=== pipelined_adder ===
### Cells by drive strength, pipelined_adder

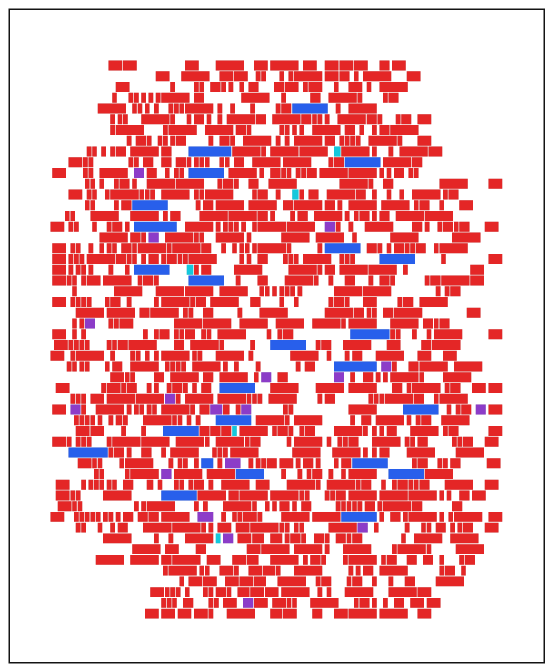
### Clock network drawn from the DEF, pipelined_adder

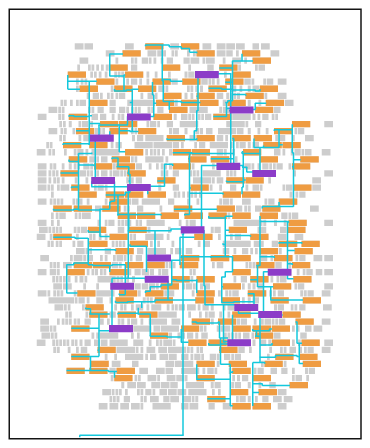
### Cells coloured by class, pipelined_adder

Bar = 50 um.
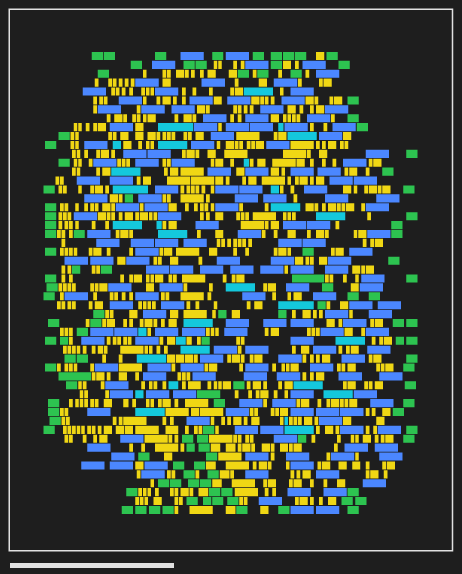
[src/rtl/adder_pkg.sv]
// Shared configuration helpers for the segmented pipelined adder:
// segment width derivation and legality of the N/STAGES pairing.
package adder_pkg;

  localparam int unsigned MIN_STAGES = 1;

  function automatic int unsigned seg_w(input int unsigned n, input int unsigned stages);
    return (stages == 0) ? n : n / stages;
  endfunction

  // N must split into STAGES equal, non-empty segments
  function automatic bit cfg_ok(input int unsigned n, input int unsigned stages);
    return (stages >= MIN_STAGES) && (n >= stages) && ((n % stages) == 0);
  endfunction

endpackage

[src/rtl/adder_segment.sv]
// Combinational W-bit ripple-carry slice; one instance resolves one pipeline segment.
module adder_segment #(
  parameter int unsigned W = 8
) (
  input  logic [W-1:0] i_a,
  input  logic [W-1:0] i_b,
  input  logic         i_cin,
  output logic [W-1:0] o_sum_c,
  output logic         o_cout_c
);

  always_comb begin
    logic c;
    c       = i_cin;
    o_sum_c = '0;
    for (int i = 0; i < W; i++) begin
      o_sum_c[i] = i_a[i] ^ i_b[i] ^ c;
      c          = (i_a[i] & i_b[i]) | (c & (i_a[i] ^ i_b[i]));
    end
    o_cout_c = c;
  end

endmodule

[src/rtl/pipelined_adder.sv]
// N-bit add/subtract with the carry chain cut into STAGES registered segments, valid/ready on both sides.
// Optional signed-overflow output enabled by defining PIPELINED_ADDER_OVF_EN.
module pipelined_adder
  import adder_pkg::*;
#(
  parameter int unsigned N      = 32,
  parameter int unsigned STAGES = 4
) (
  input  logic         CLK,
  input  logic         RST,
  input  logic         in_valid,
  output logic         in_ready,
  input  logic [N-1:0] X,
  input  logic [N-1:0] Y,
  input  logic         SUB,
  output logic         out_valid,
  input  logic         out_ready,
  output logic [N-1:0] Z,
  output logic         C_out
`ifdef PIPELINED_ADDER_OVF_EN
  ,
  output logic         OVF
`endif
);

  localparam int unsigned SEG_W = seg_w(N, STAGES);

  if (!cfg_ok(N, STAGES)) begin : g_cfg_check
    $error("pipelined_adder: N must be a nonzero multiple of STAGES");
  end

  logic         w_advance;
  logic [N-1:0] w_y_eff;

  // Whole pipe moves as one; only a held result at the output can stall it
  assign w_advance = !g_stage[STAGES-1].r_vld || out_ready;
  assign in_ready  = w_advance && !RST;
  assign w_y_eff   = SUB ? ~Y : Y;

  for (genvar k = 0; k < STAGES; k++) begin : g_stage
    localparam int unsigned LO = k * SEG_W;
    localparam int unsigned HI = LO + SEG_W;

    logic [N-LO-1:0]  w_x_src;
    logic [N-LO-1:0]  w_y_src;
    logic [SEG_W-1:0] w_sum;
    logic             w_cin;
    logic             w_cout;
    logic             w_vin;
    logic [HI-1:0]    r_res;
    logic             r_vld;
    logic             r_cy;

    if (k == 0) begin : g_head
      assign w_x_src = X;
      assign w_y_src = w_y_eff;
      assign w_cin   = SUB;
      assign w_vin   = in_valid;

      always_ff @(posedge CLK) begin
        if (RST)            r_res <= '0;
        else if (w_advance) r_res <= w_sum;
      end
    end else begin : g_tail
      assign w_x_src = g_stage[k-1].g_fwd.r_x;
      assign w_y_src = g_stage[k-1].g_fwd.r_y;
      assign w_cin   = g_stage[k-1].r_cy;
      assign w_vin   = g_stage[k-1].r_vld;

      always_ff @(posedge CLK) begin
        if (RST)            r_res <= '0;
        else if (w_advance) r_res <= {w_sum, g_stage[k-1].r_res};
      end
    end

    adder_segment #(.W(SEG_W)) u_seg (
      .i_a      (w_x_src[SEG_W-1:0]),
      .i_b      (w_y_src[SEG_W-1:0]),
      .i_cin    (w_cin),
      .o_sum_c  (w_sum),
      .o_cout_c (w_cout)
    );

    always_ff @(posedge CLK) begin
      if (RST) begin
        r_vld <= 1'b0;
        r_cy  <= 1'b0;
      end else if (w_advance) begin
        r_vld <= w_vin;
        r_cy  <= w_cout;
      end
    end

    // Operand slices not yet consumed travel alongside the partial result
    if (k + 1 < STAGES) begin : g_fwd
      logic [N-HI-1:0] r_x;
      logic [N-HI-1:0] r_y;

      always_ff @(posedge CLK) begin
        if (RST) begin
          r_x <= '0;
          r_y <= '0;
        end else if (w_advance) begin
          r_x <= w_x_src[N-LO-1:SEG_W];
          r_y <= w_y_src[N-LO-1:SEG_W];
        end
      end
    end

`ifdef PIPELINED_ADDER_OVF_EN
    // Carry-in XOR carry-out of the MSB, expressed via operand/result sign bits
    if (k + 1 == STAGES) begin : g_ovf
      logic r_ovf;

      always_ff @(posedge CLK) begin
        if (RST)            r_ovf <= 1'b0;
        else if (w_advance) r_ovf <= (w_x_src[SEG_W-1] == w_y_src[SEG_W-1]) &&
                                     (w_sum[SEG_W-1] != w_x_src[SEG_W-1]);
      end
    end
`endif
  end

  assign out_valid = g_stage[STAGES-1].r_vld;
  assign Z         = g_stage[STAGES-1].r_res;
  assign C_out     = g_stage[STAGES-1].r_cy;
`ifdef PIPELINED_ADDER_OVF_EN
  assign OVF       = g_stage[STAGES-1].g_ovf.r_ovf;
`endif

endmodule
[config.mk]
export PLATFORM = sky130hd
export DESIGN_NAME = pipelined_adder
export DESIGN_NICKNAME = d
export VERILOG_FILES = /design/src/rtl/adder_pkg.sv /design/src/rtl/adder_segment.sv /design/src/rtl/pipelined_adder.sv
export SDC_FILE = /design/constraint.sdc
export NUM_CORES = 1
export LEC_CHECK = 0
export ABC_AREA = 1
export ABC_CLOCK_PERIOD_IN_PS = 4550
export CAP_MARGIN = 20
export CORE_AREA = 10 10 125 155
export CTS_BUF_LIST = sky130_fd_sc_hd__clkbuf_16
export DETAILED_ROUTE_END_ITERATION = 8
export DIE_AREA = 0 0 135 165
export GPL_ROUTABILITY_DRIVEN = 1
export PLACE_DENSITY = 0.76
export SLEW_MARGIN = 10
export SYNTH_ARGS = -nofsm -noshare
export SYNTH_HDL_FRONTEND = slang
export SYNTH_SLANG_ARGS = --single-unit
[constraint.sdc]
create_clock -name CLK -period 4.55 [get_ports CLK]
set_input_delay 0.6825 -clock CLK [delete_from_list [all_inputs] [get_ports CLK]]
set_output_delay 0.6825 -clock CLK [all_outputs]
set_load 0.005 [all_outputs]
==> impl_metrics.toml <==
# generated from flow reports
[outcome]
outcome = "finished clean"

[final_timing]
hold_violations = 0
finalSetupViolCount = 0
worstMarginPinSlew_ps = 691.1
holdWs_ps = 472.7

[logic_synthesis]
synth.logic.top_family = "simple AND/OR/NAND/NOR gates"
synthAoiAreaFrac = 0.1386
synth-async-reset-ratio = 0
ys.flop_type = "dfxtp_1"
syn_nets = 1102
ys_sh_mux = 0

[setup_path]
worstReg2RegStart = "g_stage[1].r_cy$_SDFFE_PP0N_"
cp_max_fo = 4
critPathSlowestCell = "clkdlybuf4s50_1"
worstPathCellList = "clkdlybuf4s50_1 > xor2_1 > fa_1 > inv_1 > fa_1 > fa_1 > fa_1 > fa_1 > fa_1 > inv_1 > fa_1 > nor2_1 > nor2_1"
required_ps = 4870
startpoint = "SUB"

[power]
total_leakage_power_nw = 4.043
power_density_nw_per_um2 = 384.6
ir_drop_uv = 254.4
p_seq_mw = 1.80
p_int_mw = 2.836
power_mw = 3.743

[final_layout]
lay_top_count = "nor2_1"
fillers = 1447

[placed_design]
place_area_um2 = 9096
gp_congestion = 0.8216

[global_routing]
antenna_found_initial = 0
grt_use_total = 0.1546

[detailed_routing]
viasPerCell = 4.719

[clock_network]
cts_buffers = 17
Notes on 'Cells by drive strength' of pipelined_adder above:
Key: drive 3 to 4 = purple [cells 18, share 1.7%]; drive 2 = cyan [cells 5, share 0.46%]; drive 6 and up = blue [cells 24, share 2.2%]; drive 1 or less = red [cells 1034, share 96%]
post-layout instance area: 9733 um2
Area growth syn-to-layout: 20.87%
Plain + repair buffers: 116
crit path setup slack, layout: 596.3 ps

Notes on 'Clock network drawn from the DEF' of pipelined_adder above:
Key: clock wires = cyan [length 2070 um]; flip-flops = orange [count 184]; cells driving clock nets = purple [count 17]
There are 18 routed clock nets.
worst clock skew: 6.288 ps
Clock power frac: 0.391
clock group power: 1.46 mW
later-pin clock latency in the skew report: 420 ps

Notes on 'Cells coloured by class' of pipelined_adder above:
Key: clock drivers and dummy loads = cyan [cells 30, share of their area 6.1%]; other buffers and delay cells = green [cells 116, share of their area 12%]; flip-flops = blue [cells 184, share of their area 39%]; all other logic = yellow [cells 751, share of their area 42%]
sequential cell area share: 0.3785
row cnt: 52

metal layers:
metal / wire length, um / GRT usage
met5: 0 / 0
met4: 274 / 0.06275
met3: 741 / 0.03343
met2: 8102 / 0.2471
met1: 7771 / 0.1992
final cells by class:
cell class              count  area [um2]  area share
clock inverters            13       156.4     0.01607
repair buffers            116        1179      0.1211
flip-flops and latches    184        3684      0.3785
clock buffers              17       425.4     0.04371
well taps                 216       270.3     0.02777
multi-input cells         703        3839      0.3944
inverters                  48       180.2     0.01851
worst max-delay path: cells and delay by family:
kind	cells	cell delay (ps)
xor+xnor	1	210
fa+ha+maj	7	2520
buf+inv	3	680
simple gates	2	170
state kept, by name, summed over array words and instances (netlist names):
| signal | flops |
|---|---|
| g_stage.g_fwd.r_x | 48 |
| g_stage.r_vld | 3 |
| g_stage.r_res | 48 |
| C_out | 1 |
| g_stage.r_cy | 3 |
| Z | 32 |
| out_valid | 1 |
| g_stage.g_fwd.r_y | 48 |
cells in the mapped netlist, types with 2 or more instances:
cell,count
clkbuf_1,27
o21bai_1,147
nor2_1,392
inv_2,2
xor2_1,2
nand3_1,2
buf_4,19
xnor2_1,5
dfxtp_1,184
buf_2,19
nand2_1,98
nand3b_1,23
fa_1,31
inv_1,45

=== carfield_l2_port_arbiter ===
### The metal 1 layer, carfield_l2_port_arbiter

Supply wires on this layer in grey. Cells faint in the background.
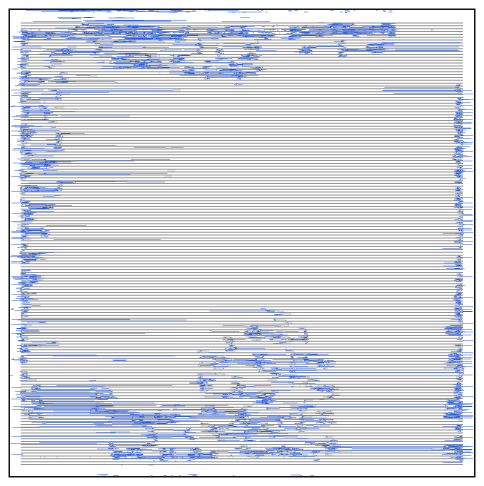
### Cells by drive strength, carfield_l2_port_arbiter

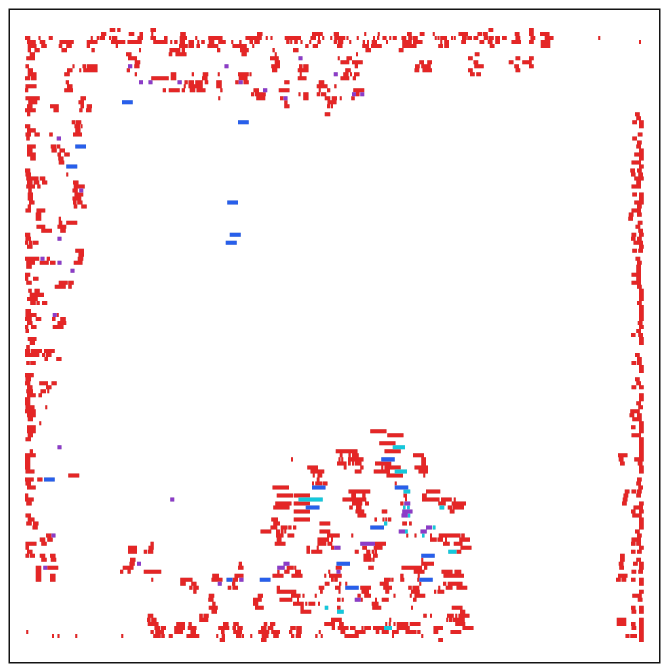
**src/rtl/carfield_l2_port_arbiter.sv**
```systemverilog
// Shares the two L2 SRAM ports among NumReq requesters: address decode, per-port round-robin
// and in-order response routing. Define CARFIELD_L2ARB_DECERR_EN to range-check addresses.
module carfield_l2_port_arbiter #(
    parameter int unsigned          NumReq    = 4,
    parameter int unsigned          AddrWidth = 48,
    parameter int unsigned          DataWidth = 64,
    parameter logic [AddrWidth-1:0] L2Base    = 'h78000000,
    parameter logic [AddrWidth-1:0] PortSize  = 'h00200000,
    parameter int unsigned          MaxOutst  = 4
) (
    input  logic                               clk_i,
    input  logic                               rst_i,
    input  logic [NumReq-1:0]                  req_i,
    output logic [NumReq-1:0]                  gnt_o,
    input  logic [NumReq-1:0][AddrWidth-1:0]   addr_i,
    input  logic [NumReq-1:0]                  we_i,
    input  logic [NumReq-1:0][DataWidth-1:0]   wdata_i,
    input  logic [NumReq-1:0][DataWidth/8-1:0] be_i,
    output logic [NumReq-1:0]                  rvalid_o,
    output logic [NumReq-1:0][DataWidth-1:0]   rdata_o,
    output logic [NumReq-1:0]                  err_o,
    output logic [1:0]                         port_req_o,
    input  logic [1:0]                         port_gnt_i,
    output logic [1:0][AddrWidth-1:0]          port_addr_o,
    output logic [1:0]                         port_we_o,
    output logic [1:0][DataWidth-1:0]          port_wdata_o,
    output logic [1:0][DataWidth/8-1:0]        port_be_o,
    input  logic [1:0]                         port_rvalid_i,
    input  logic [1:0][DataWidth-1:0]          port_rdata_i
);
    localparam int unsigned IdW     = (NumReq > 1) ? $clog2(NumReq) : 1;
    localparam int unsigned PtrW    = (MaxOutst > 1) ? $clog2(MaxOutst) : 1;
    localparam int unsigned CntW    = $clog2(MaxOutst + 1);
    localparam int unsigned PortBit = $clog2(PortSize);

    typedef logic [IdW-1:0] id_t;

    logic [NumReq-1:0]                tgt, miss, err_pend, dec_gnt;
    logic [NumReq-1:0][AddrWidth-1:0] rel_addr;
    logic [1:0][IdW-1:0]              ptr_q, win, head;
    logic [1:0]                       found, full, empty, hs, pop;
    logic [1:0][NumReq-1:0]           elig;
    id_t                              fifo_q [2][MaxOutst];
    logic [1:0][PtrW-1:0]             wr_q, rd_q;
    logic [1:0][CntW-1:0]             fcnt_q;
    logic [NumReq-1:0][1:0][CntW-1:0] cnt_q;
    id_t                              idx;

`ifdef CARFIELD_L2ARB_DECERR_EN
    logic [NumReq-1:0][AddrWidth-1:0] offs;
    logic [NumReq-1:0]                err_pend_q;

    always_comb begin
        for (int i = 0; i < NumReq; i++) begin
            offs[i]     = addr_i[i] - L2Base;
            miss[i]     = (addr_i[i] < L2Base) || (offs[i] >= (PortSize << 1));
            tgt[i]      = offs[i][PortBit];
            rel_addr[i] = offs[i] & (PortSize - 1'b1);
        end
    end

    // A miss is answered locally, only once the requester has nothing in flight on either port.
    always_comb begin
        for (int i = 0; i < NumReq; i++) begin
            dec_gnt[i] = ~rst_i & req_i[i] & miss[i] & ~err_pend_q[i] &
                         (cnt_q[i][0] == '0) & (cnt_q[i][1] == '0);
        end
    end

    always_ff @(posedge clk_i) begin
        if (rst_i) begin
            err_pend_q <= '0;
        end else begin
            err_pend_q <= dec_gnt;
        end
    end

    assign err_pend = err_pend_q;
`else
    always_comb begin
        for (int i = 0; i < NumReq; i++) begin
            miss[i]     = 1'b0;
            tgt[i]      = addr_i[i][PortBit];
            rel_addr[i] = addr_i[i] & (PortSize - 1'b1);
        end
    end

    assign dec_gnt  = '0;
    assign err_pend = '0;
`endif

    // Blocking requesters with traffic on the other port keeps responses in order per requester.
    always_comb begin
        elig  = '0;
        found = '0;
        win   = '0;
        idx   = '0;
        for (int p = 0; p < 2; p++) begin
            for (int i = 0; i < NumReq; i++) begin
                elig[p][i] = req_i[i] & ~miss[i] & (tgt[i] == p[0]) &
                             (cnt_q[i][p ^ 1] == '0) & ~err_pend[i];
            end
            for (int k = 0; k < NumReq; k++) begin
                idx = IdW'((32'(ptr_q[p]) + 32'(k)) % NumReq);
                if (!found[p] && elig[p][idx]) begin
                    found[p] = 1'b1;
                    win[p]   = idx;
                end
            end
        end
    end

    always_comb begin
        for (int p = 0; p < 2; p++) begin
            full[p]         = (fcnt_q[p] == CntW'(MaxOutst));
            empty[p]        = (fcnt_q[p] == '0);
            port_req_o[p]   = ~rst_i & found[p] & ~full[p];
            hs[p]           = port_req_o[p] & port_gnt_i[p];
            pop[p]          = ~rst_i & port_rvalid_i[p] & ~empty[p];
            head[p]         = fifo_q[p][rd_q[p]];
            port_addr_o[p]  = port_req_o[p] ? rel_addr[win[p]] : '0;
            port_we_o[p]    = port_req_o[p] & we_i[win[p]];
            port_wdata_o[p] = port_req_o[p] ? wdata_i[win[p]] : '0;
            port_be_o[p]    = port_req_o[p] ? be_i[win[p]] : '0;
        end
    end

    always_comb begin
        gnt_o    = dec_gnt;
        rvalid_o = '0;
        rdata_o  = '0;
        err_o    = '0;
        for (int p = 0; p < 2; p++) begin
            if (hs[p]) begin
                gnt_o[win[p]] = 1'b1;
            end
            if (pop[p]) begin
                rvalid_o[head[p]] = 1'b1;
                rdata_o[head[p]]  = port_rdata_i[p];
            end
        end
        for (int i = 0; i < NumReq; i++) begin
            if (err_pend[i] && !rst_i) begin
                rvalid_o[i] = 1'b1;
                err_o[i]    = 1'b1;
                rdata_o[i]  = '0;
            end
        end
    end

    always_ff @(posedge clk_i) begin
        if (rst_i) begin
            ptr_q  <= '0;
            wr_q   <= '0;
            rd_q   <= '0;
            fcnt_q <= '0;
            cnt_q  <= '0;
        end else begin
            for (int p = 0; p < 2; p++) begin
                if (hs[p]) begin
                    ptr_q[p]            <= (32'(win[p]) == NumReq - 1) ? '0 : win[p] + 1'b1;
                    fifo_q[p][wr_q[p]]  <= win[p];
                    wr_q[p]             <= (32'(wr_q[p]) == MaxOutst - 1) ? '0 : wr_q[p] + 1'b1;
                end
                if (pop[p]) begin
                    rd_q[p] <= (32'(rd_q[p]) == MaxOutst - 1) ? '0 : rd_q[p] + 1'b1;
                end
                fcnt_q[p] <= fcnt_q[p] + CntW'(hs[p]) - CntW'(pop[p]);
            end
            for (int i = 0; i < NumReq; i++) begin
                for (int p = 0; p < 2; p++) begin
                    cnt_q[i][p] <= cnt_q[i][p] + CntW'(hs[p] && (win[p] == IdW'(i)))
                                               - CntW'(pop[p] && (head[p] == IdW'(i)));
                end
            end
        end
    end

endmodule

```
**config.mk**
```make
export PLATFORM = sky130hd
export DESIGN_NAME = carfield_l2_port_arbiter
export DESIGN_NICKNAME = d
export VERILOG_FILES = /design/src/rtl/carfield_l2_port_arbiter.sv
export SDC_FILE = /design/constraint.sdc
export NUM_CORES = 1
export LEC_CHECK = 0
export ABC_CLOCK_PERIOD_IN_PS = 12250
export CORE_AREA = 10 10 430 432
export CTS_CLUSTER_DIAMETER = 30
export CTS_CLUSTER_SIZE = 24
export DETAILED_ROUTE_END_ITERATION = 8
export DIE_AREA = 0 0 440 442
export DONT_BUFFER_PORTS = 1
export PLACE_DENSITY_LB_ADDON = 0.12
export RECOVER_POWER = 100
export REMOVE_ABC_BUFFERS = 1
export SLEW_MARGIN = 20
export SYNTH_ARGS = -nofsm -noshare
export SYNTH_HDL_FRONTEND = slang
export SYNTH_SLANG_ARGS = --single-unit
export TNS_END_PERCENT = 5
```
**constraint.sdc**
```tcl
create_clock -name clk_i -period 12.25 [get_ports clk_i]
set_input_delay 3.675 -clock clk_i [delete_from_list [all_inputs] [get_ports clk_i]]
set_output_delay 3.675 -clock clk_i [all_outputs]
set_load 0.03 [all_outputs]
```
==> impl_metrics.toml <==
# generated from flow reports
[die]
tap_cells = 2340
fp_util = 0.06866

[global_routing]
met3_usage = 0.02539
use_met1 = 0.07498

[power]
power_mw = 2.206
power_density_nw_per_um2 = 150.8
pg_comb_mw = 1.72

[job]
tool_warnings = 141
cap_violations = 8

[final_layout]
fin_area_um2 = 14630
sh_comb_area = 0.6381
fillers = 20519
layout_top_cells = "mux2i_1, a22o_1, o22ai_1"

[outcome]
violations = "capacitance limit, slew limit"
outcome = "finished, violations left"

[clock_network]
cts-root-buf = "clkbuf_16"
cts_tree = "yes"
clkSlewWorstSetupHoldPaths_ps = 50

[detailed_routing]
wl_met1_um = 28130
dr.first_iter.drc_count = 443
drt-wirelength-per-cell_um = 22.96
met2_wirelength_um = 47300

[final_timing]
timing.final.ws_setup_ps = 1104
finalSetupViolCount = 0
maxSlewViolCount = 483

[logic_synthesis]
ys_seq_frac = 0.1095
syn_inst = 1361
About 'The metal 1 layer' of carfield_l2_port_arbiter:
The layer carries 28.1 mm of wire. 1708 nets have wire on it. The wires run mostly horizontal.

About 'Cells by drive strength' of carfield_l2_port_arbiter:
Key: drive 3 to 4 = purple [cells 39, share 2.9%]; drive 1 or less = red [cells 1251, share 94%]; drive 6 and up = blue [cells 19, share 1.4%]; drive 2 = cyan [cells 18, share 1.4%]
Plain + repair buffers: 95
Area growth syn-to-layout: 21.28%

## Yosys cell counts, types with 5 or more instances
library cell | count | area (um2)
mux2i_1 | 379 | 3794
bufbuf_8 | 9 | 168.9
buf_2 | 55 | 275.3
buf_1 | 8 | 30.03
edfxtp_1 | 16 | 480.5
xnor2_1 | 17 | 148.9
dfxtp_1 | 42 | 840.8
a22o_1 | 256 | 2242
buf_6 | 5 | 56.30
clkbuf_1 | 30 | 112.6
o22ai_1 | 188 | 1176
a21oi_1 | 14 | 70.07
and3_1 | 9 | 56.30
and2_1 | 6 | 37.54
buf_4 | 84 | 630.6
nand2b_1 | 6 | 37.54
nand3_1 | 6 | 30.03
inv_1 | 42 | 157.7
nand2_1 | 26 | 97.59
nor2_1 | 32 | 120.1
fa_1 | 10 | 200.2
buf_12 | 11 | 220.2
nor2b_1 | 18 | 112.6
ha_1 | 38 | 475.5
## sequential cells by signal, summed over array words and instances, names as in the netlist
name,count
cnt_q,24
fcnt_q,6
fifo_q,16
ptr_q,4
rd_q,4
wr_q,4

=== yuv_rgb_stream ===
### Clock network drawn from the DEF, yuv_rgb_stream

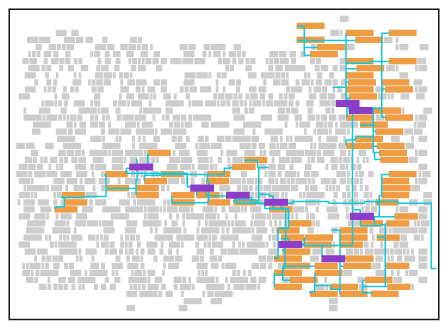
$ cat src/rtl/yuv_rgb_pkg.sv
// Shared definitions for the YUV 4:2:2 to RGB stream converter:
// group-position states, fixed-point coefficients and rounding constant.
package yuv_rgb_pkg;

    typedef enum logic [1:0] {
        S_U  = 2'd0,
        S_Y1 = 2'd1,
        S_V  = 2'd2,
        S_Y2 = 2'd3
    } state_e;

    localparam int FRAC = 3;

    // Coefficients are scaled by 2^FRAC
    localparam int C_Y  = 8;
    localparam int C_RV = 13;
    localparam int C_GU = -2;
    localparam int C_GV = -6;
    localparam int C_BU = 16;

    localparam int RND = 1 << (FRAC - 1);

endpackage

$ cat src/rtl/pix_fifo.sv
// Small power-of-two FIFO that buffers converted pixels towards the sink.
// Also reports whether the next-cycle occupancy leaves room for another entry.
module pix_fifo #(
    parameter int W     = 24,
    parameter int DEPTH = 2
) (
    input  logic         clk,
    input  logic         reset,
    input  logic         push_i,
    input  logic [W-1:0] din_i,
    input  logic         pop_i,
    output logic [W-1:0] dout_o,
    output logic         valid_o,
    output logic         ready_d_o
);

    localparam int AW = $clog2(DEPTH);

    logic [W-1:0]  mem_q [DEPTH];
    logic [AW-1:0] wr_q, rd_q;
    logic [AW:0]   cnt_q, cnt_d;

    always_comb begin
        cnt_d = cnt_q;
        if (push_i && !pop_i) begin
            cnt_d = cnt_q + 1'b1;
        end else if (!push_i && pop_i) begin
            cnt_d = cnt_q - 1'b1;
        end
    end

    // Pointers wrap naturally because DEPTH is a power of two
    always_ff @(posedge clk or posedge reset) begin
        if (reset) begin
            wr_q  <= '0;
            rd_q  <= '0;
            cnt_q <= '0;
        end else begin
            if (push_i) wr_q <= wr_q + 1'b1;
            if (pop_i)  rd_q <= rd_q + 1'b1;
            cnt_q <= cnt_d;
        end
    end

    always_ff @(posedge clk) begin
        if (push_i) mem_q[wr_q] <= din_i;
    end

    assign valid_o   = (cnt_q != '0);
    assign dout_o    = valid_o ? mem_q[rd_q] : '0;
    assign ready_d_o = (cnt_d < (AW+1)'(DEPTH));

endmodule

$ cat src/rtl/yuv_rgb_stream.sv
// Converts a U,Y1,V,Y2 beat stream into two RGB pixels per group, with
// in_sof resynchronisation and a buffered, backpressured pixel output.
module yuv_rgb_stream
    import yuv_rgb_pkg::*;
#(
    parameter int DW        = 8,
    parameter int OUT_DEPTH = 2
) (
    input  logic            clk,
    input  logic            reset,
    input  logic            in_valid,
    output logic            in_ready,
    input  logic            in_sof,
    input  logic [DW-1:0]   yuv_in,
    output logic            out_valid,
    input  logic            out_ready,
    output logic [3*DW-1:0] rgb_out,
    output logic            sync_err
);

    localparam int EW = DW + 8;

    state_e          state_q, state_d;
    logic [DW-1:0]   grp_q [4];
    logic [DW-1:0]   grp_d [4];
    logic            sync_err_q, sync_err_d;
    logic            in_ready_q;
    logic            push, pop, fifo_ready_d;
    logic [3*DW-1:0] pix_d;

    // Round half up; the extra MSB keeps the +RND from wrapping
    function automatic logic [DW-1:0] round_sat(input logic signed [EW-1:0] ext);
        logic signed [EW:0] r;
        r = $signed({ext[EW-1], ext}) + (EW+1)'(RND);
        r = r >>> FRAC;
        if (r[EW]) return '0;
        if (|r[EW-1:DW]) return '1;
        return r[DW-1:0];
    endfunction

    function automatic logic [DW-1:0] chan(input logic [DW-1:0] y, u, v,
                                           input int cu, cv);
        logic signed [EW-1:0] ys, us, vs, e;
        ys = $signed({{8{1'b0}}, y});
        us = $signed({{8{u[DW-1]}}, u});
        vs = $signed({{8{v[DW-1]}}, v});
        e  = ys * EW'(C_Y) + us * EW'(cu) + vs * EW'(cv);
        return round_sat(e);
    endfunction

    function automatic logic [3*DW-1:0] pixel(input logic [DW-1:0] y, u, v);
        return {chan(y, u, v, 0, C_RV), chan(y, u, v, C_GU, C_GV), chan(y, u, v, C_BU, 0)};
    endfunction

    always_comb begin
        state_d    = state_q;
        sync_err_d = sync_err_q;
        push       = 1'b0;
        pix_d      = '0;
        for (int i = 0; i < 4; i++) grp_d[i] = grp_q[i];
        if (in_valid && in_ready_q) begin
            if (in_sof) begin
                // A start-of-line beat is always a U; any partial group is dropped
                grp_d[S_U] = yuv_in;
                state_d    = S_Y1;
                if (state_q != S_U) sync_err_d = 1'b1;
            end else begin
                grp_d[state_q] = yuv_in;
                case (state_q)
                    S_U:  state_d = S_Y1;
                    S_Y1: state_d = S_V;
                    S_V: begin
                        state_d = S_Y2;
                        push    = 1'b1;
                        pix_d   = pixel(grp_q[S_Y1], grp_q[S_U], yuv_in);
                    end
                    S_Y2: begin
                        state_d = S_U;
                        push    = 1'b1;
                        pix_d   = pixel(yuv_in, grp_q[S_U], grp_q[S_V]);
                    end
                    default: state_d = S_U;
                endcase
            end
        end
    end

    always_ff @(posedge clk or posedge reset) begin
        if (reset) begin
            state_q    <= S_U;
            sync_err_q <= 1'b0;
            in_ready_q <= 1'b0;
            for (int i = 0; i < 4; i++) grp_q[i] <= '0;
        end else begin
            state_q    <= state_d;
            sync_err_q <= sync_err_d;
            in_ready_q <= fifo_ready_d;
            for (int i = 0; i < 4; i++) grp_q[i] <= grp_d[i];
        end
    end

    assign pop = out_valid && out_ready;

    pix_fifo #(
        .W     (3*DW),
        .DEPTH (OUT_DEPTH)
    ) u_pix_fifo (
        .clk       (clk),
        .reset     (reset),
        .push_i    (push),
        .din_i     (pix_d),
        .pop_i     (pop),
        .dout_o    (rgb_out),
        .valid_o   (out_valid),
        .ready_d_o (fifo_ready_d)
    );

    assign in_ready = in_ready_q;
    assign sync_err = sync_err_q;

endmodule

$ cat config.mk
export PLATFORM = sky130hd
export DESIGN_NAME = yuv_rgb_stream
export DESIGN_NICKNAME = d
export VERILOG_FILES = /design/src/rtl/yuv_rgb_pkg.sv /design/src/rtl/pix_fifo.sv /design/src/rtl/yuv_rgb_stream.sv
export SDC_FILE = /design/constraint.sdc
export NUM_CORES = 1
export LEC_CHECK = 0
export ABC_CLOCK_PERIOD_IN_PS = 13350
export CAP_MARGIN = 20
export CORE_AREA = 2 2 163 117
export CTS_CLUSTER_DIAMETER = 80
export CTS_CLUSTER_SIZE = 16
export DETAILED_ROUTE_END_ITERATION = 16
export DIE_AREA = 0 0 165 119
export PLACE_DENSITY = 0.72
export SKIP_LAST_GASP = 1
export SYNTH_ARGS = -nofsm -noshare
export SYNTH_HDL_FRONTEND = slang
export SYNTH_SLANG_ARGS = --single-unit
$ cat constraint.sdc
create_clock -name clk -period 13.35 [get_ports clk]
set_input_delay 2.67 -clock clk [delete_from_list [all_inputs] [get_ports clk]]
set_output_delay 2.67 -clock clk [all_outputs]
set_load 0.01 [all_outputs]
==> impl_metrics.toml <==
# generated from flow reports
[outcome]
outcome = "finished clean"

[setup_path]
max_stage_delay_ps = 850
critPathArrivalTime_ps = 8610
cp-start-kind = "input pin"
path_class = "in -> reg"

[final_timing]
fmax_ghz = 0.1168
timing.final.ws_setup_ps = 4791
hold_violations = 0
maxSlewViolCount = 0

[clock_network]
clockBufferDepth = 2

[global_routing]
use_met1 = 0.3913
grt-ovfl-total = 0

[final_layout]
finalNonFillerCells = 1358
top_register = "u_pix_fifo.mem_q"
clk_share = 0.02537
largest_registers = "u_pix_fifo.mem_q (48), grp_q (24)"
drive_above_1_share = 0.04391
lay_top_count = "inv_1"

[die]
tap_cells = 242
dieArea_um2 = 19640
placementRows = 42

[logic_synthesis]
synth_area_um2 = 9788
edf_count = 48
ys_area_um2 = 9788
ys_warn_count = 0

[job]
tool_warnings = 42

[detailed_routing]
firstDrtPassIters = 5
top_layer = "met4"
viasPerCell = 5.658
dr.first_iter.drc_count = 485

[placed_design]
place_area_um2 = 10440
place_ws_ps = 4489
Notes on 'Clock network drawn from the DEF' of yuv_rgb_stream above:
Key: cells driving clock nets = purple [count 9]; flip-flops = orange [count 80]; clock wires = cyan [length 938 um]
There are 10 routed clock nets.
later-pin clock latency in the skew report: 340 ps

-- final timing paths --
| path | end | cells after the start |
|---|---|---|
| worst max register to register | u_pix_fifo.mem_q[0][12]$_DFFE_PP_ | 21 |
| min in group asynchronous | u_pix_fifo.cnt_q[0]$_DFFE_PP0P_ | 3 |
| max in group asynchronous | grp_q[29]$_DFFE_PP0P_ | 3 |
| worst min register to register | sync_err$_DFFE_PP0P_ | 1 |
| worst max-delay path | u_pix_fifo.mem_q[0][11]$_DFFE_PP_ | 19 |
| worst min-delay path | sync_err$_DFFE_PP0P_ | 1 |
-- worst reg2reg max path, delay by kind of cell, from the launching register on --
family | cells | cell delay, ps
adder cells (fa/ha/maj) | 6 | 2090
buffers and inverters | 1 | 40
AND/OR/NAND/NOR | 4 | 1430
AND-OR/OR-AND | 7 | 1680
XOR/XNOR | 3 | 460
flip-flops | 1 | 560
-- logic make-up after synthesis --
kind of cell | count (synthesis) | share of synthesized area
XOR/XNOR | 74 | 0.06698
AND-OR/OR-AND | 238 | 0.1562
adder cells (fa/ha/maj) | 212 | 0.3139
AND/OR/NAND/NOR | 252 | 0.1299
multiplexers | 30 | 0.03221
buffers and inverters | 186 | 0.07171
flip-flops | 80 | 0.2291

=== register_writeback_queue_flat ===
## src/rtl/register_writeback_queue_if.sv

```systemverilog
// Handshake and register-file write bundle for register_writeback_queue.
// The producers and the register file sit on the master side; the queue is the slave.
interface register_writeback_queue_if #(
    parameter int unsigned REG_WIDTH  = 8,
    parameter int unsigned ADDR_WIDTH = 3,
    parameter int unsigned DEPTH_LOG2 = 2
);
    logic                  aValid;
    logic                  aReady;
    logic [ADDR_WIDTH-1:0] aAddr;
    logic [REG_WIDTH-1:0]  aData;
    logic                  bValid;
    logic                  bReady;
    logic [ADDR_WIDTH-1:0] bAddr;
    logic [REG_WIDTH-1:0]  bData;
    logic                  write;
    logic [ADDR_WIDTH-1:0] writeAddr;
    logic [REG_WIDTH-1:0]  writeData;
    logic [DEPTH_LOG2:0]   level;
    logic                  empty;

    modport master (
        output aValid, aAddr, aData, bValid, bAddr, bData,
        input  aReady, bReady, write, writeAddr, writeData, level, empty
    );

    modport slave (
        input  aValid, aAddr, aData, bValid, bAddr, bData,
        output aReady, bReady, write, writeAddr, writeData, level, empty
    );
endinterface

```

## src/rtl/register_writeback_queue.sv

```systemverilog
// Two-producer in-order write-back queue draining one result per cycle into the register file.
// Optional same-cycle A bypass on an idle queue: define WRITEBACK_QUEUE_BYPASS_EN.
module register_writeback_queue #(
    parameter int unsigned REG_WIDTH  = 8,
    parameter int unsigned ADDR_WIDTH = 3,
    parameter int unsigned DEPTH_LOG2 = 2
) (
    input logic                     clock,
    input logic                     reset,
    register_writeback_queue_if.slave bus
);
    localparam int unsigned DEPTH = 2 ** DEPTH_LOG2;

    typedef logic [DEPTH_LOG2-1:0] ptr_t;
    typedef logic [DEPTH_LOG2:0]   lvl_t;

    logic [ADDR_WIDTH-1:0] addrMem [DEPTH];
    logic [REG_WIDTH-1:0]  dataMem [DEPTH];

    ptr_t headQ, headD, tailQ, tailD, bIdx;
    lvl_t levelQ, levelD;
    logic isEmpty, aRdy, bRdy, aPush, bPush, aEnq, bEnq, pop, bypass;

    assign isEmpty = (levelQ == '0);
    assign aRdy    = (levelQ <= lvl_t'(DEPTH - 1));
    assign bRdy    = (levelQ <= lvl_t'(DEPTH - 2));

    // Handshakes and drains are suppressed while reset is asserted.
    assign aPush = reset & bus.aValid & aRdy;
    assign bPush = reset & bus.bValid & bRdy;
    assign pop   = reset & ~isEmpty;

`ifdef WRITEBACK_QUEUE_BYPASS_EN
    assign bypass = isEmpty & aPush;
`else
    assign bypass = 1'b0;
`endif

    assign aEnq = aPush & ~bypass;
    assign bEnq = bPush;
    assign bIdx = aEnq ? tailQ + ptr_t'(1) : tailQ;

    always_comb begin
        tailD  = tailQ + ptr_t'(aEnq) + ptr_t'(bEnq);
        headD  = headQ + ptr_t'(pop);
        levelD = levelQ + lvl_t'(aEnq) + lvl_t'(bEnq) - lvl_t'(pop);
    end

    always_ff @(posedge clock) begin
        if (!reset) begin
            headQ  <= '0;
            tailQ  <= '0;
            levelQ <= '0;
        end else begin
            headQ  <= headD;
            tailQ  <= tailD;
            levelQ <= levelD;
        end
    end

    // Storage is intentionally not reset; occupancy alone defines validity.
    always_ff @(posedge clock) begin
        if (aEnq) begin
            addrMem[tailQ] <= bus.aAddr;
            dataMem[tailQ] <= bus.aData;
        end
        if (bEnq) begin
            addrMem[bIdx] <= bus.bAddr;
            dataMem[bIdx] <= bus.bData;
        end
    end

    always_comb begin
        bus.write     = 1'b0;
        bus.writeAddr = '0;
        bus.writeData = '0;
        if (pop) begin
            bus.write     = 1'b1;
            bus.writeAddr = addrMem[headQ];
            bus.writeData = dataMem[headQ];
        end else if (bypass) begin
            bus.write     = 1'b1;
            bus.writeAddr = bus.aAddr;
            bus.writeData = bus.aData;
        end
    end

    assign bus.aReady = aRdy;
    assign bus.bReady = bRdy;
    assign bus.level  = levelQ;
    assign bus.empty  = isEmpty;
endmodule

```

## src/flat_wrapper.sv

```systemverilog
// flat-port wrapper written by rule: the top's interface ports become plain ports
module register_writeback_queue_flat 
#(
    parameter int unsigned REG_WIDTH  = 8,
    parameter int unsigned ADDR_WIDTH = 3,
    parameter int unsigned DEPTH_LOG2 = 2
)
  (clock, reset, bus_aValid, bus_aAddr, bus_aData, bus_bValid, bus_bAddr, bus_bData, bus_aReady, bus_bReady, bus_write, bus_writeAddr, bus_writeData, bus_level, bus_empty);
  register_writeback_queue_if #(.REG_WIDTH(REG_WIDTH), .ADDR_WIDTH(ADDR_WIDTH), .DEPTH_LOG2(DEPTH_LOG2)) bus_i ();
  input logic clock;
  input logic reset;
  input wire logic [$bits(bus_i.aValid)-1:0] bus_aValid;
  input wire logic [$bits(bus_i.aAddr)-1:0] bus_aAddr;
  input wire logic [$bits(bus_i.aData)-1:0] bus_aData;
  input wire logic [$bits(bus_i.bValid)-1:0] bus_bValid;
  input wire logic [$bits(bus_i.bAddr)-1:0] bus_bAddr;
  input wire logic [$bits(bus_i.bData)-1:0] bus_bData;
  output wire logic [$bits(bus_i.aReady)-1:0] bus_aReady;
  output wire logic [$bits(bus_i.bReady)-1:0] bus_bReady;
  output wire logic [$bits(bus_i.write)-1:0] bus_write;
  output wire logic [$bits(bus_i.writeAddr)-1:0] bus_writeAddr;
  output wire logic [$bits(bus_i.writeData)-1:0] bus_writeData;
  output wire logic [$bits(bus_i.level)-1:0] bus_level;
  output wire logic [$bits(bus_i.empty)-1:0] bus_empty;
  assign bus_i.aValid = bus_aValid;
  assign bus_i.aAddr = bus_aAddr;
  assign bus_i.aData = bus_aData;
  assign bus_i.bValid = bus_bValid;
  assign bus_i.bAddr = bus_bAddr;
  assign bus_i.bData = bus_bData;
  assign bus_aReady = bus_i.aReady;
  assign bus_bReady = bus_i.bReady;
  assign bus_write = bus_i.write;
  assign bus_writeAddr = bus_i.writeAddr;
  assign bus_writeData = bus_i.writeData;
  assign bus_level = bus_i.level;
  assign bus_empty = bus_i.empty;
  register_writeback_queue #(.REG_WIDTH(REG_WIDTH), .ADDR_WIDTH(ADDR_WIDTH), .DEPTH_LOG2(DEPTH_LOG2)) u_core (.clock(clock), .reset(reset), .bus(bus_i));
endmodule
```

## config.mk

```make
export PLATFORM = sky130hd
export DESIGN_NAME = register_writeback_queue_flat
export DESIGN_NICKNAME = d
export VERILOG_FILES = /design/src/rtl/register_writeback_queue_if.sv /design/src/rtl/register_writeback_queue.sv /design/src/flat_wrapper.sv
export SDC_FILE = /design/constraint.sdc
export NUM_CORES = 1
export LEC_CHECK = 0
export CORE_UTILIZATION = 44
export CTS_BUF_LIST = sky130_fd_sc_hd__clkbuf_2
export CTS_CLUSTER_SIZE = 20
export DETAILED_ROUTE_END_ITERATION = 8
export GPL_TIMING_DRIVEN = 0
export PLACE_DENSITY = 0.67
export SYNTH_ARGS = -nofsm -noshare
export SYNTH_HDL_FRONTEND = slang
export SYNTH_SLANG_ARGS = --single-unit
```

## constraint.sdc

```tcl
create_clock -name clock -period 4.85 [get_ports clock]
set_input_delay 0.97 -clock clock [delete_from_list [all_inputs] [get_ports clock]]
set_output_delay 0.97 -clock clock [all_outputs]
set_load 0.02 [all_outputs]
```

### The metal 1 layer, register_writeback_queue_flat

Supply wires on this layer in grey. Cells faint in the background.
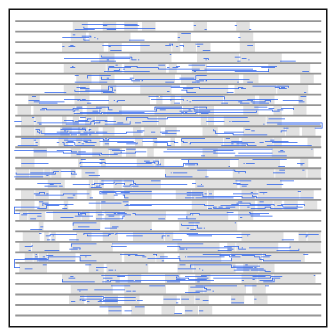
The wires run mostly horizontal. The longest straight run is 27.1 um.
met1 usage: 0.2435
vias: 1673

==> impl_metrics.toml <==
# generated from flow reports
[die]
core-area_um2 = 6026
tap_cells = 75
dieWidth_um = 81.74
dieArea_um2 = 6681
fp.dieH_um = 81.74
placementRows = 28
fp_util = 0.4643

[clock_network]
cts_buffers = 5
cts-htree-levels = 2
clkSlewWorstSetupHoldPaths_ps = 220
clockBufferDepth = 2
cts-hold-fix-buffers = 0

[job]
cap_violations = 0

[logic_synthesis]
synth_cell_types = 36
synth-async-reset-ratio = 0
edf_count = 44
synth_area_um2 = 2798
syn_nets = 223
most_common_cell = "edfxtp_1"

[global_routing]
antenna_found_initial = 0

[power]
power_density_nw_per_um2 = 399.3
total_leakage_power_nw = 1.181
ir_drop_uv = 223.5

[final_layout]
diodes = 0
fin_area_um2 = 3364
regArea_um2 = 1461
largest_register_ffs = 32
combGateArea_um2 = 1246
nNonClkInverters = 10
top_area_cell_class = "registers"

[min_path]
hold_start = "u_core.headQ[0]$_SDFF_PN0_"

[setup_path]
crit_top_cell = "clkdlybuf4s50_1"
required_ps = 3880
cp-start-kind = "input pin"
startpoint = "reset"

[placed_design]
place_area_um2 = 3322
placedCellCount = 304

[final_timing]
hold_violations = 0
slew_headroom = 0.5345
timing.final.ws_setup_ps = 925.0

[detailed_routing]
drt-wirelength-per-cell_um = 17.65
finalWirelength_um = 5506

[outcome]
outcome = "finished clean"
### Clock network drawn from the DEF, register_writeback_queue_flat

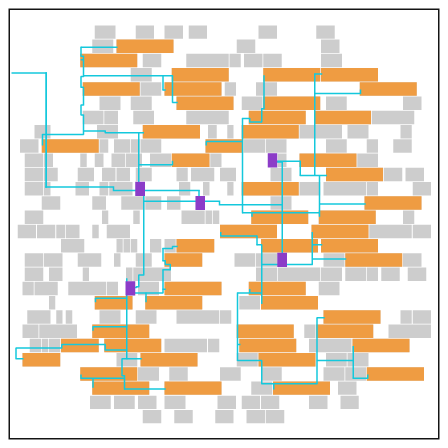
Key: clock wires = cyan [length 559 um]; cells driving clock nets = purple [count 5]; flip-flops = orange [count 51]
There are 6 routed clock nets.
clock group power: 0.168 mW
later-pin clock latency in the skew report: 410 ps
Clock power frac: 0.125
worst clock skew: 21.69 ps

[cells by family (layout without fill, tap and decap cells)]
kind of cell / Yosys count / in the layout / share of synthesized area
simple gates: 37 / 37 / 0.08319
fa+ha+maj: 11 / 11 / 0.05725
xor+xnor: 3 / 3 / 0.009393
buf+inv: 18 / 69 / 0.03220
mux: 55 / 55 / 0.2657
compound gates: 11 / 11 / 0.02996
flops: 51 / 51 / 0.5224
[per-layer routing]
| metal | wire length, um | up-vias | part of all wire | GRT usage |
|---|---|---|---|---|
| met5 | 0 | - | 0 | 0 |
| met4 | 77 | 0 | 0.014 | 0.06667 |
| met3 | 191 | 9 | 0.035 | 0.03000 |
| met2 | 2712 | 32 | 0.49 | 0.3116 |
| met1 | 2525 | 828 | 0.46 | 0.2435 |
| li1 | - | 804 | - | - |
[where the power goes]
part / internal, mW / total (mW) / switching [mW] / leakage (nW)
clock network: 0.0374 / 0.168 / 0.131 / 0.0306
registers: 0.554 / 0.593 / 0.0384 / 0.459
logic: 0.300 / 0.582 / 0.282 / 0.691
[worst min-delay path, cell delays in order (launching register included)]
cell and delay [ps]:
dfxtp_1 420, ha_1 130, and2_1 110

=== bin_to_bcd_seq ===
==> src/rtl/bin_to_bcd_seq.sv <==
// -----------------------------------------------------------------------------
// bin_to_bcd_seq
//
// Iterative binary-to-BCD converter (shift-and-add-3, "double dabble").
// One input bit is consumed per clock; the result is registered and held
// until the next conversion is accepted.
//
// Handshake (both sides): a transfer happens on a rising edge where the
// producer's valid and the consumer's ready are both high. The input side is
// ready only in IDLE; the output side presents valid only in DONE. valid_in
// outside IDLE and ready_in outside DONE are ignored.
//
// Ports:
//   clk_in        system clock, rising edge
//   rst_n_in      asynchronous active-low reset
//   bin_in        unsigned binary value, sampled on the accept edge
//   valid_in      bin_in is valid
//   ready_out     converter can accept (IDLE)
//   bcd_out       result digits, digit 0 (ones) in bits [3:0]
//   digit_nz_out  per-digit significance mask for leading-zero blanking
//   ovf_out       input exceeded 10^DIGITS-1; bcd_out saturated to all nines
//   valid_out     result held and valid (DONE)
//   ready_in      downstream accepts the result
//   state_out     current FSM state (0 = IDLE, 1 = SHIFT, 2 = DONE)
//
// Timing: accept on edge k, BIN_W shift edges, one edge to register the
// result; valid_out is high after edge k+BIN_W+1.
// -----------------------------------------------------------------------------
module bin_to_bcd_seq #(
  parameter int BIN_W  = 8,
  parameter int DIGITS = 2
) (
  input  logic                  clk_in,
  input  logic                  rst_n_in,
  input  logic [BIN_W-1:0]      bin_in,
  input  logic                  valid_in,
  output logic                  ready_out,
  output logic [4*DIGITS-1:0]   bcd_out,
  output logic [DIGITS-1:0]     digit_nz_out,
  output logic                  ovf_out,
  output logic                  valid_out,
  input  logic                  ready_in,
  output logic [1:0]            state_out
);

  localparam int BCD_W = 4 * DIGITS;
  localparam int SH_W  = BCD_W + BIN_W;
  localparam int CNT_W = $clog2(BIN_W + 1);

  typedef enum logic [1:0] {
    ST_IDLE  = 2'd0,
    ST_SHIFT = 2'd1,
    ST_DONE  = 2'd2
  } state_t;

  state_t               state_q, state_d;
  logic [CNT_W-1:0]     cnt_q;
  logic [SH_W-1:0]      sh_q;
  logic                 sticky_q;
  logic [BCD_W-1:0]     bcd_q;
  logic [DIGITS-1:0]    nz_q;
  logic                 ovf_q;

  logic                 last_iter;
  logic [BCD_W-1:0]     bcd_adj;
  logic [SH_W-1:0]      sh_adj;
  logic [SH_W-1:0]      sh_step;
  logic                 shout_bit;
  logic [BCD_W-1:0]     res_bcd;
  logic [DIGITS-1:0]    res_nz;

  // All BIN_W iterations done once the counter reaches BIN_W; that edge only
  // registers the result.
  assign last_iter = (cnt_q == CNT_W'(BIN_W));

  // One double-dabble iteration: add 3 to every digit >= 5, then shift left.
  always_comb begin
    bcd_adj = '0;
    for (int i = 0; i < DIGITS; i++) begin
      if (sh_q[BIN_W + 4*i +: 4] >= 4'd5)
        bcd_adj[4*i +: 4] = sh_q[BIN_W + 4*i +: 4] + 4'd3;
      else
        bcd_adj[4*i +: 4] = sh_q[BIN_W + 4*i +: 4];
    end
  end

  assign sh_adj    = {bcd_adj, sh_q[BIN_W-1:0]};
  // The bit leaving the top digit means the running value no longer fits.
  assign shout_bit = bcd_adj[BCD_W-1];
  assign sh_step   = {sh_adj[SH_W-2:0], 1'b0};

  // Final result with saturation and significance mask.
  always_comb begin
    logic any_nz;
    any_nz  = 1'b0;
    res_nz  = '0;
    res_bcd = sticky_q ? {DIGITS{4'h9}} : sh_q[SH_W-1 -: BCD_W];
    for (int i = DIGITS - 1; i >= 0; i--) begin
      any_nz    = any_nz | (res_bcd[4*i +: 4] != 4'd0);
      res_nz[i] = any_nz;
    end
    // The ones digit is always shown, even for a zero result.
    res_nz[0] = 1'b1;
  end

  // Next-state logic.
  always_comb begin
    state_d = state_q;
    case (state_q)
      ST_IDLE:  if (valid_in)  state_d = ST_SHIFT;
      ST_SHIFT: if (last_iter) state_d = ST_DONE;
      ST_DONE:  if (ready_in)  state_d = ST_IDLE;
      default:                 state_d = ST_IDLE;
    endcase
  end

  always_ff @(posedge clk_in or negedge rst_n_in) begin
    if (!rst_n_in) state_q <= ST_IDLE;
    else           state_q <= state_d;
  end

  // Datapath.
  always_ff @(posedge clk_in or negedge rst_n_in) begin
    if (!rst_n_in) begin
      cnt_q    <= '0;
      sh_q     <= '0;
      sticky_q <= 1'b0;
      bcd_q    <= '0;
      nz_q     <= '0;
      ovf_q    <= 1'b0;
    end else begin
      case (state_q)
        ST_IDLE: begin
          if (valid_in) begin
            sh_q     <= {{BCD_W{1'b0}}, bin_in};
            cnt_q    <= '0;
            sticky_q <= 1'b0;
          end
        end
        ST_SHIFT: begin
          if (!last_iter) begin
            sh_q     <= sh_step;
            sticky_q <= sticky_q | shout_bit;
            cnt_q    <= cnt_q + CNT_W'(1);
          end else begin
            bcd_q <= res_bcd;
            nz_q  <= res_nz;
            ovf_q <= sticky_q;
          end
        end
        default: ;
      endcase
    end
  end

  assign ready_out    = (state_q == ST_IDLE);
  assign valid_out    = (state_q == ST_DONE);
  assign bcd_out      = bcd_q;
  assign digit_nz_out = nz_q;
  assign ovf_out      = ovf_q;
  assign state_out    = state_q;

endmodule

==> config.mk <==
export PLATFORM = sky130hd
export DESIGN_NAME = bin_to_bcd_seq
export DESIGN_NICKNAME = d
export VERILOG_FILES = /design/src/rtl/bin_to_bcd_seq.sv
export SDC_FILE = /design/constraint.sdc
export NUM_CORES = 1
export LEC_CHECK = 0
export CAP_MARGIN = 20
export CORE_MARGIN = 8
export CORE_UTILIZATION = 55
export CTS_BUF_LIST = sky130_fd_sc_hd__clkbuf_16
export DETAILED_ROUTE_END_ITERATION = 7
export PLACE_DENSITY = 0.91
export REMOVE_ABC_BUFFERS = 1
export SETUP_SLACK_MARGIN = 0.3
export SLEW_MARGIN = 10
export SYNTH_ARGS = -nofsm -noshare
export SYNTH_HDL_FRONTEND = slang
export SYNTH_SLANG_ARGS = --single-unit
==> constraint.sdc <==
create_clock -name clk_in -period 4.65 [get_ports clk_in]
set_input_delay 0.93 -clock clk_in [delete_from_list [all_inputs] [get_ports clk_in]]
set_output_delay 0.93 -clock clk_in [all_outputs]
set_load 0.005 [all_outputs]
### Clock network drawn from the DEF, bin_to_bcd_seq

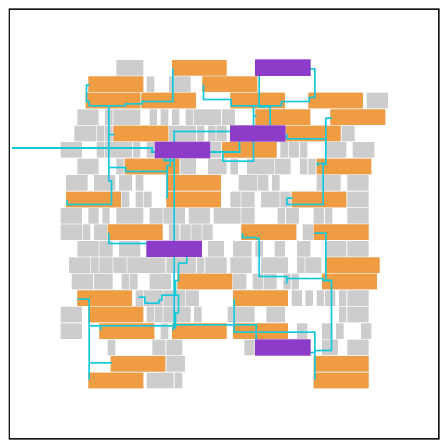
Key: clock wires = cyan [length 439 um]; cells driving clock nets = purple [count 5]; flip-flops = orange [count 34]
There are 6 routed clock nets.

### Cells coloured by class, bin_to_bcd_seq

Bar = 20 um.
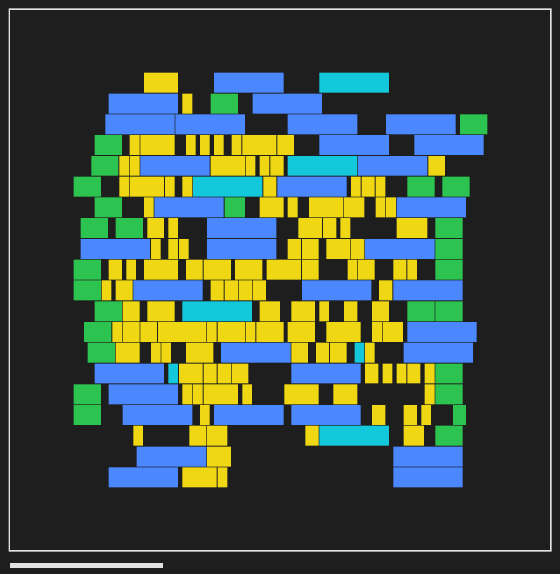
Key: other buffers and delay cells = green [cells 27, share of their area 13%]; all other logic = yellow [cells 119, share of their area 37%]; flip-flops = blue [cells 34, share of their area 43%]; clock drivers and dummy loads = cyan [cells 7, share of their area 6.7%]
row cnt: 20
sequential cell area share: 0.4190
Layout Utilization: 0.6877

==> impl_metrics.toml <==
# generated from flow reports
[clock_network]
cts.sinks = 34
clkSlewWorstSetupHoldPaths_ps = 50
cts-root-buf = "clkbuf_16"
cts-htree-levels = 2
cts_tree = "yes"
cts-hold-fix-buffers = 0
clock_insertion_delay_worst_skew_ps = 270

[placed_design]
dp_hpwl_um = 2476
gp_congestion = 0.8107

[die]
dieArea_um2 = 5003
ios = 27
fp.dieH_um = 70.74
dieWidth_um = 70.74
core-area_um2 = 2953

[final_layout]
finalNonFillerCells = 220
diodes = 0
fin_area_um2 = 2031
nets = 205
layout_top_cells = "dfrtp_1, nand2_1, clkdlybuf4s50_1"

[setup_path]
critPathArrivalTime_ps = 2550
cp_max_fo = 21
required_ps = 4810
r2r_end = "ovf_out$_DFFE_PN0P_"
max_stage_delay_ps = 750
crit_family = "simple AND/OR/NAND/NOR gates"
worstSetupEndpoint = "ovf_out$_DFFE_PN0P_"
critPathSlowestCell = "nor2b_1"
cp-end-kind = "flip-flop"
startpoint = "state_out[0]$_DFFE_PN0P_"
cp-start-kind = "flip-flop"

[logic_synthesis]
ys_seq_frac = 0.5163
ys_warn_count = 0
synthTopCellsByArea = "dfrtp_1, nand2_1, a31oi_2"
yosysCellCount = 160
ys_sh_mux = 0.01898

[detailed_routing]
firstDrtPassIters = 4
viasPerCell = 5.695

[job]
cap_violations = 0
tool_warnings = 28

[final_timing]
finalSetupViolCount = 0
holdWs_ps = 466.6
worstMarginPinSlew_ps = 893.0
timing.final.ws_setup_ps = 2257

[global_routing]
grt_max_degree = 26
grt_use_total = 0.1433
grt_pass1_wl_um = 5761

[power]
power_density_nw_per_um2 = 723.1

[min_path]
min_path_cells = 1

[outcome]
outcome = "finished clean"
registers in the layout, summed over array words and instances, names as in the netlist:
register	flops
sticky_q	1
sh_q	16
ovf_out	1
bcd_out	8
cnt_q	4
state_out	2
digit_nz_out	2
report_power, final:
part           total [mW]  switching (mW)  internal (mW)  leakage (nW)
registers           0.535           0.105          0.430         0.423
clock network       0.303           0.112          0.191        0.0723
logic               0.631           0.322          0.309         0.430
total                1.47           0.538          0.930         0.925
metal layers:
layer	GRT usage	up-vias	share of wire
li1	-	601	-
met1	0.1655	605	0.42
met2	0.2225	43	0.47
met3	0.07062	4	0.094
met4	0.05543	0	0.0091
met5	0	-	0
area by class of cell:
cell class	count	area (um2)
clock buffer	5	125.1
clock inverter	2	7.507
fill	239	922.1
inverter	9	36.28
multi-input combinational	110	706.9
sequential	34	850.8
tap	33	41.29
timing repair buffer	27	262.8

=== alu_reservation_station_flat ===
### Clock network drawn from the DEF, alu_reservation_station_flat

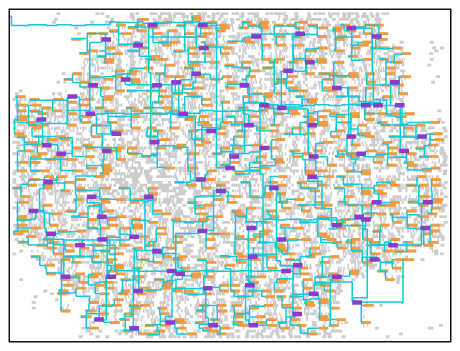
## config.mk

```make
export PLATFORM = sky130hd
export DESIGN_NAME = alu_reservation_station_flat
export DESIGN_NICKNAME = d
export VERILOG_FILES = /design/src/rtl/alu_reservation_station_if.sv /design/src/rtl/alu_reservation_station.sv /design/src/flat_wrapper.sv
export SDC_FILE = /design/constraint.sdc
export NUM_CORES = 2
export LEC_CHECK = 0
export ABC_AREA = 1
export CAP_MARGIN = 5
export CORE_ASPECT_RATIO = 0.75
export CORE_MARGIN = 2
export CORE_UTILIZATION = 40
export CTS_BUF_LIST = sky130_fd_sc_hd__clkbuf_8 sky130_fd_sc_hd__clkbuf_16
export DETAILED_ROUTE_END_ITERATION = 7
export RECOVER_POWER = 25
export SYNTH_ARGS = -nofsm -noshare
export SYNTH_HDL_FRONTEND = slang
export SYNTH_SLANG_ARGS = --single-unit
```

## constraint.sdc

```tcl
create_clock -name in_clk -period 3.2 [get_ports in_clk]
set_input_delay 0.32 -clock in_clk [delete_from_list [all_inputs] [get_ports in_clk]]
set_output_delay 0.32 -clock in_clk [all_outputs]
set_load 0.03 [all_outputs]
```

## src/rtl/alu_reservation_station_if.sv

```systemverilog
// Interface between dispatch/broadcast/ALU and alu_reservation_station.
// Optional build macro RS_ISSUE_BYPASS_EN is consumed by the station itself.
`ifndef GPR_SIZE
`define GPR_SIZE 64
`endif
`ifndef ROB_IDX_SIZE
`define ROB_IDX_SIZE 4
`endif

interface alu_reservation_station_if #(
  parameter int DEPTH = 4,
  parameter int VAL_W = `GPR_SIZE,
  parameter int TAG_W = `ROB_IDX_SIZE
);
  localparam int CNT_W = $clog2(DEPTH + 1);

  // Handshakes: a dispatch transfers on a rising edge where in_disp_valid and
  // out_disp_ready are both 1; an issue transfers on a rising edge where the
  // station has a ready entry and in_fu_ready is 1, then out_fu_start pulses.
  logic             in_flush;
  logic             in_disp_valid;
  logic             out_disp_ready;
  logic [3:0]       in_disp_op;
  logic             in_disp_a_ready;
  logic [VAL_W-1:0] in_disp_a_val;
  logic [TAG_W-1:0] in_disp_a_tag;
  logic             in_disp_b_ready;
  logic [VAL_W-1:0] in_disp_b_val;
  logic [TAG_W-1:0] in_disp_b_tag;
  logic             in_disp_nzcv_ready;
  logic [3:0]       in_disp_nzcv;
  logic [TAG_W-1:0] in_disp_nzcv_tag;
  logic             in_disp_set_nzcv;
  logic [TAG_W-1:0] in_disp_dst;
  logic             in_bcast_valid;
  logic [TAG_W-1:0] in_bcast_tag;
  logic [VAL_W-1:0] in_bcast_value;
  logic             in_bcast_set_nzcv;
  logic [3:0]       in_bcast_nzcv;
  logic             in_fu_ready;
  logic             out_fu_start;
  logic [3:0]       out_fu_op;
  logic [VAL_W-1:0] out_fu_val_a;
  logic [VAL_W-1:0] out_fu_val_b;
  logic [TAG_W-1:0] out_fu_dst_rob_index;
  logic             out_fu_set_nzcv;
  logic [3:0]       out_fu_nzcv;
  logic [CNT_W-1:0] out_count;

  modport master (
    output in_flush, in_disp_valid, in_disp_op,
    output in_disp_a_ready, in_disp_a_val, in_disp_a_tag,
    output in_disp_b_ready, in_disp_b_val, in_disp_b_tag,
    output in_disp_nzcv_ready, in_disp_nzcv, in_disp_nzcv_tag,
    output in_disp_set_nzcv, in_disp_dst,
    output in_bcast_valid, in_bcast_tag, in_bcast_value, in_bcast_set_nzcv, in_bcast_nzcv,
    output in_fu_ready,
    input  out_disp_ready, out_fu_start, out_fu_op, out_fu_val_a, out_fu_val_b,
    input  out_fu_dst_rob_index, out_fu_set_nzcv, out_fu_nzcv, out_count
  );

  modport slave (
    input  in_flush, in_disp_valid, in_disp_op,
    input  in_disp_a_ready, in_disp_a_val, in_disp_a_tag,
    input  in_disp_b_ready, in_disp_b_val, in_disp_b_tag,
    input  in_disp_nzcv_ready, in_disp_nzcv, in_disp_nzcv_tag,
    input  in_disp_set_nzcv, in_disp_dst,
    input  in_bcast_valid, in_bcast_tag, in_bcast_value, in_bcast_set_nzcv, in_bcast_nzcv,
    input  in_fu_ready,
    output out_disp_ready, out_fu_start, out_fu_op, out_fu_val_a, out_fu_val_b,
    output out_fu_dst_rob_index, out_fu_set_nzcv, out_fu_nzcv, out_count
  );
endinterface

```

## src/rtl/alu_reservation_station.sv

```systemverilog
// ALU reservation station: collapsing queue with CDB wakeup and oldest-ready issue.
// Define RS_ISSUE_BYPASS_EN to let a ready dispatch go straight to the ALU when nothing stored is ready.
`ifndef GPR_SIZE
`define GPR_SIZE 64
`endif
`ifndef ROB_IDX_SIZE
`define ROB_IDX_SIZE 4
`endif

module alu_reservation_station #(
  parameter int DEPTH = 4,
  parameter int VAL_W = `GPR_SIZE,
  parameter int TAG_W = `ROB_IDX_SIZE
) (
  input logic                     in_clk,
  input logic                     in_rst_n,
  alu_reservation_station_if.slave bus
);
  localparam int CNT_W = $clog2(DEPTH + 1);
  localparam logic [CNT_W-1:0] FULL = CNT_W'(DEPTH);

  typedef struct packed {
    logic             valid;
    logic [3:0]       op;
    logic             a_rdy;
    logic [VAL_W-1:0] a_val;
    logic [TAG_W-1:0] a_tag;
    logic             b_rdy;
    logic [VAL_W-1:0] b_val;
    logic [TAG_W-1:0] b_tag;
    logic             f_rdy;
    logic [3:0]       f_nzcv;
    logic [TAG_W-1:0] f_tag;
    logic             set_nzcv;
    logic [TAG_W-1:0] dst;
  } entry_t;

  typedef struct packed {
    logic [3:0]       op;
    logic [VAL_W-1:0] a;
    logic [VAL_W-1:0] b;
    logic [TAG_W-1:0] dst;
    logic             set_nzcv;
    logic [3:0]       nzcv;
  } fu_t;

  function automatic fu_t to_fu(input entry_t e);
    fu_t f;
    f.op = e.op;
    f.a = e.a_val;
    f.b = e.b_val;
    f.dst = e.dst;
    f.set_nzcv = e.set_nzcv;
    f.nzcv = e.f_nzcv;
    return f;
  endfunction

  entry_t           ent_q [DEPTH];
  entry_t           ent_d [DEPTH];
  entry_t           woken [DEPTH+1];
  entry_t           new_ent;
  fu_t              fu_q, fu_d;
  logic             start_q, start_d;
  logic [CNT_W-1:0] count_q, count_d;
  logic [CNT_W-1:0] sel_idx, tail;
  logic             sel_found, disp_ready, disp_acc, issue, bypass;

  // Registered entries updated with this edge's broadcast; slot DEPTH feeds the collapse.
  always_comb begin
    for (int i = 0; i < DEPTH; i++) begin
      woken[i] = ent_q[i];
      if (bus.in_bcast_valid && ent_q[i].valid) begin
        if (!ent_q[i].a_rdy && ent_q[i].a_tag == bus.in_bcast_tag) begin
          woken[i].a_rdy = 1'b1;
          woken[i].a_val = bus.in_bcast_value;
        end
        if (!ent_q[i].b_rdy && ent_q[i].b_tag == bus.in_bcast_tag) begin
          woken[i].b_rdy = 1'b1;
          woken[i].b_val = bus.in_bcast_value;
        end
        if (!ent_q[i].f_rdy && bus.in_bcast_set_nzcv && ent_q[i].f_tag == bus.in_bcast_tag) begin
          woken[i].f_rdy  = 1'b1;
          woken[i].f_nzcv = bus.in_bcast_nzcv;
        end
      end
    end
    woken[DEPTH] = '0;
  end

  always_comb begin
    sel_found = 1'b0;
    sel_idx   = '0;
    for (int i = 0; i < DEPTH; i++) begin
      if (!sel_found && ent_q[i].valid && ent_q[i].a_rdy && ent_q[i].b_rdy && ent_q[i].f_rdy) begin
        sel_found = 1'b1;
        sel_idx   = CNT_W'(i);
      end
    end
  end

  // Incoming micro-op, forwarding a same-edge broadcast so no wakeup is lost.
  always_comb begin
    new_ent          = '0;
    new_ent.valid    = 1'b1;
    new_ent.op       = bus.in_disp_op;
    new_ent.a_rdy    = bus.in_disp_a_ready;
    new_ent.a_val    = bus.in_disp_a_val;
    new_ent.a_tag    = bus.in_disp_a_tag;
    new_ent.b_rdy    = bus.in_disp_b_ready;
    new_ent.b_val    = bus.in_disp_b_val;
    new_ent.b_tag    = bus.in_disp_b_tag;
    new_ent.f_rdy    = bus.in_disp_nzcv_ready;
    new_ent.f_nzcv   = bus.in_disp_nzcv;
    new_ent.f_tag    = bus.in_disp_nzcv_tag;
    new_ent.set_nzcv = bus.in_disp_set_nzcv;
    new_ent.dst      = bus.in_disp_dst;
    if (bus.in_bcast_valid) begin
      if (!bus.in_disp_a_ready && bus.in_disp_a_tag == bus.in_bcast_tag) begin
        new_ent.a_rdy = 1'b1;
        new_ent.a_val = bus.in_bcast_value;
      end
      if (!bus.in_disp_b_ready && bus.in_disp_b_tag == bus.in_bcast_tag) begin
        new_ent.b_rdy = 1'b1;
        new_ent.b_val = bus.in_bcast_value;
      end
      if (!bus.in_disp_nzcv_ready && bus.in_bcast_set_nzcv && bus.in_disp_nzcv_tag == bus.in_bcast_tag) begin
        new_ent.f_rdy  = 1'b1;
        new_ent.f_nzcv = bus.in_bcast_nzcv;
      end
    end
  end

  assign disp_ready = (count_q != FULL);
  assign disp_acc   = bus.in_disp_valid && disp_ready;
  assign issue      = bus.in_fu_ready && sel_found;

`ifdef RS_ISSUE_BYPASS_EN
  // Any stored entry that is ready (or becomes ready this edge) is older and blocks the bypass.
  logic any_woken_rdy;
  always_comb begin
    any_woken_rdy = 1'b0;
    for (int i = 0; i < DEPTH; i++) begin
      if (woken[i].valid && woken[i].a_rdy && woken[i].b_rdy && woken[i].f_rdy) any_woken_rdy = 1'b1;
    end
  end
  assign bypass = disp_acc && bus.in_fu_ready && !any_woken_rdy &&
                  new_ent.a_rdy && new_ent.b_rdy && new_ent.f_rdy;
`else
  assign bypass = 1'b0;
`endif

  always_comb begin
    ent_d   = ent_q;
    count_d = count_q;
    start_d = 1'b0;
    fu_d    = fu_q;
    tail    = count_q - CNT_W'(issue);
    if (bus.in_flush) begin
      for (int i = 0; i < DEPTH; i++) ent_d[i] = '0;
      count_d = '0;
    end else begin
      for (int i = 0; i < DEPTH; i++) begin
        ent_d[i] = (issue && CNT_W'(i) >= sel_idx) ? woken[i+1] : woken[i];
      end
      if (disp_acc && !bypass) begin
        for (int i = 0; i < DEPTH; i++) begin
          if (CNT_W'(i) == tail) ent_d[i] = new_ent;
        end
      end
      count_d = tail + CNT_W'(disp_acc && !bypass);
      if (issue) begin
        start_d = 1'b1;
        fu_d    = to_fu(ent_q[sel_idx]);
      end else if (bypass) begin
        start_d = 1'b1;
        fu_d    = to_fu(new_ent);
      end
    end
  end

  always_ff @(posedge in_clk or negedge in_rst_n) begin
    if (!in_rst_n) begin
      for (int i = 0; i < DEPTH; i++) ent_q[i] <= '0;
      count_q <= '0;
      start_q <= 1'b0;
      fu_q    <= '0;
    end else begin
      ent_q   <= ent_d;
      count_q <= count_d;
      start_q <= start_d;
      fu_q    <= fu_d;
    end
  end

  assign bus.out_disp_ready       = disp_ready;
  assign bus.out_fu_start         = start_q;
  assign bus.out_fu_op            = fu_q.op;
  assign bus.out_fu_val_a         = fu_q.a;
  assign bus.out_fu_val_b         = fu_q.b;
  assign bus.out_fu_dst_rob_index = fu_q.dst;
  assign bus.out_fu_set_nzcv      = fu_q.set_nzcv;
  assign bus.out_fu_nzcv          = fu_q.nzcv;
  assign bus.out_count            = count_q;
endmodule

```

## src/flat_wrapper.sv

```systemverilog
// flat-port wrapper written by rule: the top's interface ports become plain ports
module alu_reservation_station_flat 
#(
  parameter int DEPTH = 4,
  parameter int VAL_W = `GPR_SIZE,
  parameter int TAG_W = `ROB_IDX_SIZE
)
  (in_clk, in_rst_n, bus_in_flush, bus_in_disp_valid, bus_in_disp_op, bus_in_disp_a_ready, bus_in_disp_a_val, bus_in_disp_a_tag, bus_in_disp_b_ready, bus_in_disp_b_val, bus_in_disp_b_tag, bus_in_disp_nzcv_ready, bus_in_disp_nzcv, bus_in_disp_nzcv_tag, bus_in_disp_set_nzcv, bus_in_disp_dst, bus_in_bcast_valid, bus_in_bcast_tag, bus_in_bcast_value, bus_in_bcast_set_nzcv, bus_in_bcast_nzcv, bus_in_fu_ready, bus_out_disp_ready, bus_out_fu_start, bus_out_fu_op, bus_out_fu_val_a, bus_out_fu_val_b, bus_out_fu_dst_rob_index, bus_out_fu_set_nzcv, bus_out_fu_nzcv, bus_out_count);
  alu_reservation_station_if #(.DEPTH(DEPTH), .VAL_W(VAL_W), .TAG_W(TAG_W)) bus_i ();
  input logic in_clk;
  input logic in_rst_n;
  input wire logic [$bits(bus_i.in_flush)-1:0] bus_in_flush;
  input wire logic [$bits(bus_i.in_disp_valid)-1:0] bus_in_disp_valid;
  input wire logic [$bits(bus_i.in_disp_op)-1:0] bus_in_disp_op;
  input wire logic [$bits(bus_i.in_disp_a_ready)-1:0] bus_in_disp_a_ready;
  input wire logic [$bits(bus_i.in_disp_a_val)-1:0] bus_in_disp_a_val;
  input wire logic [$bits(bus_i.in_disp_a_tag)-1:0] bus_in_disp_a_tag;
  input wire logic [$bits(bus_i.in_disp_b_ready)-1:0] bus_in_disp_b_ready;
  input wire logic [$bits(bus_i.in_disp_b_val)-1:0] bus_in_disp_b_val;
  input wire logic [$bits(bus_i.in_disp_b_tag)-1:0] bus_in_disp_b_tag;
  input wire logic [$bits(bus_i.in_disp_nzcv_ready)-1:0] bus_in_disp_nzcv_ready;
  input wire logic [$bits(bus_i.in_disp_nzcv)-1:0] bus_in_disp_nzcv;
  input wire logic [$bits(bus_i.in_disp_nzcv_tag)-1:0] bus_in_disp_nzcv_tag;
  input wire logic [$bits(bus_i.in_disp_set_nzcv)-1:0] bus_in_disp_set_nzcv;
  input wire logic [$bits(bus_i.in_disp_dst)-1:0] bus_in_disp_dst;
  input wire logic [$bits(bus_i.in_bcast_valid)-1:0] bus_in_bcast_valid;
  input wire logic [$bits(bus_i.in_bcast_tag)-1:0] bus_in_bcast_tag;
  input wire logic [$bits(bus_i.in_bcast_value)-1:0] bus_in_bcast_value;
  input wire logic [$bits(bus_i.in_bcast_set_nzcv)-1:0] bus_in_bcast_set_nzcv;
  input wire logic [$bits(bus_i.in_bcast_nzcv)-1:0] bus_in_bcast_nzcv;
  input wire logic [$bits(bus_i.in_fu_ready)-1:0] bus_in_fu_ready;
  output wire logic [$bits(bus_i.out_disp_ready)-1:0] bus_out_disp_ready;
  output wire logic [$bits(bus_i.out_fu_start)-1:0] bus_out_fu_start;
  output wire logic [$bits(bus_i.out_fu_op)-1:0] bus_out_fu_op;
  output wire logic [$bits(bus_i.out_fu_val_a)-1:0] bus_out_fu_val_a;
  output wire logic [$bits(bus_i.out_fu_val_b)-1:0] bus_out_fu_val_b;
  output wire logic [$bits(bus_i.out_fu_dst_rob_index)-1:0] bus_out_fu_dst_rob_index;
  output wire logic [$bits(bus_i.out_fu_set_nzcv)-1:0] bus_out_fu_set_nzcv;
  output wire logic [$bits(bus_i.out_fu_nzcv)-1:0] bus_out_fu_nzcv;
  output wire logic [$bits(bus_i.out_count)-1:0] bus_out_count;
  assign bus_i.in_flush = bus_in_flush;
  assign bus_i.in_disp_valid = bus_in_disp_valid;
  assign bus_i.in_disp_op = bus_in_disp_op;
  assign bus_i.in_disp_a_ready = bus_in_disp_a_ready;
  assign bus_i.in_disp_a_val = bus_in_disp_a_val;
  assign bus_i.in_disp_a_tag = bus_in_disp_a_tag;
  assign bus_i.in_disp_b_ready = bus_in_disp_b_ready;
  assign bus_i.in_disp_b_val = bus_in_disp_b_val;
  assign bus_i.in_disp_b_tag = bus_in_disp_b_tag;
  assign bus_i.in_disp_nzcv_ready = bus_in_disp_nzcv_ready;
  assign bus_i.in_disp_nzcv = bus_in_disp_nzcv;
  assign bus_i.in_disp_nzcv_tag = bus_in_disp_nzcv_tag;
  assign bus_i.in_disp_set_nzcv = bus_in_disp_set_nzcv;
  assign bus_i.in_disp_dst = bus_in_disp_dst;
  assign bus_i.in_bcast_valid = bus_in_bcast_valid;
  assign bus_i.in_bcast_tag = bus_in_bcast_tag;
  assign bus_i.in_bcast_value = bus_in_bcast_value;
  assign bus_i.in_bcast_set_nzcv = bus_in_bcast_set_nzcv;
  assign bus_i.in_bcast_nzcv = bus_in_bcast_nzcv;
  assign bus_i.in_fu_ready = bus_in_fu_ready;
  assign bus_out_disp_ready = bus_i.out_disp_ready;
  assign bus_out_fu_start = bus_i.out_fu_start;
  assign bus_out_fu_op = bus_i.out_fu_op;
  assign bus_out_fu_val_a = bus_i.out_fu_val_a;
  assign bus_out_fu_val_b = bus_i.out_fu_val_b;
  assign bus_out_fu_dst_rob_index = bus_i.out_fu_dst_rob_index;
  assign bus_out_fu_set_nzcv = bus_i.out_fu_set_nzcv;
  assign bus_out_fu_nzcv = bus_i.out_fu_nzcv;
  assign bus_out_count = bus_i.out_count;
  alu_reservation_station #(.DEPTH(DEPTH), .VAL_W(VAL_W), .TAG_W(TAG_W)) u_core (.in_clk(in_clk), .in_rst_n(in_rst_n), .bus(bus_i));
endmodule
```

==> impl_metrics.toml <==
# generated from flow reports
[outcome]
outcome = "finished, violations left"
violations = "DRC, capacitance limit, slew limit"

[setup_path]
worst-r2r-setup-slack_ps = 220
startpoint = "u_core.ent_q[622]$_DFF_PN0_"
critPathArrivalTime_ps = 3590
cp_max_fo = 22
path_class = "reg -> reg"
required_ps = 3810
worstReg2RegStart = "u_core.ent_q[622]$_DFF_PN0_"

[die]
fp.dieH_um = 314.9
tap_cells = 1682
placementRows = 114
fp_util = 0.4016

[logic_synthesis]
ys_sh_mux = 0
yosysCellCount = 7986
synthAoiAreaFrac = 0.1347
synth_top_area_share = 0.3752
ys.flop_type = "dfrtp_1"
ys_area_um2 = 51550
syn_inst = 7986
yosys.area.top_type = "dfrtp_1"
syn_nets = 8225
ys_sh_simple = 0.3773

[detailed_routing]
drt_drc_violations_left = 11
drt-wirelength-per-cell_um = 24.57
vias = 58217
finalWirelength_um = 240100
viasPerCell = 5.957
met2_wirelength_um = 100100

[clock_network]
cts_buffers = 88
cts-htree-levels = 3
clkSlewWorstSetupHoldPaths_ps = 70
cts_tree = "yes"
clockBufferDepth = 3

[final_timing]
rsz0062_at_grt = "no"
timing.final.ws_setup_ps = 222.3
worstMarginPinSlew_ps = 2214
hold_violations = 0
finalSetupViolCount = 0
fin_crit_sh = 0.9305
tns_ps = 0
maxSlewViolCount = 251
skew_ps = 38.12

[power]
total_leakage_power_nw = 29.75
power_mw = 26.29
netSwitchingPower_mw = 8.110
seqPwrFrac = 0.403
p_seq_mw = 10.6

[final_layout]
n_all_buffers = 630
top_area_cell_class = "logic gates"
post-route-util = 0.4734
regArea_um2 = 19340
sh_comb_area = 0.4418
n_clock_buffer = 111
finalNonFillerCells = 9773
layout_top_cells = "nand2_1, nand3_1, dfrtp_1"
seq_area_frac = 0.3183
diodes = 10

[global_routing]
grt_pass1_vias = 54864
grt-ovfl-total = 0
grt_pass1_wl_um = 353700
grt_max_degree = 135

[placed_design]
gp_congestion = 0.9181
dp_hpwl_um = 148400
place_area_um2 = 57850

[job]
cap_violations = 4
About 'Clock network drawn from the DEF' of alu_reservation_station_flat:
Key: flip-flops = orange [count 773]; cells driving clock nets = purple [count 88]; clock wires = cyan [length 12500 um]
Position of the flops: spread over the die. There are 89 routed clock nets.

==> critical path, stage by stage (launching register included) <==
cell and delay, ps:
dfrtp_2 460, nand4_1 180, nand3_1 160, nor2_1 160, nor2_2 90, ha_1 190, ha_1 310, inv_1 70
nand2_2 120, nor3_4 60, buf_12 150, inv_6 300, buf_4 310, nand3_1 110, a21oi_1 160
==> synthesized netlist by cell type (6+ instances only) <==
library cell  count
a21oi_1         756
dfrtp_1         773
buf_6            23
inv_1           601
nor2_1          122
inv_2            18
nand3_1        1701
or2_1            16
xnor2_1           8
buf_1            49
o211ai_1         83
o21ai_1          76
clkbuf_1        345
nand4_2           6
buf_4            33
nand2_1        2628
o21ai_0         407
buf_2           236
a31oi_1          11
nor2_2            9
xor2_1           13
clkinv_1          6
nand4_1          26
==> registers in the layout (all words and copies together), names as in the netlist <==
| register | flops |
|---|---|
| u_core.bus.out_fu_op | 4 |
| u_core.bus.out_fu_val_a | 64 |
| u_core.bus.out_fu_nzcv | 4 |
| u_core.bus.out_fu_start | 1 |
| u_core.bus.out_count | 3 |
| u_core.bus.out_fu_dst_rob_index | 4 |
| u_core.bus.out_fu_val_b | 64 |
| u_core.bus.out_fu_set_nzcv | 1 |
| u_core.ent_q | 628 |

=== execution_sequencer ===
### The metal 1 layer, execution_sequencer

Supply wires on this layer in grey. Cells faint in the background.
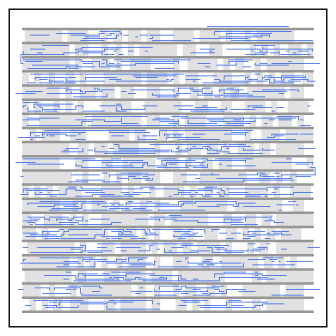
### Clock network drawn from the DEF, execution_sequencer

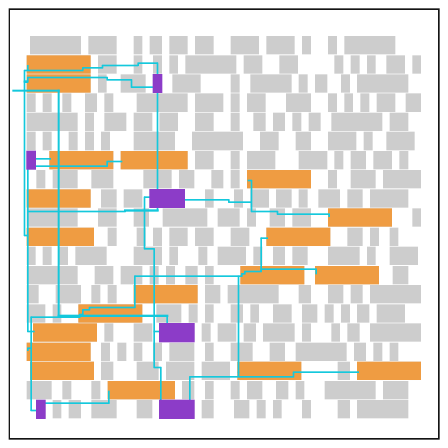
### Cells coloured by class, execution_sequencer

Bar = 20 um.
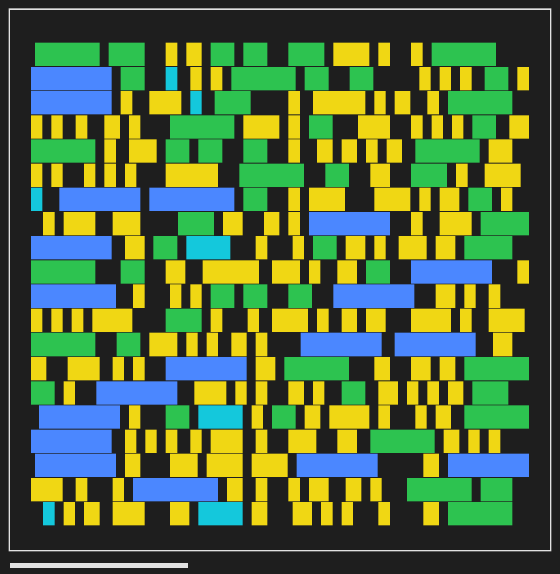
## src/rtl/tau_exec_pkg.sv

```systemverilog
// Shared types for the tau execution sequencer: FSM state encoding and the
// registered strobe vector with its per-state decode.
package tau_exec_pkg;

  typedef enum logic [2:0] {
    BOOT    = 3'd0,
    LOAD    = 3'd1,
    DECODE  = 3'd2,
    EXEC    = 3'd3,
    ADVANCE = 3'd4,
    JUMP    = 3'd5,
    HALT    = 3'd6,
    FAULT   = 3'd7
  } exec_state_t;

  typedef struct packed {
    logic useq_load_n;
    logic useq_enable;
    logic urom_read_enable;
    logic pc_enable;
    logic pc_load_n;
    logic fault;
  } exec_out_t;

  localparam exec_out_t IDLE_OUT = '{
    useq_load_n:      1'b1,
    useq_enable:      1'b0,
    urom_read_enable: 1'b0,
    pc_enable:        1'b0,
    pc_load_n:        1'b1,
    fault:            1'b0
  };

  function automatic exec_out_t decode_outputs(input exec_state_t s);
    exec_out_t o;
    o = IDLE_OUT;
    case (s)
      LOAD: begin
        o.useq_load_n      = 1'b0;
        o.urom_read_enable = 1'b1;
      end
      DECODE:  o.urom_read_enable = 1'b1;
      EXEC: begin
        o.useq_enable      = 1'b1;
        o.urom_read_enable = 1'b1;
      end
      ADVANCE: o.pc_enable = 1'b1;
      JUMP:    o.pc_load_n = 1'b0;
      FAULT:   o.fault     = 1'b1;
      default: o = IDLE_OUT;
    endcase
    return o;
  endfunction

endpackage

```

## src/rtl/exec_cycle_counter.sv

```systemverilog
// Falling-edge down-counter with parallel load and a zero flag; times both the
// boot delay and the PC-load window.
module exec_cycle_counter #(
  parameter int             W         = 2,
  parameter logic [W-1:0]   RESET_VAL = '0
) (
  input  logic         clock_i,
  input  logic         reset_n_i,
  input  logic         load_i,
  input  logic [W-1:0] load_val_i,
  input  logic         dec_i,
  output logic         zero_o
);

  logic [W-1:0] cnt_q;

  always_ff @(negedge clock_i or negedge reset_n_i) begin
    if (!reset_n_i) begin
      cnt_q <= RESET_VAL;
    end else if (load_i) begin
      cnt_q <= load_val_i;
    end else if (dec_i && (cnt_q != '0)) begin
      cnt_q <= cnt_q - 1'b1;
    end
  end

  assign zero_o = (cnt_q == '0);

endmodule

```

## src/rtl/execution_sequencer.sv

```systemverilog
// Fetch/decode/execute sequencer for the tau microcoded core: Moore FSM on the
// falling clock edge with boot and jump timers and a per-instruction step watchdog.
module execution_sequencer
  import tau_exec_pkg::*;
#(
  parameter int  BOOT_CYCLES = 2,
  parameter int  JUMP_CYCLES = 1,
  parameter int  MAX_STEPS   = 16,
  localparam int STEP_W      = $clog2(MAX_STEPS + 1)
) (
  input  logic              clock,
  input  logic              reset_n,
  input  logic              enable,
  input  logic              instr_finish,
  input  logic              halt,
  input  logic              resume,
  input  logic              jump_flag,
  output logic              useq_load_n,
  output logic              useq_enable,
  output logic              urom_read_enable,
  output logic              pc_enable,
  output logic              pc_load_n,
  output logic [STEP_W-1:0] step_count,
  output logic [2:0]        state_o,
  output logic              fault
);

  localparam int CNT_BJ  = (BOOT_CYCLES > JUMP_CYCLES) ? BOOT_CYCLES : JUMP_CYCLES;
  localparam int CNT_MAX = (CNT_BJ > MAX_STEPS) ? CNT_BJ : MAX_STEPS;
  localparam int CNT_W   = $clog2(CNT_MAX + 1);

  localparam logic [STEP_W-1:0] STEP_LAST = STEP_W'(MAX_STEPS - 1);
  localparam logic [CNT_W-1:0]  JUMP_LD   = CNT_W'(JUMP_CYCLES - 1);
  localparam logic [CNT_W-1:0]  BOOT_LD   = CNT_W'(BOOT_CYCLES);

  exec_state_t       state_q, state_d;
  logic [STEP_W-1:0] step_q, step_d;
  exec_out_t         out_q;
  logic              tmr_load, tmr_dec, tmr_zero;

  function automatic logic [STEP_W-1:0] inc_sat(input logic [STEP_W-1:0] v);
    return (v >= STEP_LAST) ? STEP_LAST : v + 1'b1;
  endfunction

  exec_cycle_counter #(
    .W         (CNT_W),
    .RESET_VAL (BOOT_LD)
  ) u_timer (
    .clock_i    (clock),
    .reset_n_i  (reset_n),
    .load_i     (tmr_load),
    .load_val_i (JUMP_LD),
    .dec_i      (tmr_dec),
    .zero_o     (tmr_zero)
  );

  always_comb begin
    state_d = state_q;
    step_d  = step_q;
    tmr_dec = 1'b0;
    if (enable) begin
      case (state_q)
        BOOT: begin
          if (tmr_zero) state_d = LOAD;
          else          tmr_dec = 1'b1;
        end
        LOAD: state_d = DECODE;
        DECODE: begin
          step_d = '0;
          if (halt)              state_d = HALT;
          else if (jump_flag)    state_d = JUMP;
          else if (instr_finish) state_d = ADVANCE;
          else                   state_d = EXEC;
        end
        EXEC: begin
          if (halt)                   state_d = HALT;
          else if (jump_flag)         state_d = JUMP;
          else if (instr_finish)      state_d = ADVANCE;
          else if (step_q == STEP_LAST) state_d = FAULT;
          else                        step_d  = inc_sat(step_q);
        end
        ADVANCE: state_d = halt ? HALT : LOAD;
        JUMP: begin
          // halt is only honoured once the load window has fully elapsed
          if (tmr_zero) state_d = halt ? HALT : LOAD;
          else          tmr_dec = 1'b1;
        end
        HALT:    if (resume && !halt) state_d = LOAD;
        FAULT:   state_d = FAULT;
        default: state_d = FAULT;
      endcase
    end
  end

  assign tmr_load = enable && (state_d == JUMP) && (state_q != JUMP);

  // Outputs are decoded from the next state so they move on the same edge as state
  always_ff @(negedge clock or negedge reset_n) begin
    if (!reset_n) begin
      state_q <= BOOT;
      step_q  <= '0;
      out_q   <= IDLE_OUT;
    end else if (enable) begin
      state_q <= state_d;
      step_q  <= step_d;
      out_q   <= decode_outputs(state_d);
    end
  end

  assign useq_load_n      = out_q.useq_load_n;
  assign useq_enable      = out_q.useq_enable;
  assign urom_read_enable = out_q.urom_read_enable;
  assign pc_enable        = out_q.pc_enable;
  assign pc_load_n        = out_q.pc_load_n;
  assign fault            = out_q.fault;
  assign step_count       = step_q;
  assign state_o          = state_q;

endmodule

```

## config.mk

```make
export PLATFORM = sky130hd
export DESIGN_NAME = execution_sequencer
export DESIGN_NICKNAME = d
export VERILOG_FILES = /design/src/rtl/tau_exec_pkg.sv /design/src/rtl/exec_cycle_counter.sv /design/src/rtl/execution_sequencer.sv
export SDC_FILE = /design/constraint.sdc
export NUM_CORES = 1
export LEC_CHECK = 0
export ABC_AREA = 1
export CAP_MARGIN = 10
export CELL_PAD_IN_SITES_DETAIL_PLACEMENT = 1
export CELL_PAD_IN_SITES_GLOBAL_PLACEMENT = 1
export CORE_MARGIN = 2
export CORE_UTILIZATION = 39
export CTS_BUF_LIST = sky130_fd_sc_hd__clkbuf_8
export CTS_CLUSTER_DIAMETER = 150
export CTS_CLUSTER_SIZE = 28
export DETAILED_ROUTE_END_ITERATION = 8
export HOLD_SLACK_MARGIN = 0.12
export PLACE_DENSITY_LB_ADDON = 0.1
export SYNTH_ARGS = -nofsm -noshare
export SYNTH_HDL_FRONTEND = slang
export SYNTH_HIERARCHICAL = 1
export SYNTH_SLANG_ARGS = --single-unit
export TNS_END_PERCENT = 50
```

## constraint.sdc

```tcl
create_clock -name clock -period 3.1 [get_ports clock]
set_input_delay 0.62 -clock clock [delete_from_list [all_inputs] [get_ports clock]]
set_output_delay 0.62 -clock clock [all_outputs]
set_load 0.05 [all_outputs]
```

==> impl_metrics.toml <==
# generated from flow reports
[final_timing]
finalSetupViolCount = 18
timing.final.ws_setup_ps = -475.5
holdWs_ps = 519.4

[power]
clk-power_mw = 0.211
seqPwrFrac = 0.196
power_density_nw_per_um2 = 1289
total_leakage_power_nw = 1.058

[logic_synthesis]
synth_cell_types = 29
yosysCellCount = 178
synthTopCellsByArea = "dfrtn_1, nand2_1, nand3_1"

[global_routing]
met2_usage = 0.4823
antenna_found_initial = 0
grt-ovfl-total = 0

[setup_path]
required_ps = 1660
cp_max_fo = 4
crit_family = "simple AND/OR/NAND/NOR gates"
path_buffers = 2
path_class = "in -> reg"

[outcome]
violations = "setup timing"
outcome = "finished, violations left"

[clock_network]
cts-hold-fix-buffers = 0
clock_insertion_delay_worst_skew_ps = 370
clockBufferDepth = 2

[final_layout]
layout_top_cells = "nand2_1, buf_4, inv_1"
finalNonFillerCells = 281

[placed_design]
gp_congestion = 0.8148
## Picture notes: 'The metal 1 layer' of execution_sequencer
The layer holds 41% of the routed length. The longest straight run is 23.5 um. The wires run mostly horizontal. The layer carries 2500 um of wire.

## Picture notes: 'Clock network drawn from the DEF' of execution_sequencer
Key: clock wires = cyan [length 397 um]; cells driving clock nets = purple [count 6]; flip-flops = orange [count 19]
There are 7 routed clock nets.

## Picture notes: 'Cells coloured by class' of execution_sequencer
Key: flip-flops = blue [cells 19, share of their area 23%]; other buffers and delay cells = green [cells 52, share of their area 31%]; clock drivers and dummy loads = cyan [cells 7, share of their area 2.7%]; all other logic = yellow [cells 159, share of their area 44%]
core area: 3053 um2
post-layout instance area: 2127 um2
row cnt: 20

[final timing paths]
kind	cells after the start	startpoint	end	slack (ps)
max reg2reg	15	u_timer/cnt_q[1]$_DFFE_NN1P_	u_timer/cnt_q[4]$_DFFE_NN0P_	290
min in group asynchronous	2	reset_n	state_o[1]$_DFFE_NN0P_	2130
min	2	urom_read_enable$_DFFE_NN0P_	urom_read_enable$_DFFE_NN0P_	520
min reg2reg	2	urom_read_enable$_DFFE_NN0P_	urom_read_enable$_DFFE_NN0P_	520
max	12	halt	u_timer/cnt_q[4]$_DFFE_NN0P_	-480
max in group asynchronous	2	reset_n	u_timer/cnt_q[1]$_DFFE_NN1P_	700
[what timing repair did]
action                     CTS  global route
gates cloned                 0             0
buffers inserted             8             7
resized                     43            21
pin swaps                   17            21
setup endpoints to repair   25            21
[final cells by class]
type,instances,area (um2),share of cell area
clock inverter,4,15.01,0.007059
multi-input combinational,139,812.0,0.3818
sequential,19,479.2,0.2253
clock buffer,3,41.29,0.01941
inverter,20,90.09,0.04235
timing repair buffer,52,634.4,0.2982
tap,44,55.05,0.02588
[tightest hold or removal path, delay by kind of cell, from the launching register on]
family,cells,cell delay [ps]
and+or+nand+nor,2,130
DFF,1,470

=== ps2_key_decoder_flat ===
--- config.mk ---
export PLATFORM = sky130hd
export DESIGN_NAME = ps2_key_decoder_flat
export DESIGN_NICKNAME = d
export VERILOG_FILES = /design/src/rtl/ps2_key_decoder_if.sv /design/src/rtl/ps2_key_decoder.sv /design/src/flat_wrapper.sv
export SDC_FILE = /design/constraint.sdc
export NUM_CORES = 1
export LEC_CHECK = 0
export CORE_AREA = 2 2 76 78
export CTS_BUF_LIST = sky130_fd_sc_hd__clkbuf_4 sky130_fd_sc_hd__clkbuf_8
export DETAILED_ROUTE_END_ITERATION = 12
export DIE_AREA = 0 0 78 80
export HOLD_SLACK_MARGIN = 0.15
export PLACE_DENSITY = 0.8
export REMOVE_ABC_BUFFERS = 1
export SYNTH_ARGS = -nofsm -noshare
export SYNTH_HDL_FRONTEND = slang
export SYNTH_SLANG_ARGS = --single-unit
--- constraint.sdc ---
create_clock -name clk -period 3.3 [get_ports clk]
set_clock_uncertainty 0.2 [all_clocks]
set_input_delay 0.66 -clock clk [delete_from_list [all_inputs] [get_ports clk]]
set_output_delay 0.66 -clock clk [all_outputs]
set_load 0.05 [all_outputs]
--- src/rtl/ps2_key_decoder_if.sv ---
// Byte-stream and character-stream signals between Ps2Interface, the decoder
// and the character-buffer writer.
interface ps2_key_decoder_if;
    logic [7:0] rx_data;
    logic       read_data;
    logic       err;
    logic [7:0] char_out;
    logic       char_valid;
    logic       char_ready;

    modport master (
        output rx_data, read_data, err, char_ready,
        input  char_out, char_valid
    );

    modport slave (
        input  rx_data, read_data, err, char_ready,
        output char_out, char_valid
    );
endinterface

--- src/rtl/ps2_key_decoder.sv ---
// Set-2 scancode to ASCII decoder: prefix FSM (F0/E0), Shift/Caps tracking,
// and a small character FIFO drained with a valid/ready handshake.
module ps2_key_decoder #(
    parameter int FIFO_DEPTH = 4,
    parameter int CNT_W      = 3
) (
    input  logic             clk,
    input  logic             reset,
    ps2_key_decoder_if.slave kb,
    output logic             overflow,
    output logic             shift_active,
    output logic             caps_active,
    output logic [CNT_W-1:0] fifo_count
);
    localparam int PTR_W = $clog2(FIFO_DEPTH);

    typedef enum logic [1:0] {IDLE, BRK, EXT, EXT_BRK} state_t;
    state_t state, state_next;

    logic             lshift, rshift, caps_held;
    logic             accepted;
    logic             push, do_push, do_pop, full, empty;
    logic [7:0]       push_char;
    logic             lset, lclr, rset, rclr, caps_press, caps_rel;
    logic [9:0]       lut;
    logic [7:0]       mem [FIFO_DEPTH];
    logic [PTR_W-1:0] wr_ptr, rd_ptr;
    logic [CNT_W-1:0] count;

    // Result is {is_char, is_letter, ascii}; letters are returned lowercase.
    function automatic logic [9:0] lookup(input logic [7:0] sc);
        case (sc)
            8'h1C: lookup = 10'h361;  8'h32: lookup = 10'h362;  8'h21: lookup = 10'h363;
            8'h23: lookup = 10'h364;  8'h24: lookup = 10'h365;  8'h2B: lookup = 10'h366;
            8'h34: lookup = 10'h367;  8'h33: lookup = 10'h368;  8'h43: lookup = 10'h369;
            8'h3B: lookup = 10'h36A;  8'h42: lookup = 10'h36B;  8'h4B: lookup = 10'h36C;
            8'h3A: lookup = 10'h36D;  8'h31: lookup = 10'h36E;  8'h44: lookup = 10'h36F;
            8'h4D: lookup = 10'h370;  8'h15: lookup = 10'h371;  8'h2D: lookup = 10'h372;
            8'h1B: lookup = 10'h373;  8'h2C: lookup = 10'h374;  8'h3C: lookup = 10'h375;
            8'h2A: lookup = 10'h376;  8'h1D: lookup = 10'h377;  8'h22: lookup = 10'h378;
            8'h35: lookup = 10'h379;  8'h1A: lookup = 10'h37A;
            8'h45: lookup = 10'h230;  8'h16: lookup = 10'h231;  8'h1E: lookup = 10'h232;
            8'h26: lookup = 10'h233;  8'h25: lookup = 10'h234;  8'h2E: lookup = 10'h235;
            8'h36: lookup = 10'h236;  8'h3D: lookup = 10'h237;  8'h3E: lookup = 10'h238;
            8'h46: lookup = 10'h239;
            8'h29: lookup = 10'h220;  8'h5A: lookup = 10'h20D;  8'h66: lookup = 10'h208;
            default: lookup = 10'h000;
        endcase
    endfunction

    assign accepted     = kb.read_data & ~kb.err;
    assign lut          = lookup(kb.rx_data);
    assign shift_active = lshift | rshift;

    always_ff @(posedge clk or posedge reset) begin
        if (reset) state <= IDLE;
        else       state <= state_next;
    end

    // A frame error aborts any pending prefix.
    always_comb begin
        state_next = state;
        if (kb.read_data) begin
            if (kb.err) begin
                state_next = IDLE;
            end else begin
                case (state)
                    IDLE: begin
                        if (kb.rx_data == 8'hF0)      state_next = BRK;
                        else if (kb.rx_data == 8'hE0) state_next = EXT;
                    end
                    EXT:     state_next = (kb.rx_data == 8'hF0) ? EXT_BRK : IDLE;
                    default: state_next = IDLE;
                endcase
            end
        end
    end

    always_comb begin
        push       = 1'b0;
        push_char  = 8'h00;
        lset       = 1'b0;
        lclr       = 1'b0;
        rset       = 1'b0;
        rclr       = 1'b0;
        caps_press = 1'b0;
        caps_rel   = 1'b0;
        if (accepted && state == IDLE) begin
            case (kb.rx_data)
                8'h12:   lset = 1'b1;
                8'h59:   rset = 1'b1;
                8'h58:   caps_press = 1'b1;
                default: begin
                    push      = lut[9];
                    push_char = (lut[8] && (shift_active ^ caps_active)) ? lut[7:0] - 8'h20
                                                                        : lut[7:0];
                end
            endcase
        end else if (accepted && state == BRK) begin
            case (kb.rx_data)
                8'h12:   lclr = 1'b1;
                8'h59:   rclr = 1'b1;
                8'h58:   caps_rel = 1'b1;
                default: ;
            endcase
        end
    end

    // caps_held blocks typematic repeats of Caps Lock from re-toggling.
    always_ff @(posedge clk or posedge reset) begin
        if (reset) begin
            lshift      <= 1'b0;
            rshift      <= 1'b0;
            caps_held   <= 1'b0;
            caps_active <= 1'b0;
        end else begin
            if (lset)      lshift <= 1'b1;
            else if (lclr) lshift <= 1'b0;
            if (rset)      rshift <= 1'b1;
            else if (rclr) rshift <= 1'b0;
            if (caps_press && !caps_held) caps_active <= ~caps_active;
            if (caps_press)    caps_held <= 1'b1;
            else if (caps_rel) caps_held <= 1'b0;
        end
    end

    assign full    = (count == CNT_W'(FIFO_DEPTH));
    assign empty   = (count == '0);
    assign do_pop  = kb.char_ready & ~empty;
    assign do_push = push & (~full | do_pop);

    always_ff @(posedge clk) begin
        if (do_push) mem[wr_ptr] <= push_char;
    end

    always_ff @(posedge clk or posedge reset) begin
        if (reset) begin
            wr_ptr   <= '0;
            rd_ptr   <= '0;
            count    <= '0;
            overflow <= 1'b0;
        end else begin
            if (do_push) wr_ptr <= wr_ptr + 1'b1;
            if (do_pop)  rd_ptr <= rd_ptr + 1'b1;
            case ({do_push, do_pop})
                2'b10:   count <= count + 1'b1;
                2'b01:   count <= count - 1'b1;
                default: count <= count;
            endcase
            if (push && !do_push) overflow <= 1'b1;
        end
    end

    assign fifo_count    = count;
    assign kb.char_valid = ~empty;
    assign kb.char_out   = empty ? 8'h00 : mem[rd_ptr];
endmodule
--- src/flat_wrapper.sv ---
// flat-port wrapper written by rule: the top's interface ports become plain ports
module ps2_key_decoder_flat 
#(
    parameter int FIFO_DEPTH = 4,
    parameter int CNT_W      = 3
)
  (clk, reset, overflow, shift_active, caps_active, fifo_count, kb_rx_data, kb_read_data, kb_err, kb_char_ready, kb_char_out, kb_char_valid);
  ps2_key_decoder_if kb_i ();
  input  logic clk;
  input  logic reset;
  output logic overflow;
  output logic shift_active;
  output logic caps_active;
  output logic [CNT_W-1:0] fifo_count;
  input wire logic [$bits(kb_i.rx_data)-1:0] kb_rx_data;
  input wire logic [$bits(kb_i.read_data)-1:0] kb_read_data;
  input wire logic [$bits(kb_i.err)-1:0] kb_err;
  input wire logic [$bits(kb_i.char_ready)-1:0] kb_char_ready;
  output wire logic [$bits(kb_i.char_out)-1:0] kb_char_out;
  output wire logic [$bits(kb_i.char_valid)-1:0] kb_char_valid;
  assign kb_i.rx_data = kb_rx_data;
  assign kb_i.read_data = kb_read_data;
  assign kb_i.err = kb_err;
  assign kb_i.char_ready = kb_char_ready;
  assign kb_char_out = kb_i.char_out;
  assign kb_char_valid = kb_i.char_valid;
  ps2_key_decoder #(.FIFO_DEPTH(FIFO_DEPTH), .CNT_W(CNT_W)) u_core (.clk(clk), .reset(reset), .kb(kb_i), .overflow(overflow), .shift_active(shift_active), .caps_active(caps_active), .fifo_count(fifo_count));
endmodule
==> impl_metrics.toml <==
# generated from flow reports
[die]
dieWidth_um = 78
tap_cells = 72
dieArea_um2 = 6240
placementRows = 27
core-area_um2 = 5405
ios = 28

[logic_synthesis]
synthAoiAreaFrac = 0.1391
synthTopCellsByArea = "edfxtp_1, dfrtp_1, mux4_2"
ys_warn_count = 0
edf_count = 32
most_common_cell = "edfxtp_1"
ys_top_cells_by_count = "edfxtp_1, a21oi_1, nor2_1"
adder_share = 0.06250
synth_area_per_cell_um2 = 10.83
syn_inst = 270
ys_sh_mux = 0.08176
xor_area_frac = 0.02697

[placed_design]
gp_congestion = 0.9266
place_area_um2 = 3682
place_ws_ps = -445.9

[clock_network]
clock_insertion_delay_worst_skew_ps = 300
cts-root-buf = "clkbuf_8"
cts_tree = "yes"
cts_buffers = 5
cts.sinks = 46
clkSlewWorstSetupHoldPaths_ps = 90

[power]
p_int_mw = 1.402
netSwitchingPower_mw = 0.9211
ir_drop_uv = 374.7
total_leakage_power_nw = 1.578
power_density_nw_per_um2 = 588.0
combinationalPowerShare = 0.496
seqPwrFrac = 0.322
pwr-share-clk = 0.182
switching_share = 0.3964

[final_timing]
hold_violations = 0
worstMarginPinSlew_ps = 532.7
timing.final.ws_setup_ps = 94.32
maxSlewViolCount = 0
fin_crit_sh = 0.9714

[final_layout]
regArea_um2 = 1311
nNonClkInverters = 15
top_register = "u_core.mem"
post-route-util = 0.7310
n_clock_buffer = 6
clk_share = 0.02882

[setup_path]
required_ps = 3300
worstPathCellList = "clkdlybuf4s50_1 > buf_4 > a311o_1 > a221oi_2 > nor2_1 > buf_4 > buf_4 > buf_4 > buf_4 > buf_4 > buf_4 > buf_4 > buf_4 > buf_4 > nand3_1 > o21bai_1"
cp-end-kind = "flip-flop"
worstSetupEndpoint = "u_core.overflow$_DFFE_PP0P_"
max_stage_delay_ps = 430
reg2reg_depth = 9
path_class = "in -> reg"
r2r_end = "u_core.fifo_count[2]$_DFFE_PP0P_"
critPathSlowestCell = "clkdlybuf4s50_1"
path_depth = 16
cp-start-kind = "input pin"

[detailed_routing]
wl_met3_um = 348
firstDrtPassIters = 4
vias = 2464
top_layer = "met4"
drt_drc_violations_left = 0
viasPerCell = 5.744
wl_met1_um = 2952

[min_path]
hold_class = "reg -> reg"
min_path_cells = 1
hold_start = "u_core.overflow$_DFFE_PP0P_"

[global_routing]
grt_pass1_wl_um = 12340
grt_pass1_vias = 2582

[outcome]
outcome = "finished clean"
power groups by stage:
stage          registers [mW]  logic (mW)  clock network [mW]
2_1_floorplan           0.853       0.617                   0
3_3_place_gp            0.757        1.08                   0
3_5_place_dp            0.761        1.10                   0
4_1_cts                 0.748        1.12               0.422
5_1_grt                 0.757        1.23               0.448
6_report                0.749        1.15               0.423
timing repair:
action                                  4_1_cts  5_1_grt
setup buffers                                11        1
hold buffers                                  0        0
endpoints found under the setup margin        1        2
gates resized                                13       13
pin swaps                                     4        7
layout by cell type, fill, tap and decap left out, types with 3 or more instances in the layout:
master	count
xor2_1	3
nand2b_1	9
nor3_1	4
o21ai_0	10
buf_6	3
buf_4	63
nor2b_1	7
nor2_2	3
and2_1	13
inv_1	12
nor2_1	15
a21oi_1	16
nand3_1	7
ha_1	9
edfxtp_1	32
mux4_2	9
nand3b_1	3
a32o_1	3
dfrtp_1	14
nand4b_1	3
clkbuf_8	5
buf_12	4
dlymetal6s2s_1	3
nand2_1	16
a31oi_1	6
xnor2_1	5
clkdlybuf4s50_1	22
### Cells coloured by class, ps2_key_decoder_flat

Bar = 20 um.
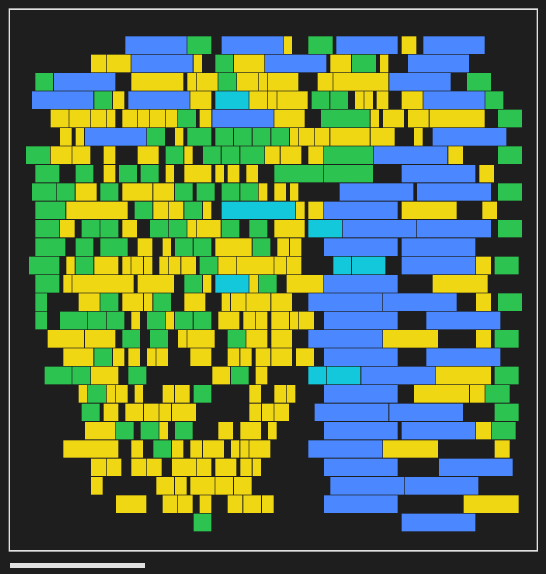
Key: all other logic = yellow [cells 206, share of their area 41%]; other buffers and delay cells = green [cells 97, share of their area 22%]; clock drivers and dummy loads = cyan [cells 8, share of their area 2.9%]; flip-flops = blue [cells 46, share of their area 34%]

### The metal 1 layer, ps2_key_decoder_flat

Supply wires on this layer in grey. Cells faint in the background.
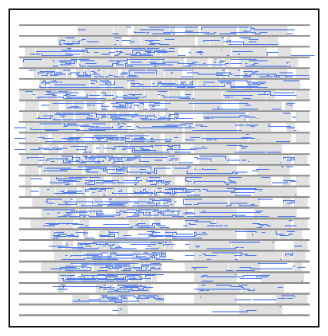
The longest straight run is 21.2 um. 344 nets have wire on it.


=== spinner_seq ===
### src/rtl/spinner_pkg.sv
// Shared encodings for the segment-bank busy animator: mode codes, active-low segment
// constants, per-mode position tables and the sequence-length helper.
package spinner_pkg;

    // Wide-ring mode needs 2*8+4 = 20 positions at the largest bank, so one bit beyond a nibble.
    localparam int POS_W = 5;

    typedef enum logic [1:0] {
        MODE_RING  = 2'd0,
        MODE_FIG8  = 2'd1,
        MODE_WIDE  = 2'd2,
        MODE_BLANK = 2'd3
    } mode_e;

    localparam logic [6:0] SEG_A   = 7'b0111111;
    localparam logic [6:0] SEG_B   = 7'b1011111;
    localparam logic [6:0] SEG_C   = 7'b1101111;
    localparam logic [6:0] SEG_D   = 7'b1110111;
    localparam logic [6:0] SEG_E   = 7'b1111011;
    localparam logic [6:0] SEG_F   = 7'b1111101;
    localparam logic [6:0] SEG_G   = 7'b1111110;
    localparam logic [6:0] SEG_OFF = 7'b1111111;

    function automatic logic [6:0] ring_seg(input logic [POS_W-1:0] p);
        case (p)
            5'd0:    return SEG_A;
            5'd1:    return SEG_B;
            5'd2:    return SEG_C;
            5'd3:    return SEG_D;
            5'd4:    return SEG_E;
            5'd5:    return SEG_F;
            default: return SEG_OFF;
        endcase
    endfunction

    function automatic logic [6:0] fig8_seg(input logic [POS_W-1:0] p);
        case (p)
            5'd0:    return SEG_A;
            5'd1:    return SEG_B;
            5'd2:    return SEG_G;
            5'd3:    return SEG_E;
            5'd4:    return SEG_D;
            5'd5:    return SEG_C;
            5'd6:    return SEG_G;
            5'd7:    return SEG_F;
            default: return SEG_OFF;
        endcase
    endfunction

    function automatic logic [POS_W-1:0] seq_len(input mode_e m, input int n);
        case (m)
            MODE_RING: return POS_W'(6);
            MODE_FIG8: return POS_W'(8);
            MODE_WIDE: return POS_W'(2 * n + 4);
            default:   return POS_W'(1);
        endcase
    endfunction

endpackage

### src/rtl/spinner_prescaler.sv
// Step-rate divider: ticks once every div+1 cycles while run is high; holds its count when run is low.
// Comparison is >= so lowering div mid-count produces a tick on the next cycle instead of a long wrap.
module spinner_prescaler #(
    parameter int DIV_WIDTH = 24
) (
    input  logic                 clk,
    input  logic                 reset,
    input  logic                 run,
    input  logic                 clear,
    input  logic [DIV_WIDTH-1:0] div,
    output logic                 tick
);

    logic [DIV_WIDTH-1:0] pcnt;

    assign tick = run && !clear && (pcnt >= div);

    always_ff @(posedge clk or negedge reset) begin
        if (!reset) begin
            pcnt <= '0;
        end else if (clear || tick) begin
            pcnt <= '0;
        end else if (run) begin
            pcnt <= pcnt + DIV_WIDTH'(1);
        end
    end

endmodule

### src/rtl/spinner_seq.sv
// Busy-indicator animator stepping a lit segment across a NUM_DIGITS 7-segment bank (active-low seg).
// Define SPINNER_TRAIL_EN to also light the previous position as a comet tail.
module spinner_seq
    import spinner_pkg::*;
#(
    parameter int NUM_DIGITS = 4,
    parameter int DIV_WIDTH  = 24
) (
    input  logic                    clk,
    input  logic                    reset,
    input  logic                    run,
    input  logic                    clear,
    input  logic                    dir,
    input  logic [1:0]              mode,
    input  logic [DIV_WIDTH-1:0]    div,
    output logic [7*NUM_DIGITS-1:0] seg,
    output logic                    step,
    output logic                    lap
);

    localparam int SEG_W = 7 * NUM_DIGITS;

    mode_e            mode_cur;
    mode_e            mode_q;
    logic [POS_W-1:0] pos;
    logic [POS_W-1:0] pos_nxt;
    logic [POS_W-1:0] len;
    logic             tick;
    logic             restart;
    logic             at_end;
    logic             wrap;
    logic             advance;

    assign mode_cur = mode_e'(mode);
    assign restart  = clear || (mode_cur != mode_q);
    assign len      = seq_len(mode_cur, NUM_DIGITS);
    assign at_end   = (pos >= len - POS_W'(1));
    assign advance  = tick && (mode_cur != MODE_BLANK);

    spinner_prescaler #(
        .DIV_WIDTH (DIV_WIDTH)
    ) u_prescaler (
        .clk   (clk),
        .reset (reset),
        .run   (run),
        .clear (restart),
        .div   (div),
        .tick  (tick)
    );

    always_comb begin
        pos_nxt = pos;
        wrap    = 1'b0;
        if (!dir) begin
            wrap    = at_end;
            pos_nxt = at_end ? '0 : pos + POS_W'(1);
        end else begin
            wrap    = (pos == '0);
            pos_nxt = (pos == '0) ? len - POS_W'(1) : pos - POS_W'(1);
        end
    end

    always_ff @(posedge clk or negedge reset) begin
        if (!reset) begin
            pos    <= '0;
            mode_q <= MODE_RING;
            step   <= 1'b0;
            lap    <= 1'b0;
        end else begin
            mode_q <= mode_cur;
            step   <= 1'b0;
            lap    <= 1'b0;
            if (restart) begin
                pos <= '0;
            end else if (advance) begin
                pos  <= pos_nxt;
                step <= 1'b1;
                lap  <= wrap;
            end
        end
    end

    // Wide ring walks a across the top (left to right), down the right edge, d back along
    // the bottom, then up the left edge; digit 0 is the rightmost.
    function automatic logic [SEG_W-1:0] decode(input mode_e m, input logic [POS_W-1:0] p);
        logic [SEG_W-1:0] s;
        logic [6:0]       d;
        int               pi;
        s  = '1;
        pi = int'(p);
        case (m)
            MODE_RING: s = {NUM_DIGITS{ring_seg(p)}};
            MODE_FIG8: s = {NUM_DIGITS{fig8_seg(p)}};
            MODE_WIDE: begin
                for (int k = 0; k < NUM_DIGITS; k++) begin
                    d = SEG_OFF;
                    if (pi < NUM_DIGITS && pi == NUM_DIGITS - 1 - k)             d = SEG_A;
                    else if (k == 0 && pi == NUM_DIGITS)                         d = SEG_B;
                    else if (k == 0 && pi == NUM_DIGITS + 1)                     d = SEG_C;
                    else if (pi == NUM_DIGITS + 2 + k)                           d = SEG_D;
                    else if (k == NUM_DIGITS - 1 && pi == 2 * NUM_DIGITS + 2)    d = SEG_E;
                    else if (k == NUM_DIGITS - 1 && pi == 2 * NUM_DIGITS + 3)    d = SEG_F;
                    s[7*k +: 7] = d;
                end
            end
            default: s = '1;
        endcase
        return s;
    endfunction

`ifdef SPINNER_TRAIL_EN
    logic [POS_W-1:0] pos_prev;

    always_comb begin
        pos_prev = pos;
        if (!dir) begin
            pos_prev = (pos == '0) ? len - POS_W'(1) : pos - POS_W'(1);
        end else begin
            pos_prev = at_end ? '0 : pos + POS_W'(1);
        end
    end

    // Active-low, so AND merges the two lit patterns; a shared g collapses to one segment.
    assign seg = decode(mode_cur, pos) & decode(mode_cur, pos_prev);
`else
    assign seg = decode(mode_cur, pos);
`endif

endmodule

### config.mk
export PLATFORM = sky130hd
export DESIGN_NAME = spinner_seq
export DESIGN_NICKNAME = d
export VERILOG_FILES = /design/src/rtl/spinner_pkg.sv /design/src/rtl/spinner_prescaler.sv /design/src/rtl/spinner_seq.sv
export SDC_FILE = /design/constraint.sdc
export NUM_CORES = 1
export LEC_CHECK = 0
export CAP_MARGIN = 20
export CORE_MARGIN = 2
export CORE_UTILIZATION = 55
export CTS_BUF_LIST = sky130_fd_sc_hd__clkbuf_8
export DETAILED_ROUTE_END_ITERATION = 12
export GPL_TIMING_DRIVEN = 0
export PLACE_DENSITY = 0.89
export SYNTH_ARGS = -nofsm -noshare
export SYNTH_HDL_FRONTEND = slang
export SYNTH_SLANG_ARGS = --single-unit
### constraint.sdc
create_clock -name clk -period 3.11 [get_ports clk]
set_clock_uncertainty 0.1 [all_clocks]
set_input_delay 0.622 -clock clk [delete_from_list [all_inputs] [get_ports clk]]
set_output_delay 0.622 -clock clk [all_outputs]
set_load 0.05 [all_outputs]
### The metal 1 layer, spinner_seq

Supply wires on this layer in grey. Cells faint in the background.
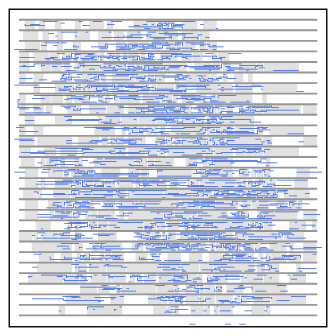
The layer carries 3590 um of wire. 494 nets have wire on it. The longest straight run is 25.8 um. The layer holds 41% of the routed length. The wires run mostly horizontal.
Post-Route WL: 8801 um
met1 usage: 0.3255
vias: 3294

### Cells coloured by class, spinner_seq

Bar = 20 um.
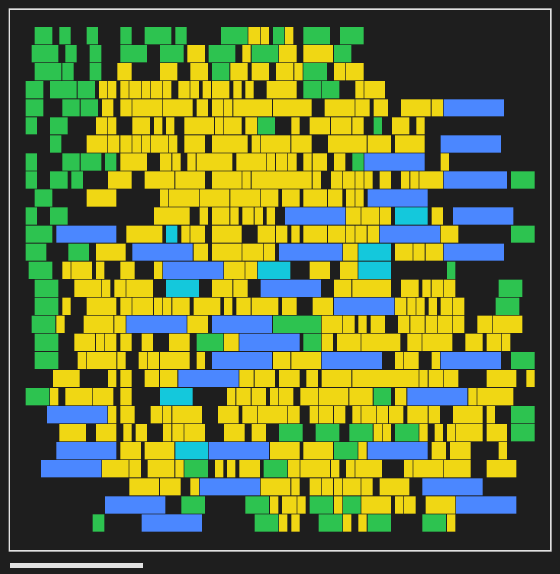
Key: flip-flops = blue [cells 33, share of their area 20%]; all other logic = yellow [cells 345, share of their area 59%]; clock drivers and dummy loads = cyan [cells 8, share of their area 2.5%]; other buffers and delay cells = green [cells 85, share of their area 18%]
post-layout instance area: 4167 um2
sequential cell area share: 0.1988
core area: 5851 um2
Layout Utilization: 0.7121
row cnt: 28

==> impl_metrics.toml <==
# generated from flow reports
[final_layout]
lay_top_count = "nand2_1"
diodes = 0
n_clock_buffer = 7
nNonClkInverters = 35
combGateArea_um2 = 2287
sh_comb_area = 0.5489

[setup_path]
path_class = "reg -> out"
max_stage_delay_ps = 470
worstPathCellList = "clkinvlp_4 > buf_4 > ha_1 > ha_1 > nand2_1 > a21oi_1 > nand2_1 > a21o_1 > clkdlybuf4s15_2"
path_buffers = 3
critPathSlowestCell = "dfrtp_2"
reg2reg_depth = 7
required_ps = 2390
cp_max_fo = 7

[placed_design]
io_buffers = 60
place_area_um2 = 3983

[power]
p_seq_mw = 0.433
netSwitchingPower_mw = 0.3942
power_density_nw_per_um2 = 276.5
ir_drop_uv = 218.5

[logic_synthesis]
xor_area_frac = 0.05319
yosys.area.top_type = "dfrtp_1"
ys_warn_count = 0
synth_area_um2 = 3293
syn_nets = 477

[global_routing]
grt_max_degree = 34
antenna_found_initial = 0
grt_pass1_wl_um = 13940
grt.busiest_layer = "met2"
grt_pass1_vias = 3185

[die]
dieWidth_um = 81.38
fp_util = 0.5629

[job]
tool_warnings = 40
cap_violations = 0

[clock_network]
clockBufferDepth = 2
clkSlewWorstSetupHoldPaths_ps = 70
cts.sinks = 33

[final_timing]
fin_crit_sh = 0.9926

[detailed_routing]
viasPerCell = 6.033

[min_path]
hold_class = "in -> async"

[outcome]
outcome = "finished clean"
[path summary, 6_finish.rpt]
kind	end	startpoint	slack (ps)
hold / removal	u_prescaler.pcnt[20]$_DFFE_PN0P_	reset	300
min in group clk	u_prescaler.pcnt[10]$_DFFE_PN0P_	u_prescaler.pcnt[10]$_DFFE_PN0P_	450
hold reg to reg	u_prescaler.pcnt[10]$_DFFE_PN0P_	u_prescaler.pcnt[10]$_DFFE_PN0P_	450
max in group asynchronous	pos[0]$_DFFE_PN0P_	reset	2090
setup reg to reg	u_prescaler.pcnt[8]$_DFFE_PN0P_	u_prescaler.pcnt[15]$_DFFE_PN0P_	420
setup / recovery	seg[10]	pos[0]$_DFFE_PN0P_	20
[per-stage QoR]
stage	hold WS (ps)	util
floorplan	226.4	-
global placement	431.5	0.6816
detailed placement	425.2	0.6807
CTS	332.2	0.7004
global route	353.5	0.7121
finish	303.1	0.7121
[what timing repair did]
action	in CTS	in global routing
buffers inserted	1	5
resized	106	37
pin swaps	1	4
cloned	0	0
setup endpoints to repair	42	45
[flip-flops by register name (all words and copies together), names as in the netlist]
name / count
mode_q: 2
step: 1
pos: 5
u_prescaler.pcnt: 24
lap: 1


==> screenshots <==
Clock wiring as the flow saved it.
shot_01.png
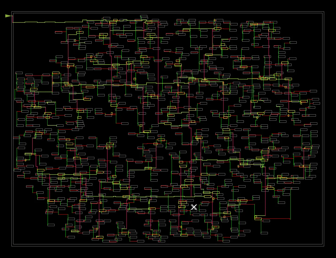
shot_02.png
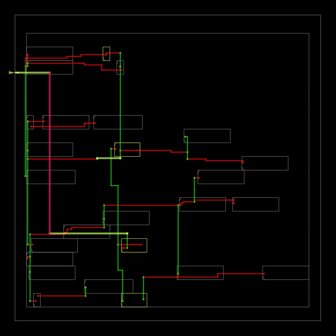
shot_03.png
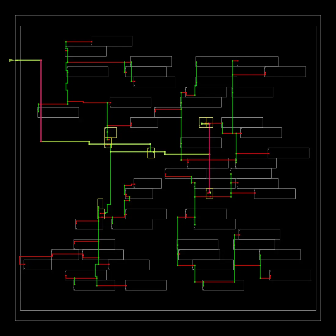
shot_04.png
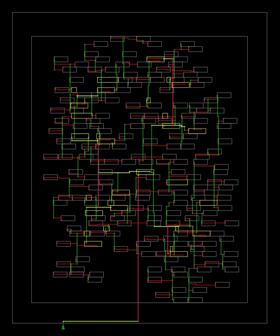
shot_05.png
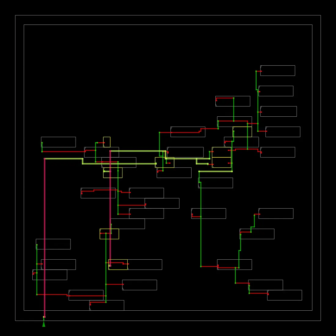
shot_06.png
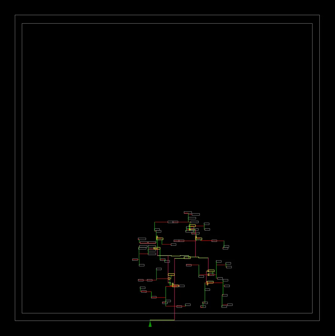
For carfield_l2_port_arbiter, see shot_06.png.
For register_writeback_queue_flat, see shot_03.png.
For pipelined_adder, see shot_04.png.
For execution_sequencer, see shot_02.png.
For spinner_seq, see shot_05.png.
For alu_reservation_station_flat, see shot_01.png.
Of these, most sequential cells: shot_01.png


==> gallery <==
Cells coloured by class.
panel A
Bar = 20 um.
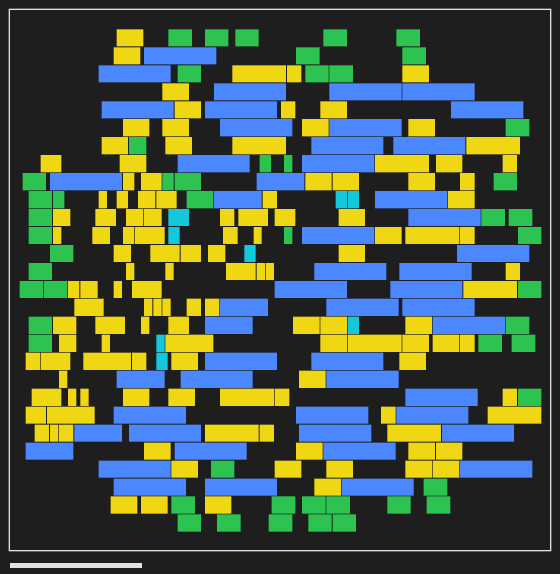
panel B
Bar = 100 um.
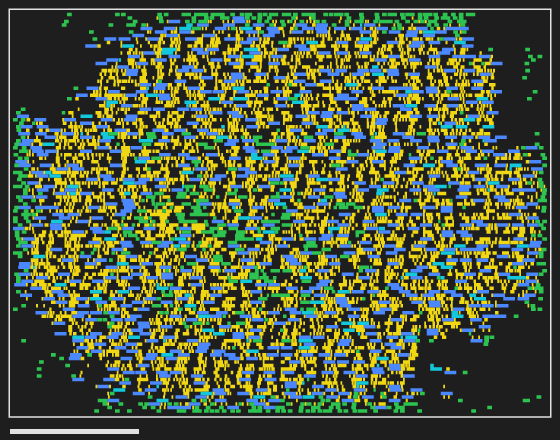
panel C
Bar = 100 um.
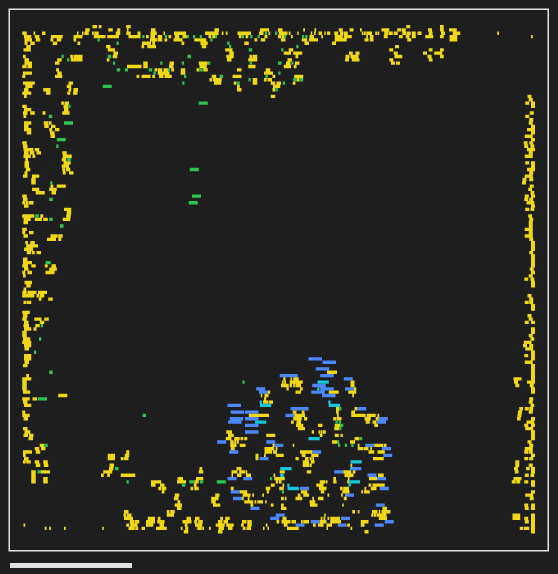
panel D
Bar = 50 um.
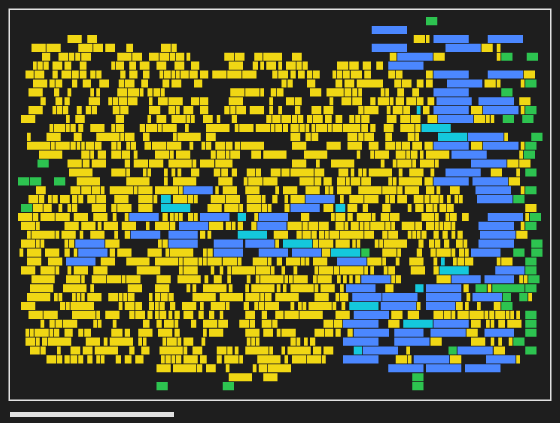
- most cells: panel B
- most sequential cells: panel B
panel C -> carfield_l2_port_arbiter
panel B -> alu_reservation_station_flat
panel A -> register_writeback_queue_flat
panel D -> yuv_rgb_stream

Key to panel B:
Key: all other logic = yellow [cells 6527, share of their area 50%]; clock drivers and dummy loads = cyan [cells 151, share of their area 5.1%]; flip-flops = blue [cells 773, share of their area 33%]; other buffers and delay cells = green [cells 630, share of their area 12%]

No activity file was given, so power comes from the tool's default toggle rates.
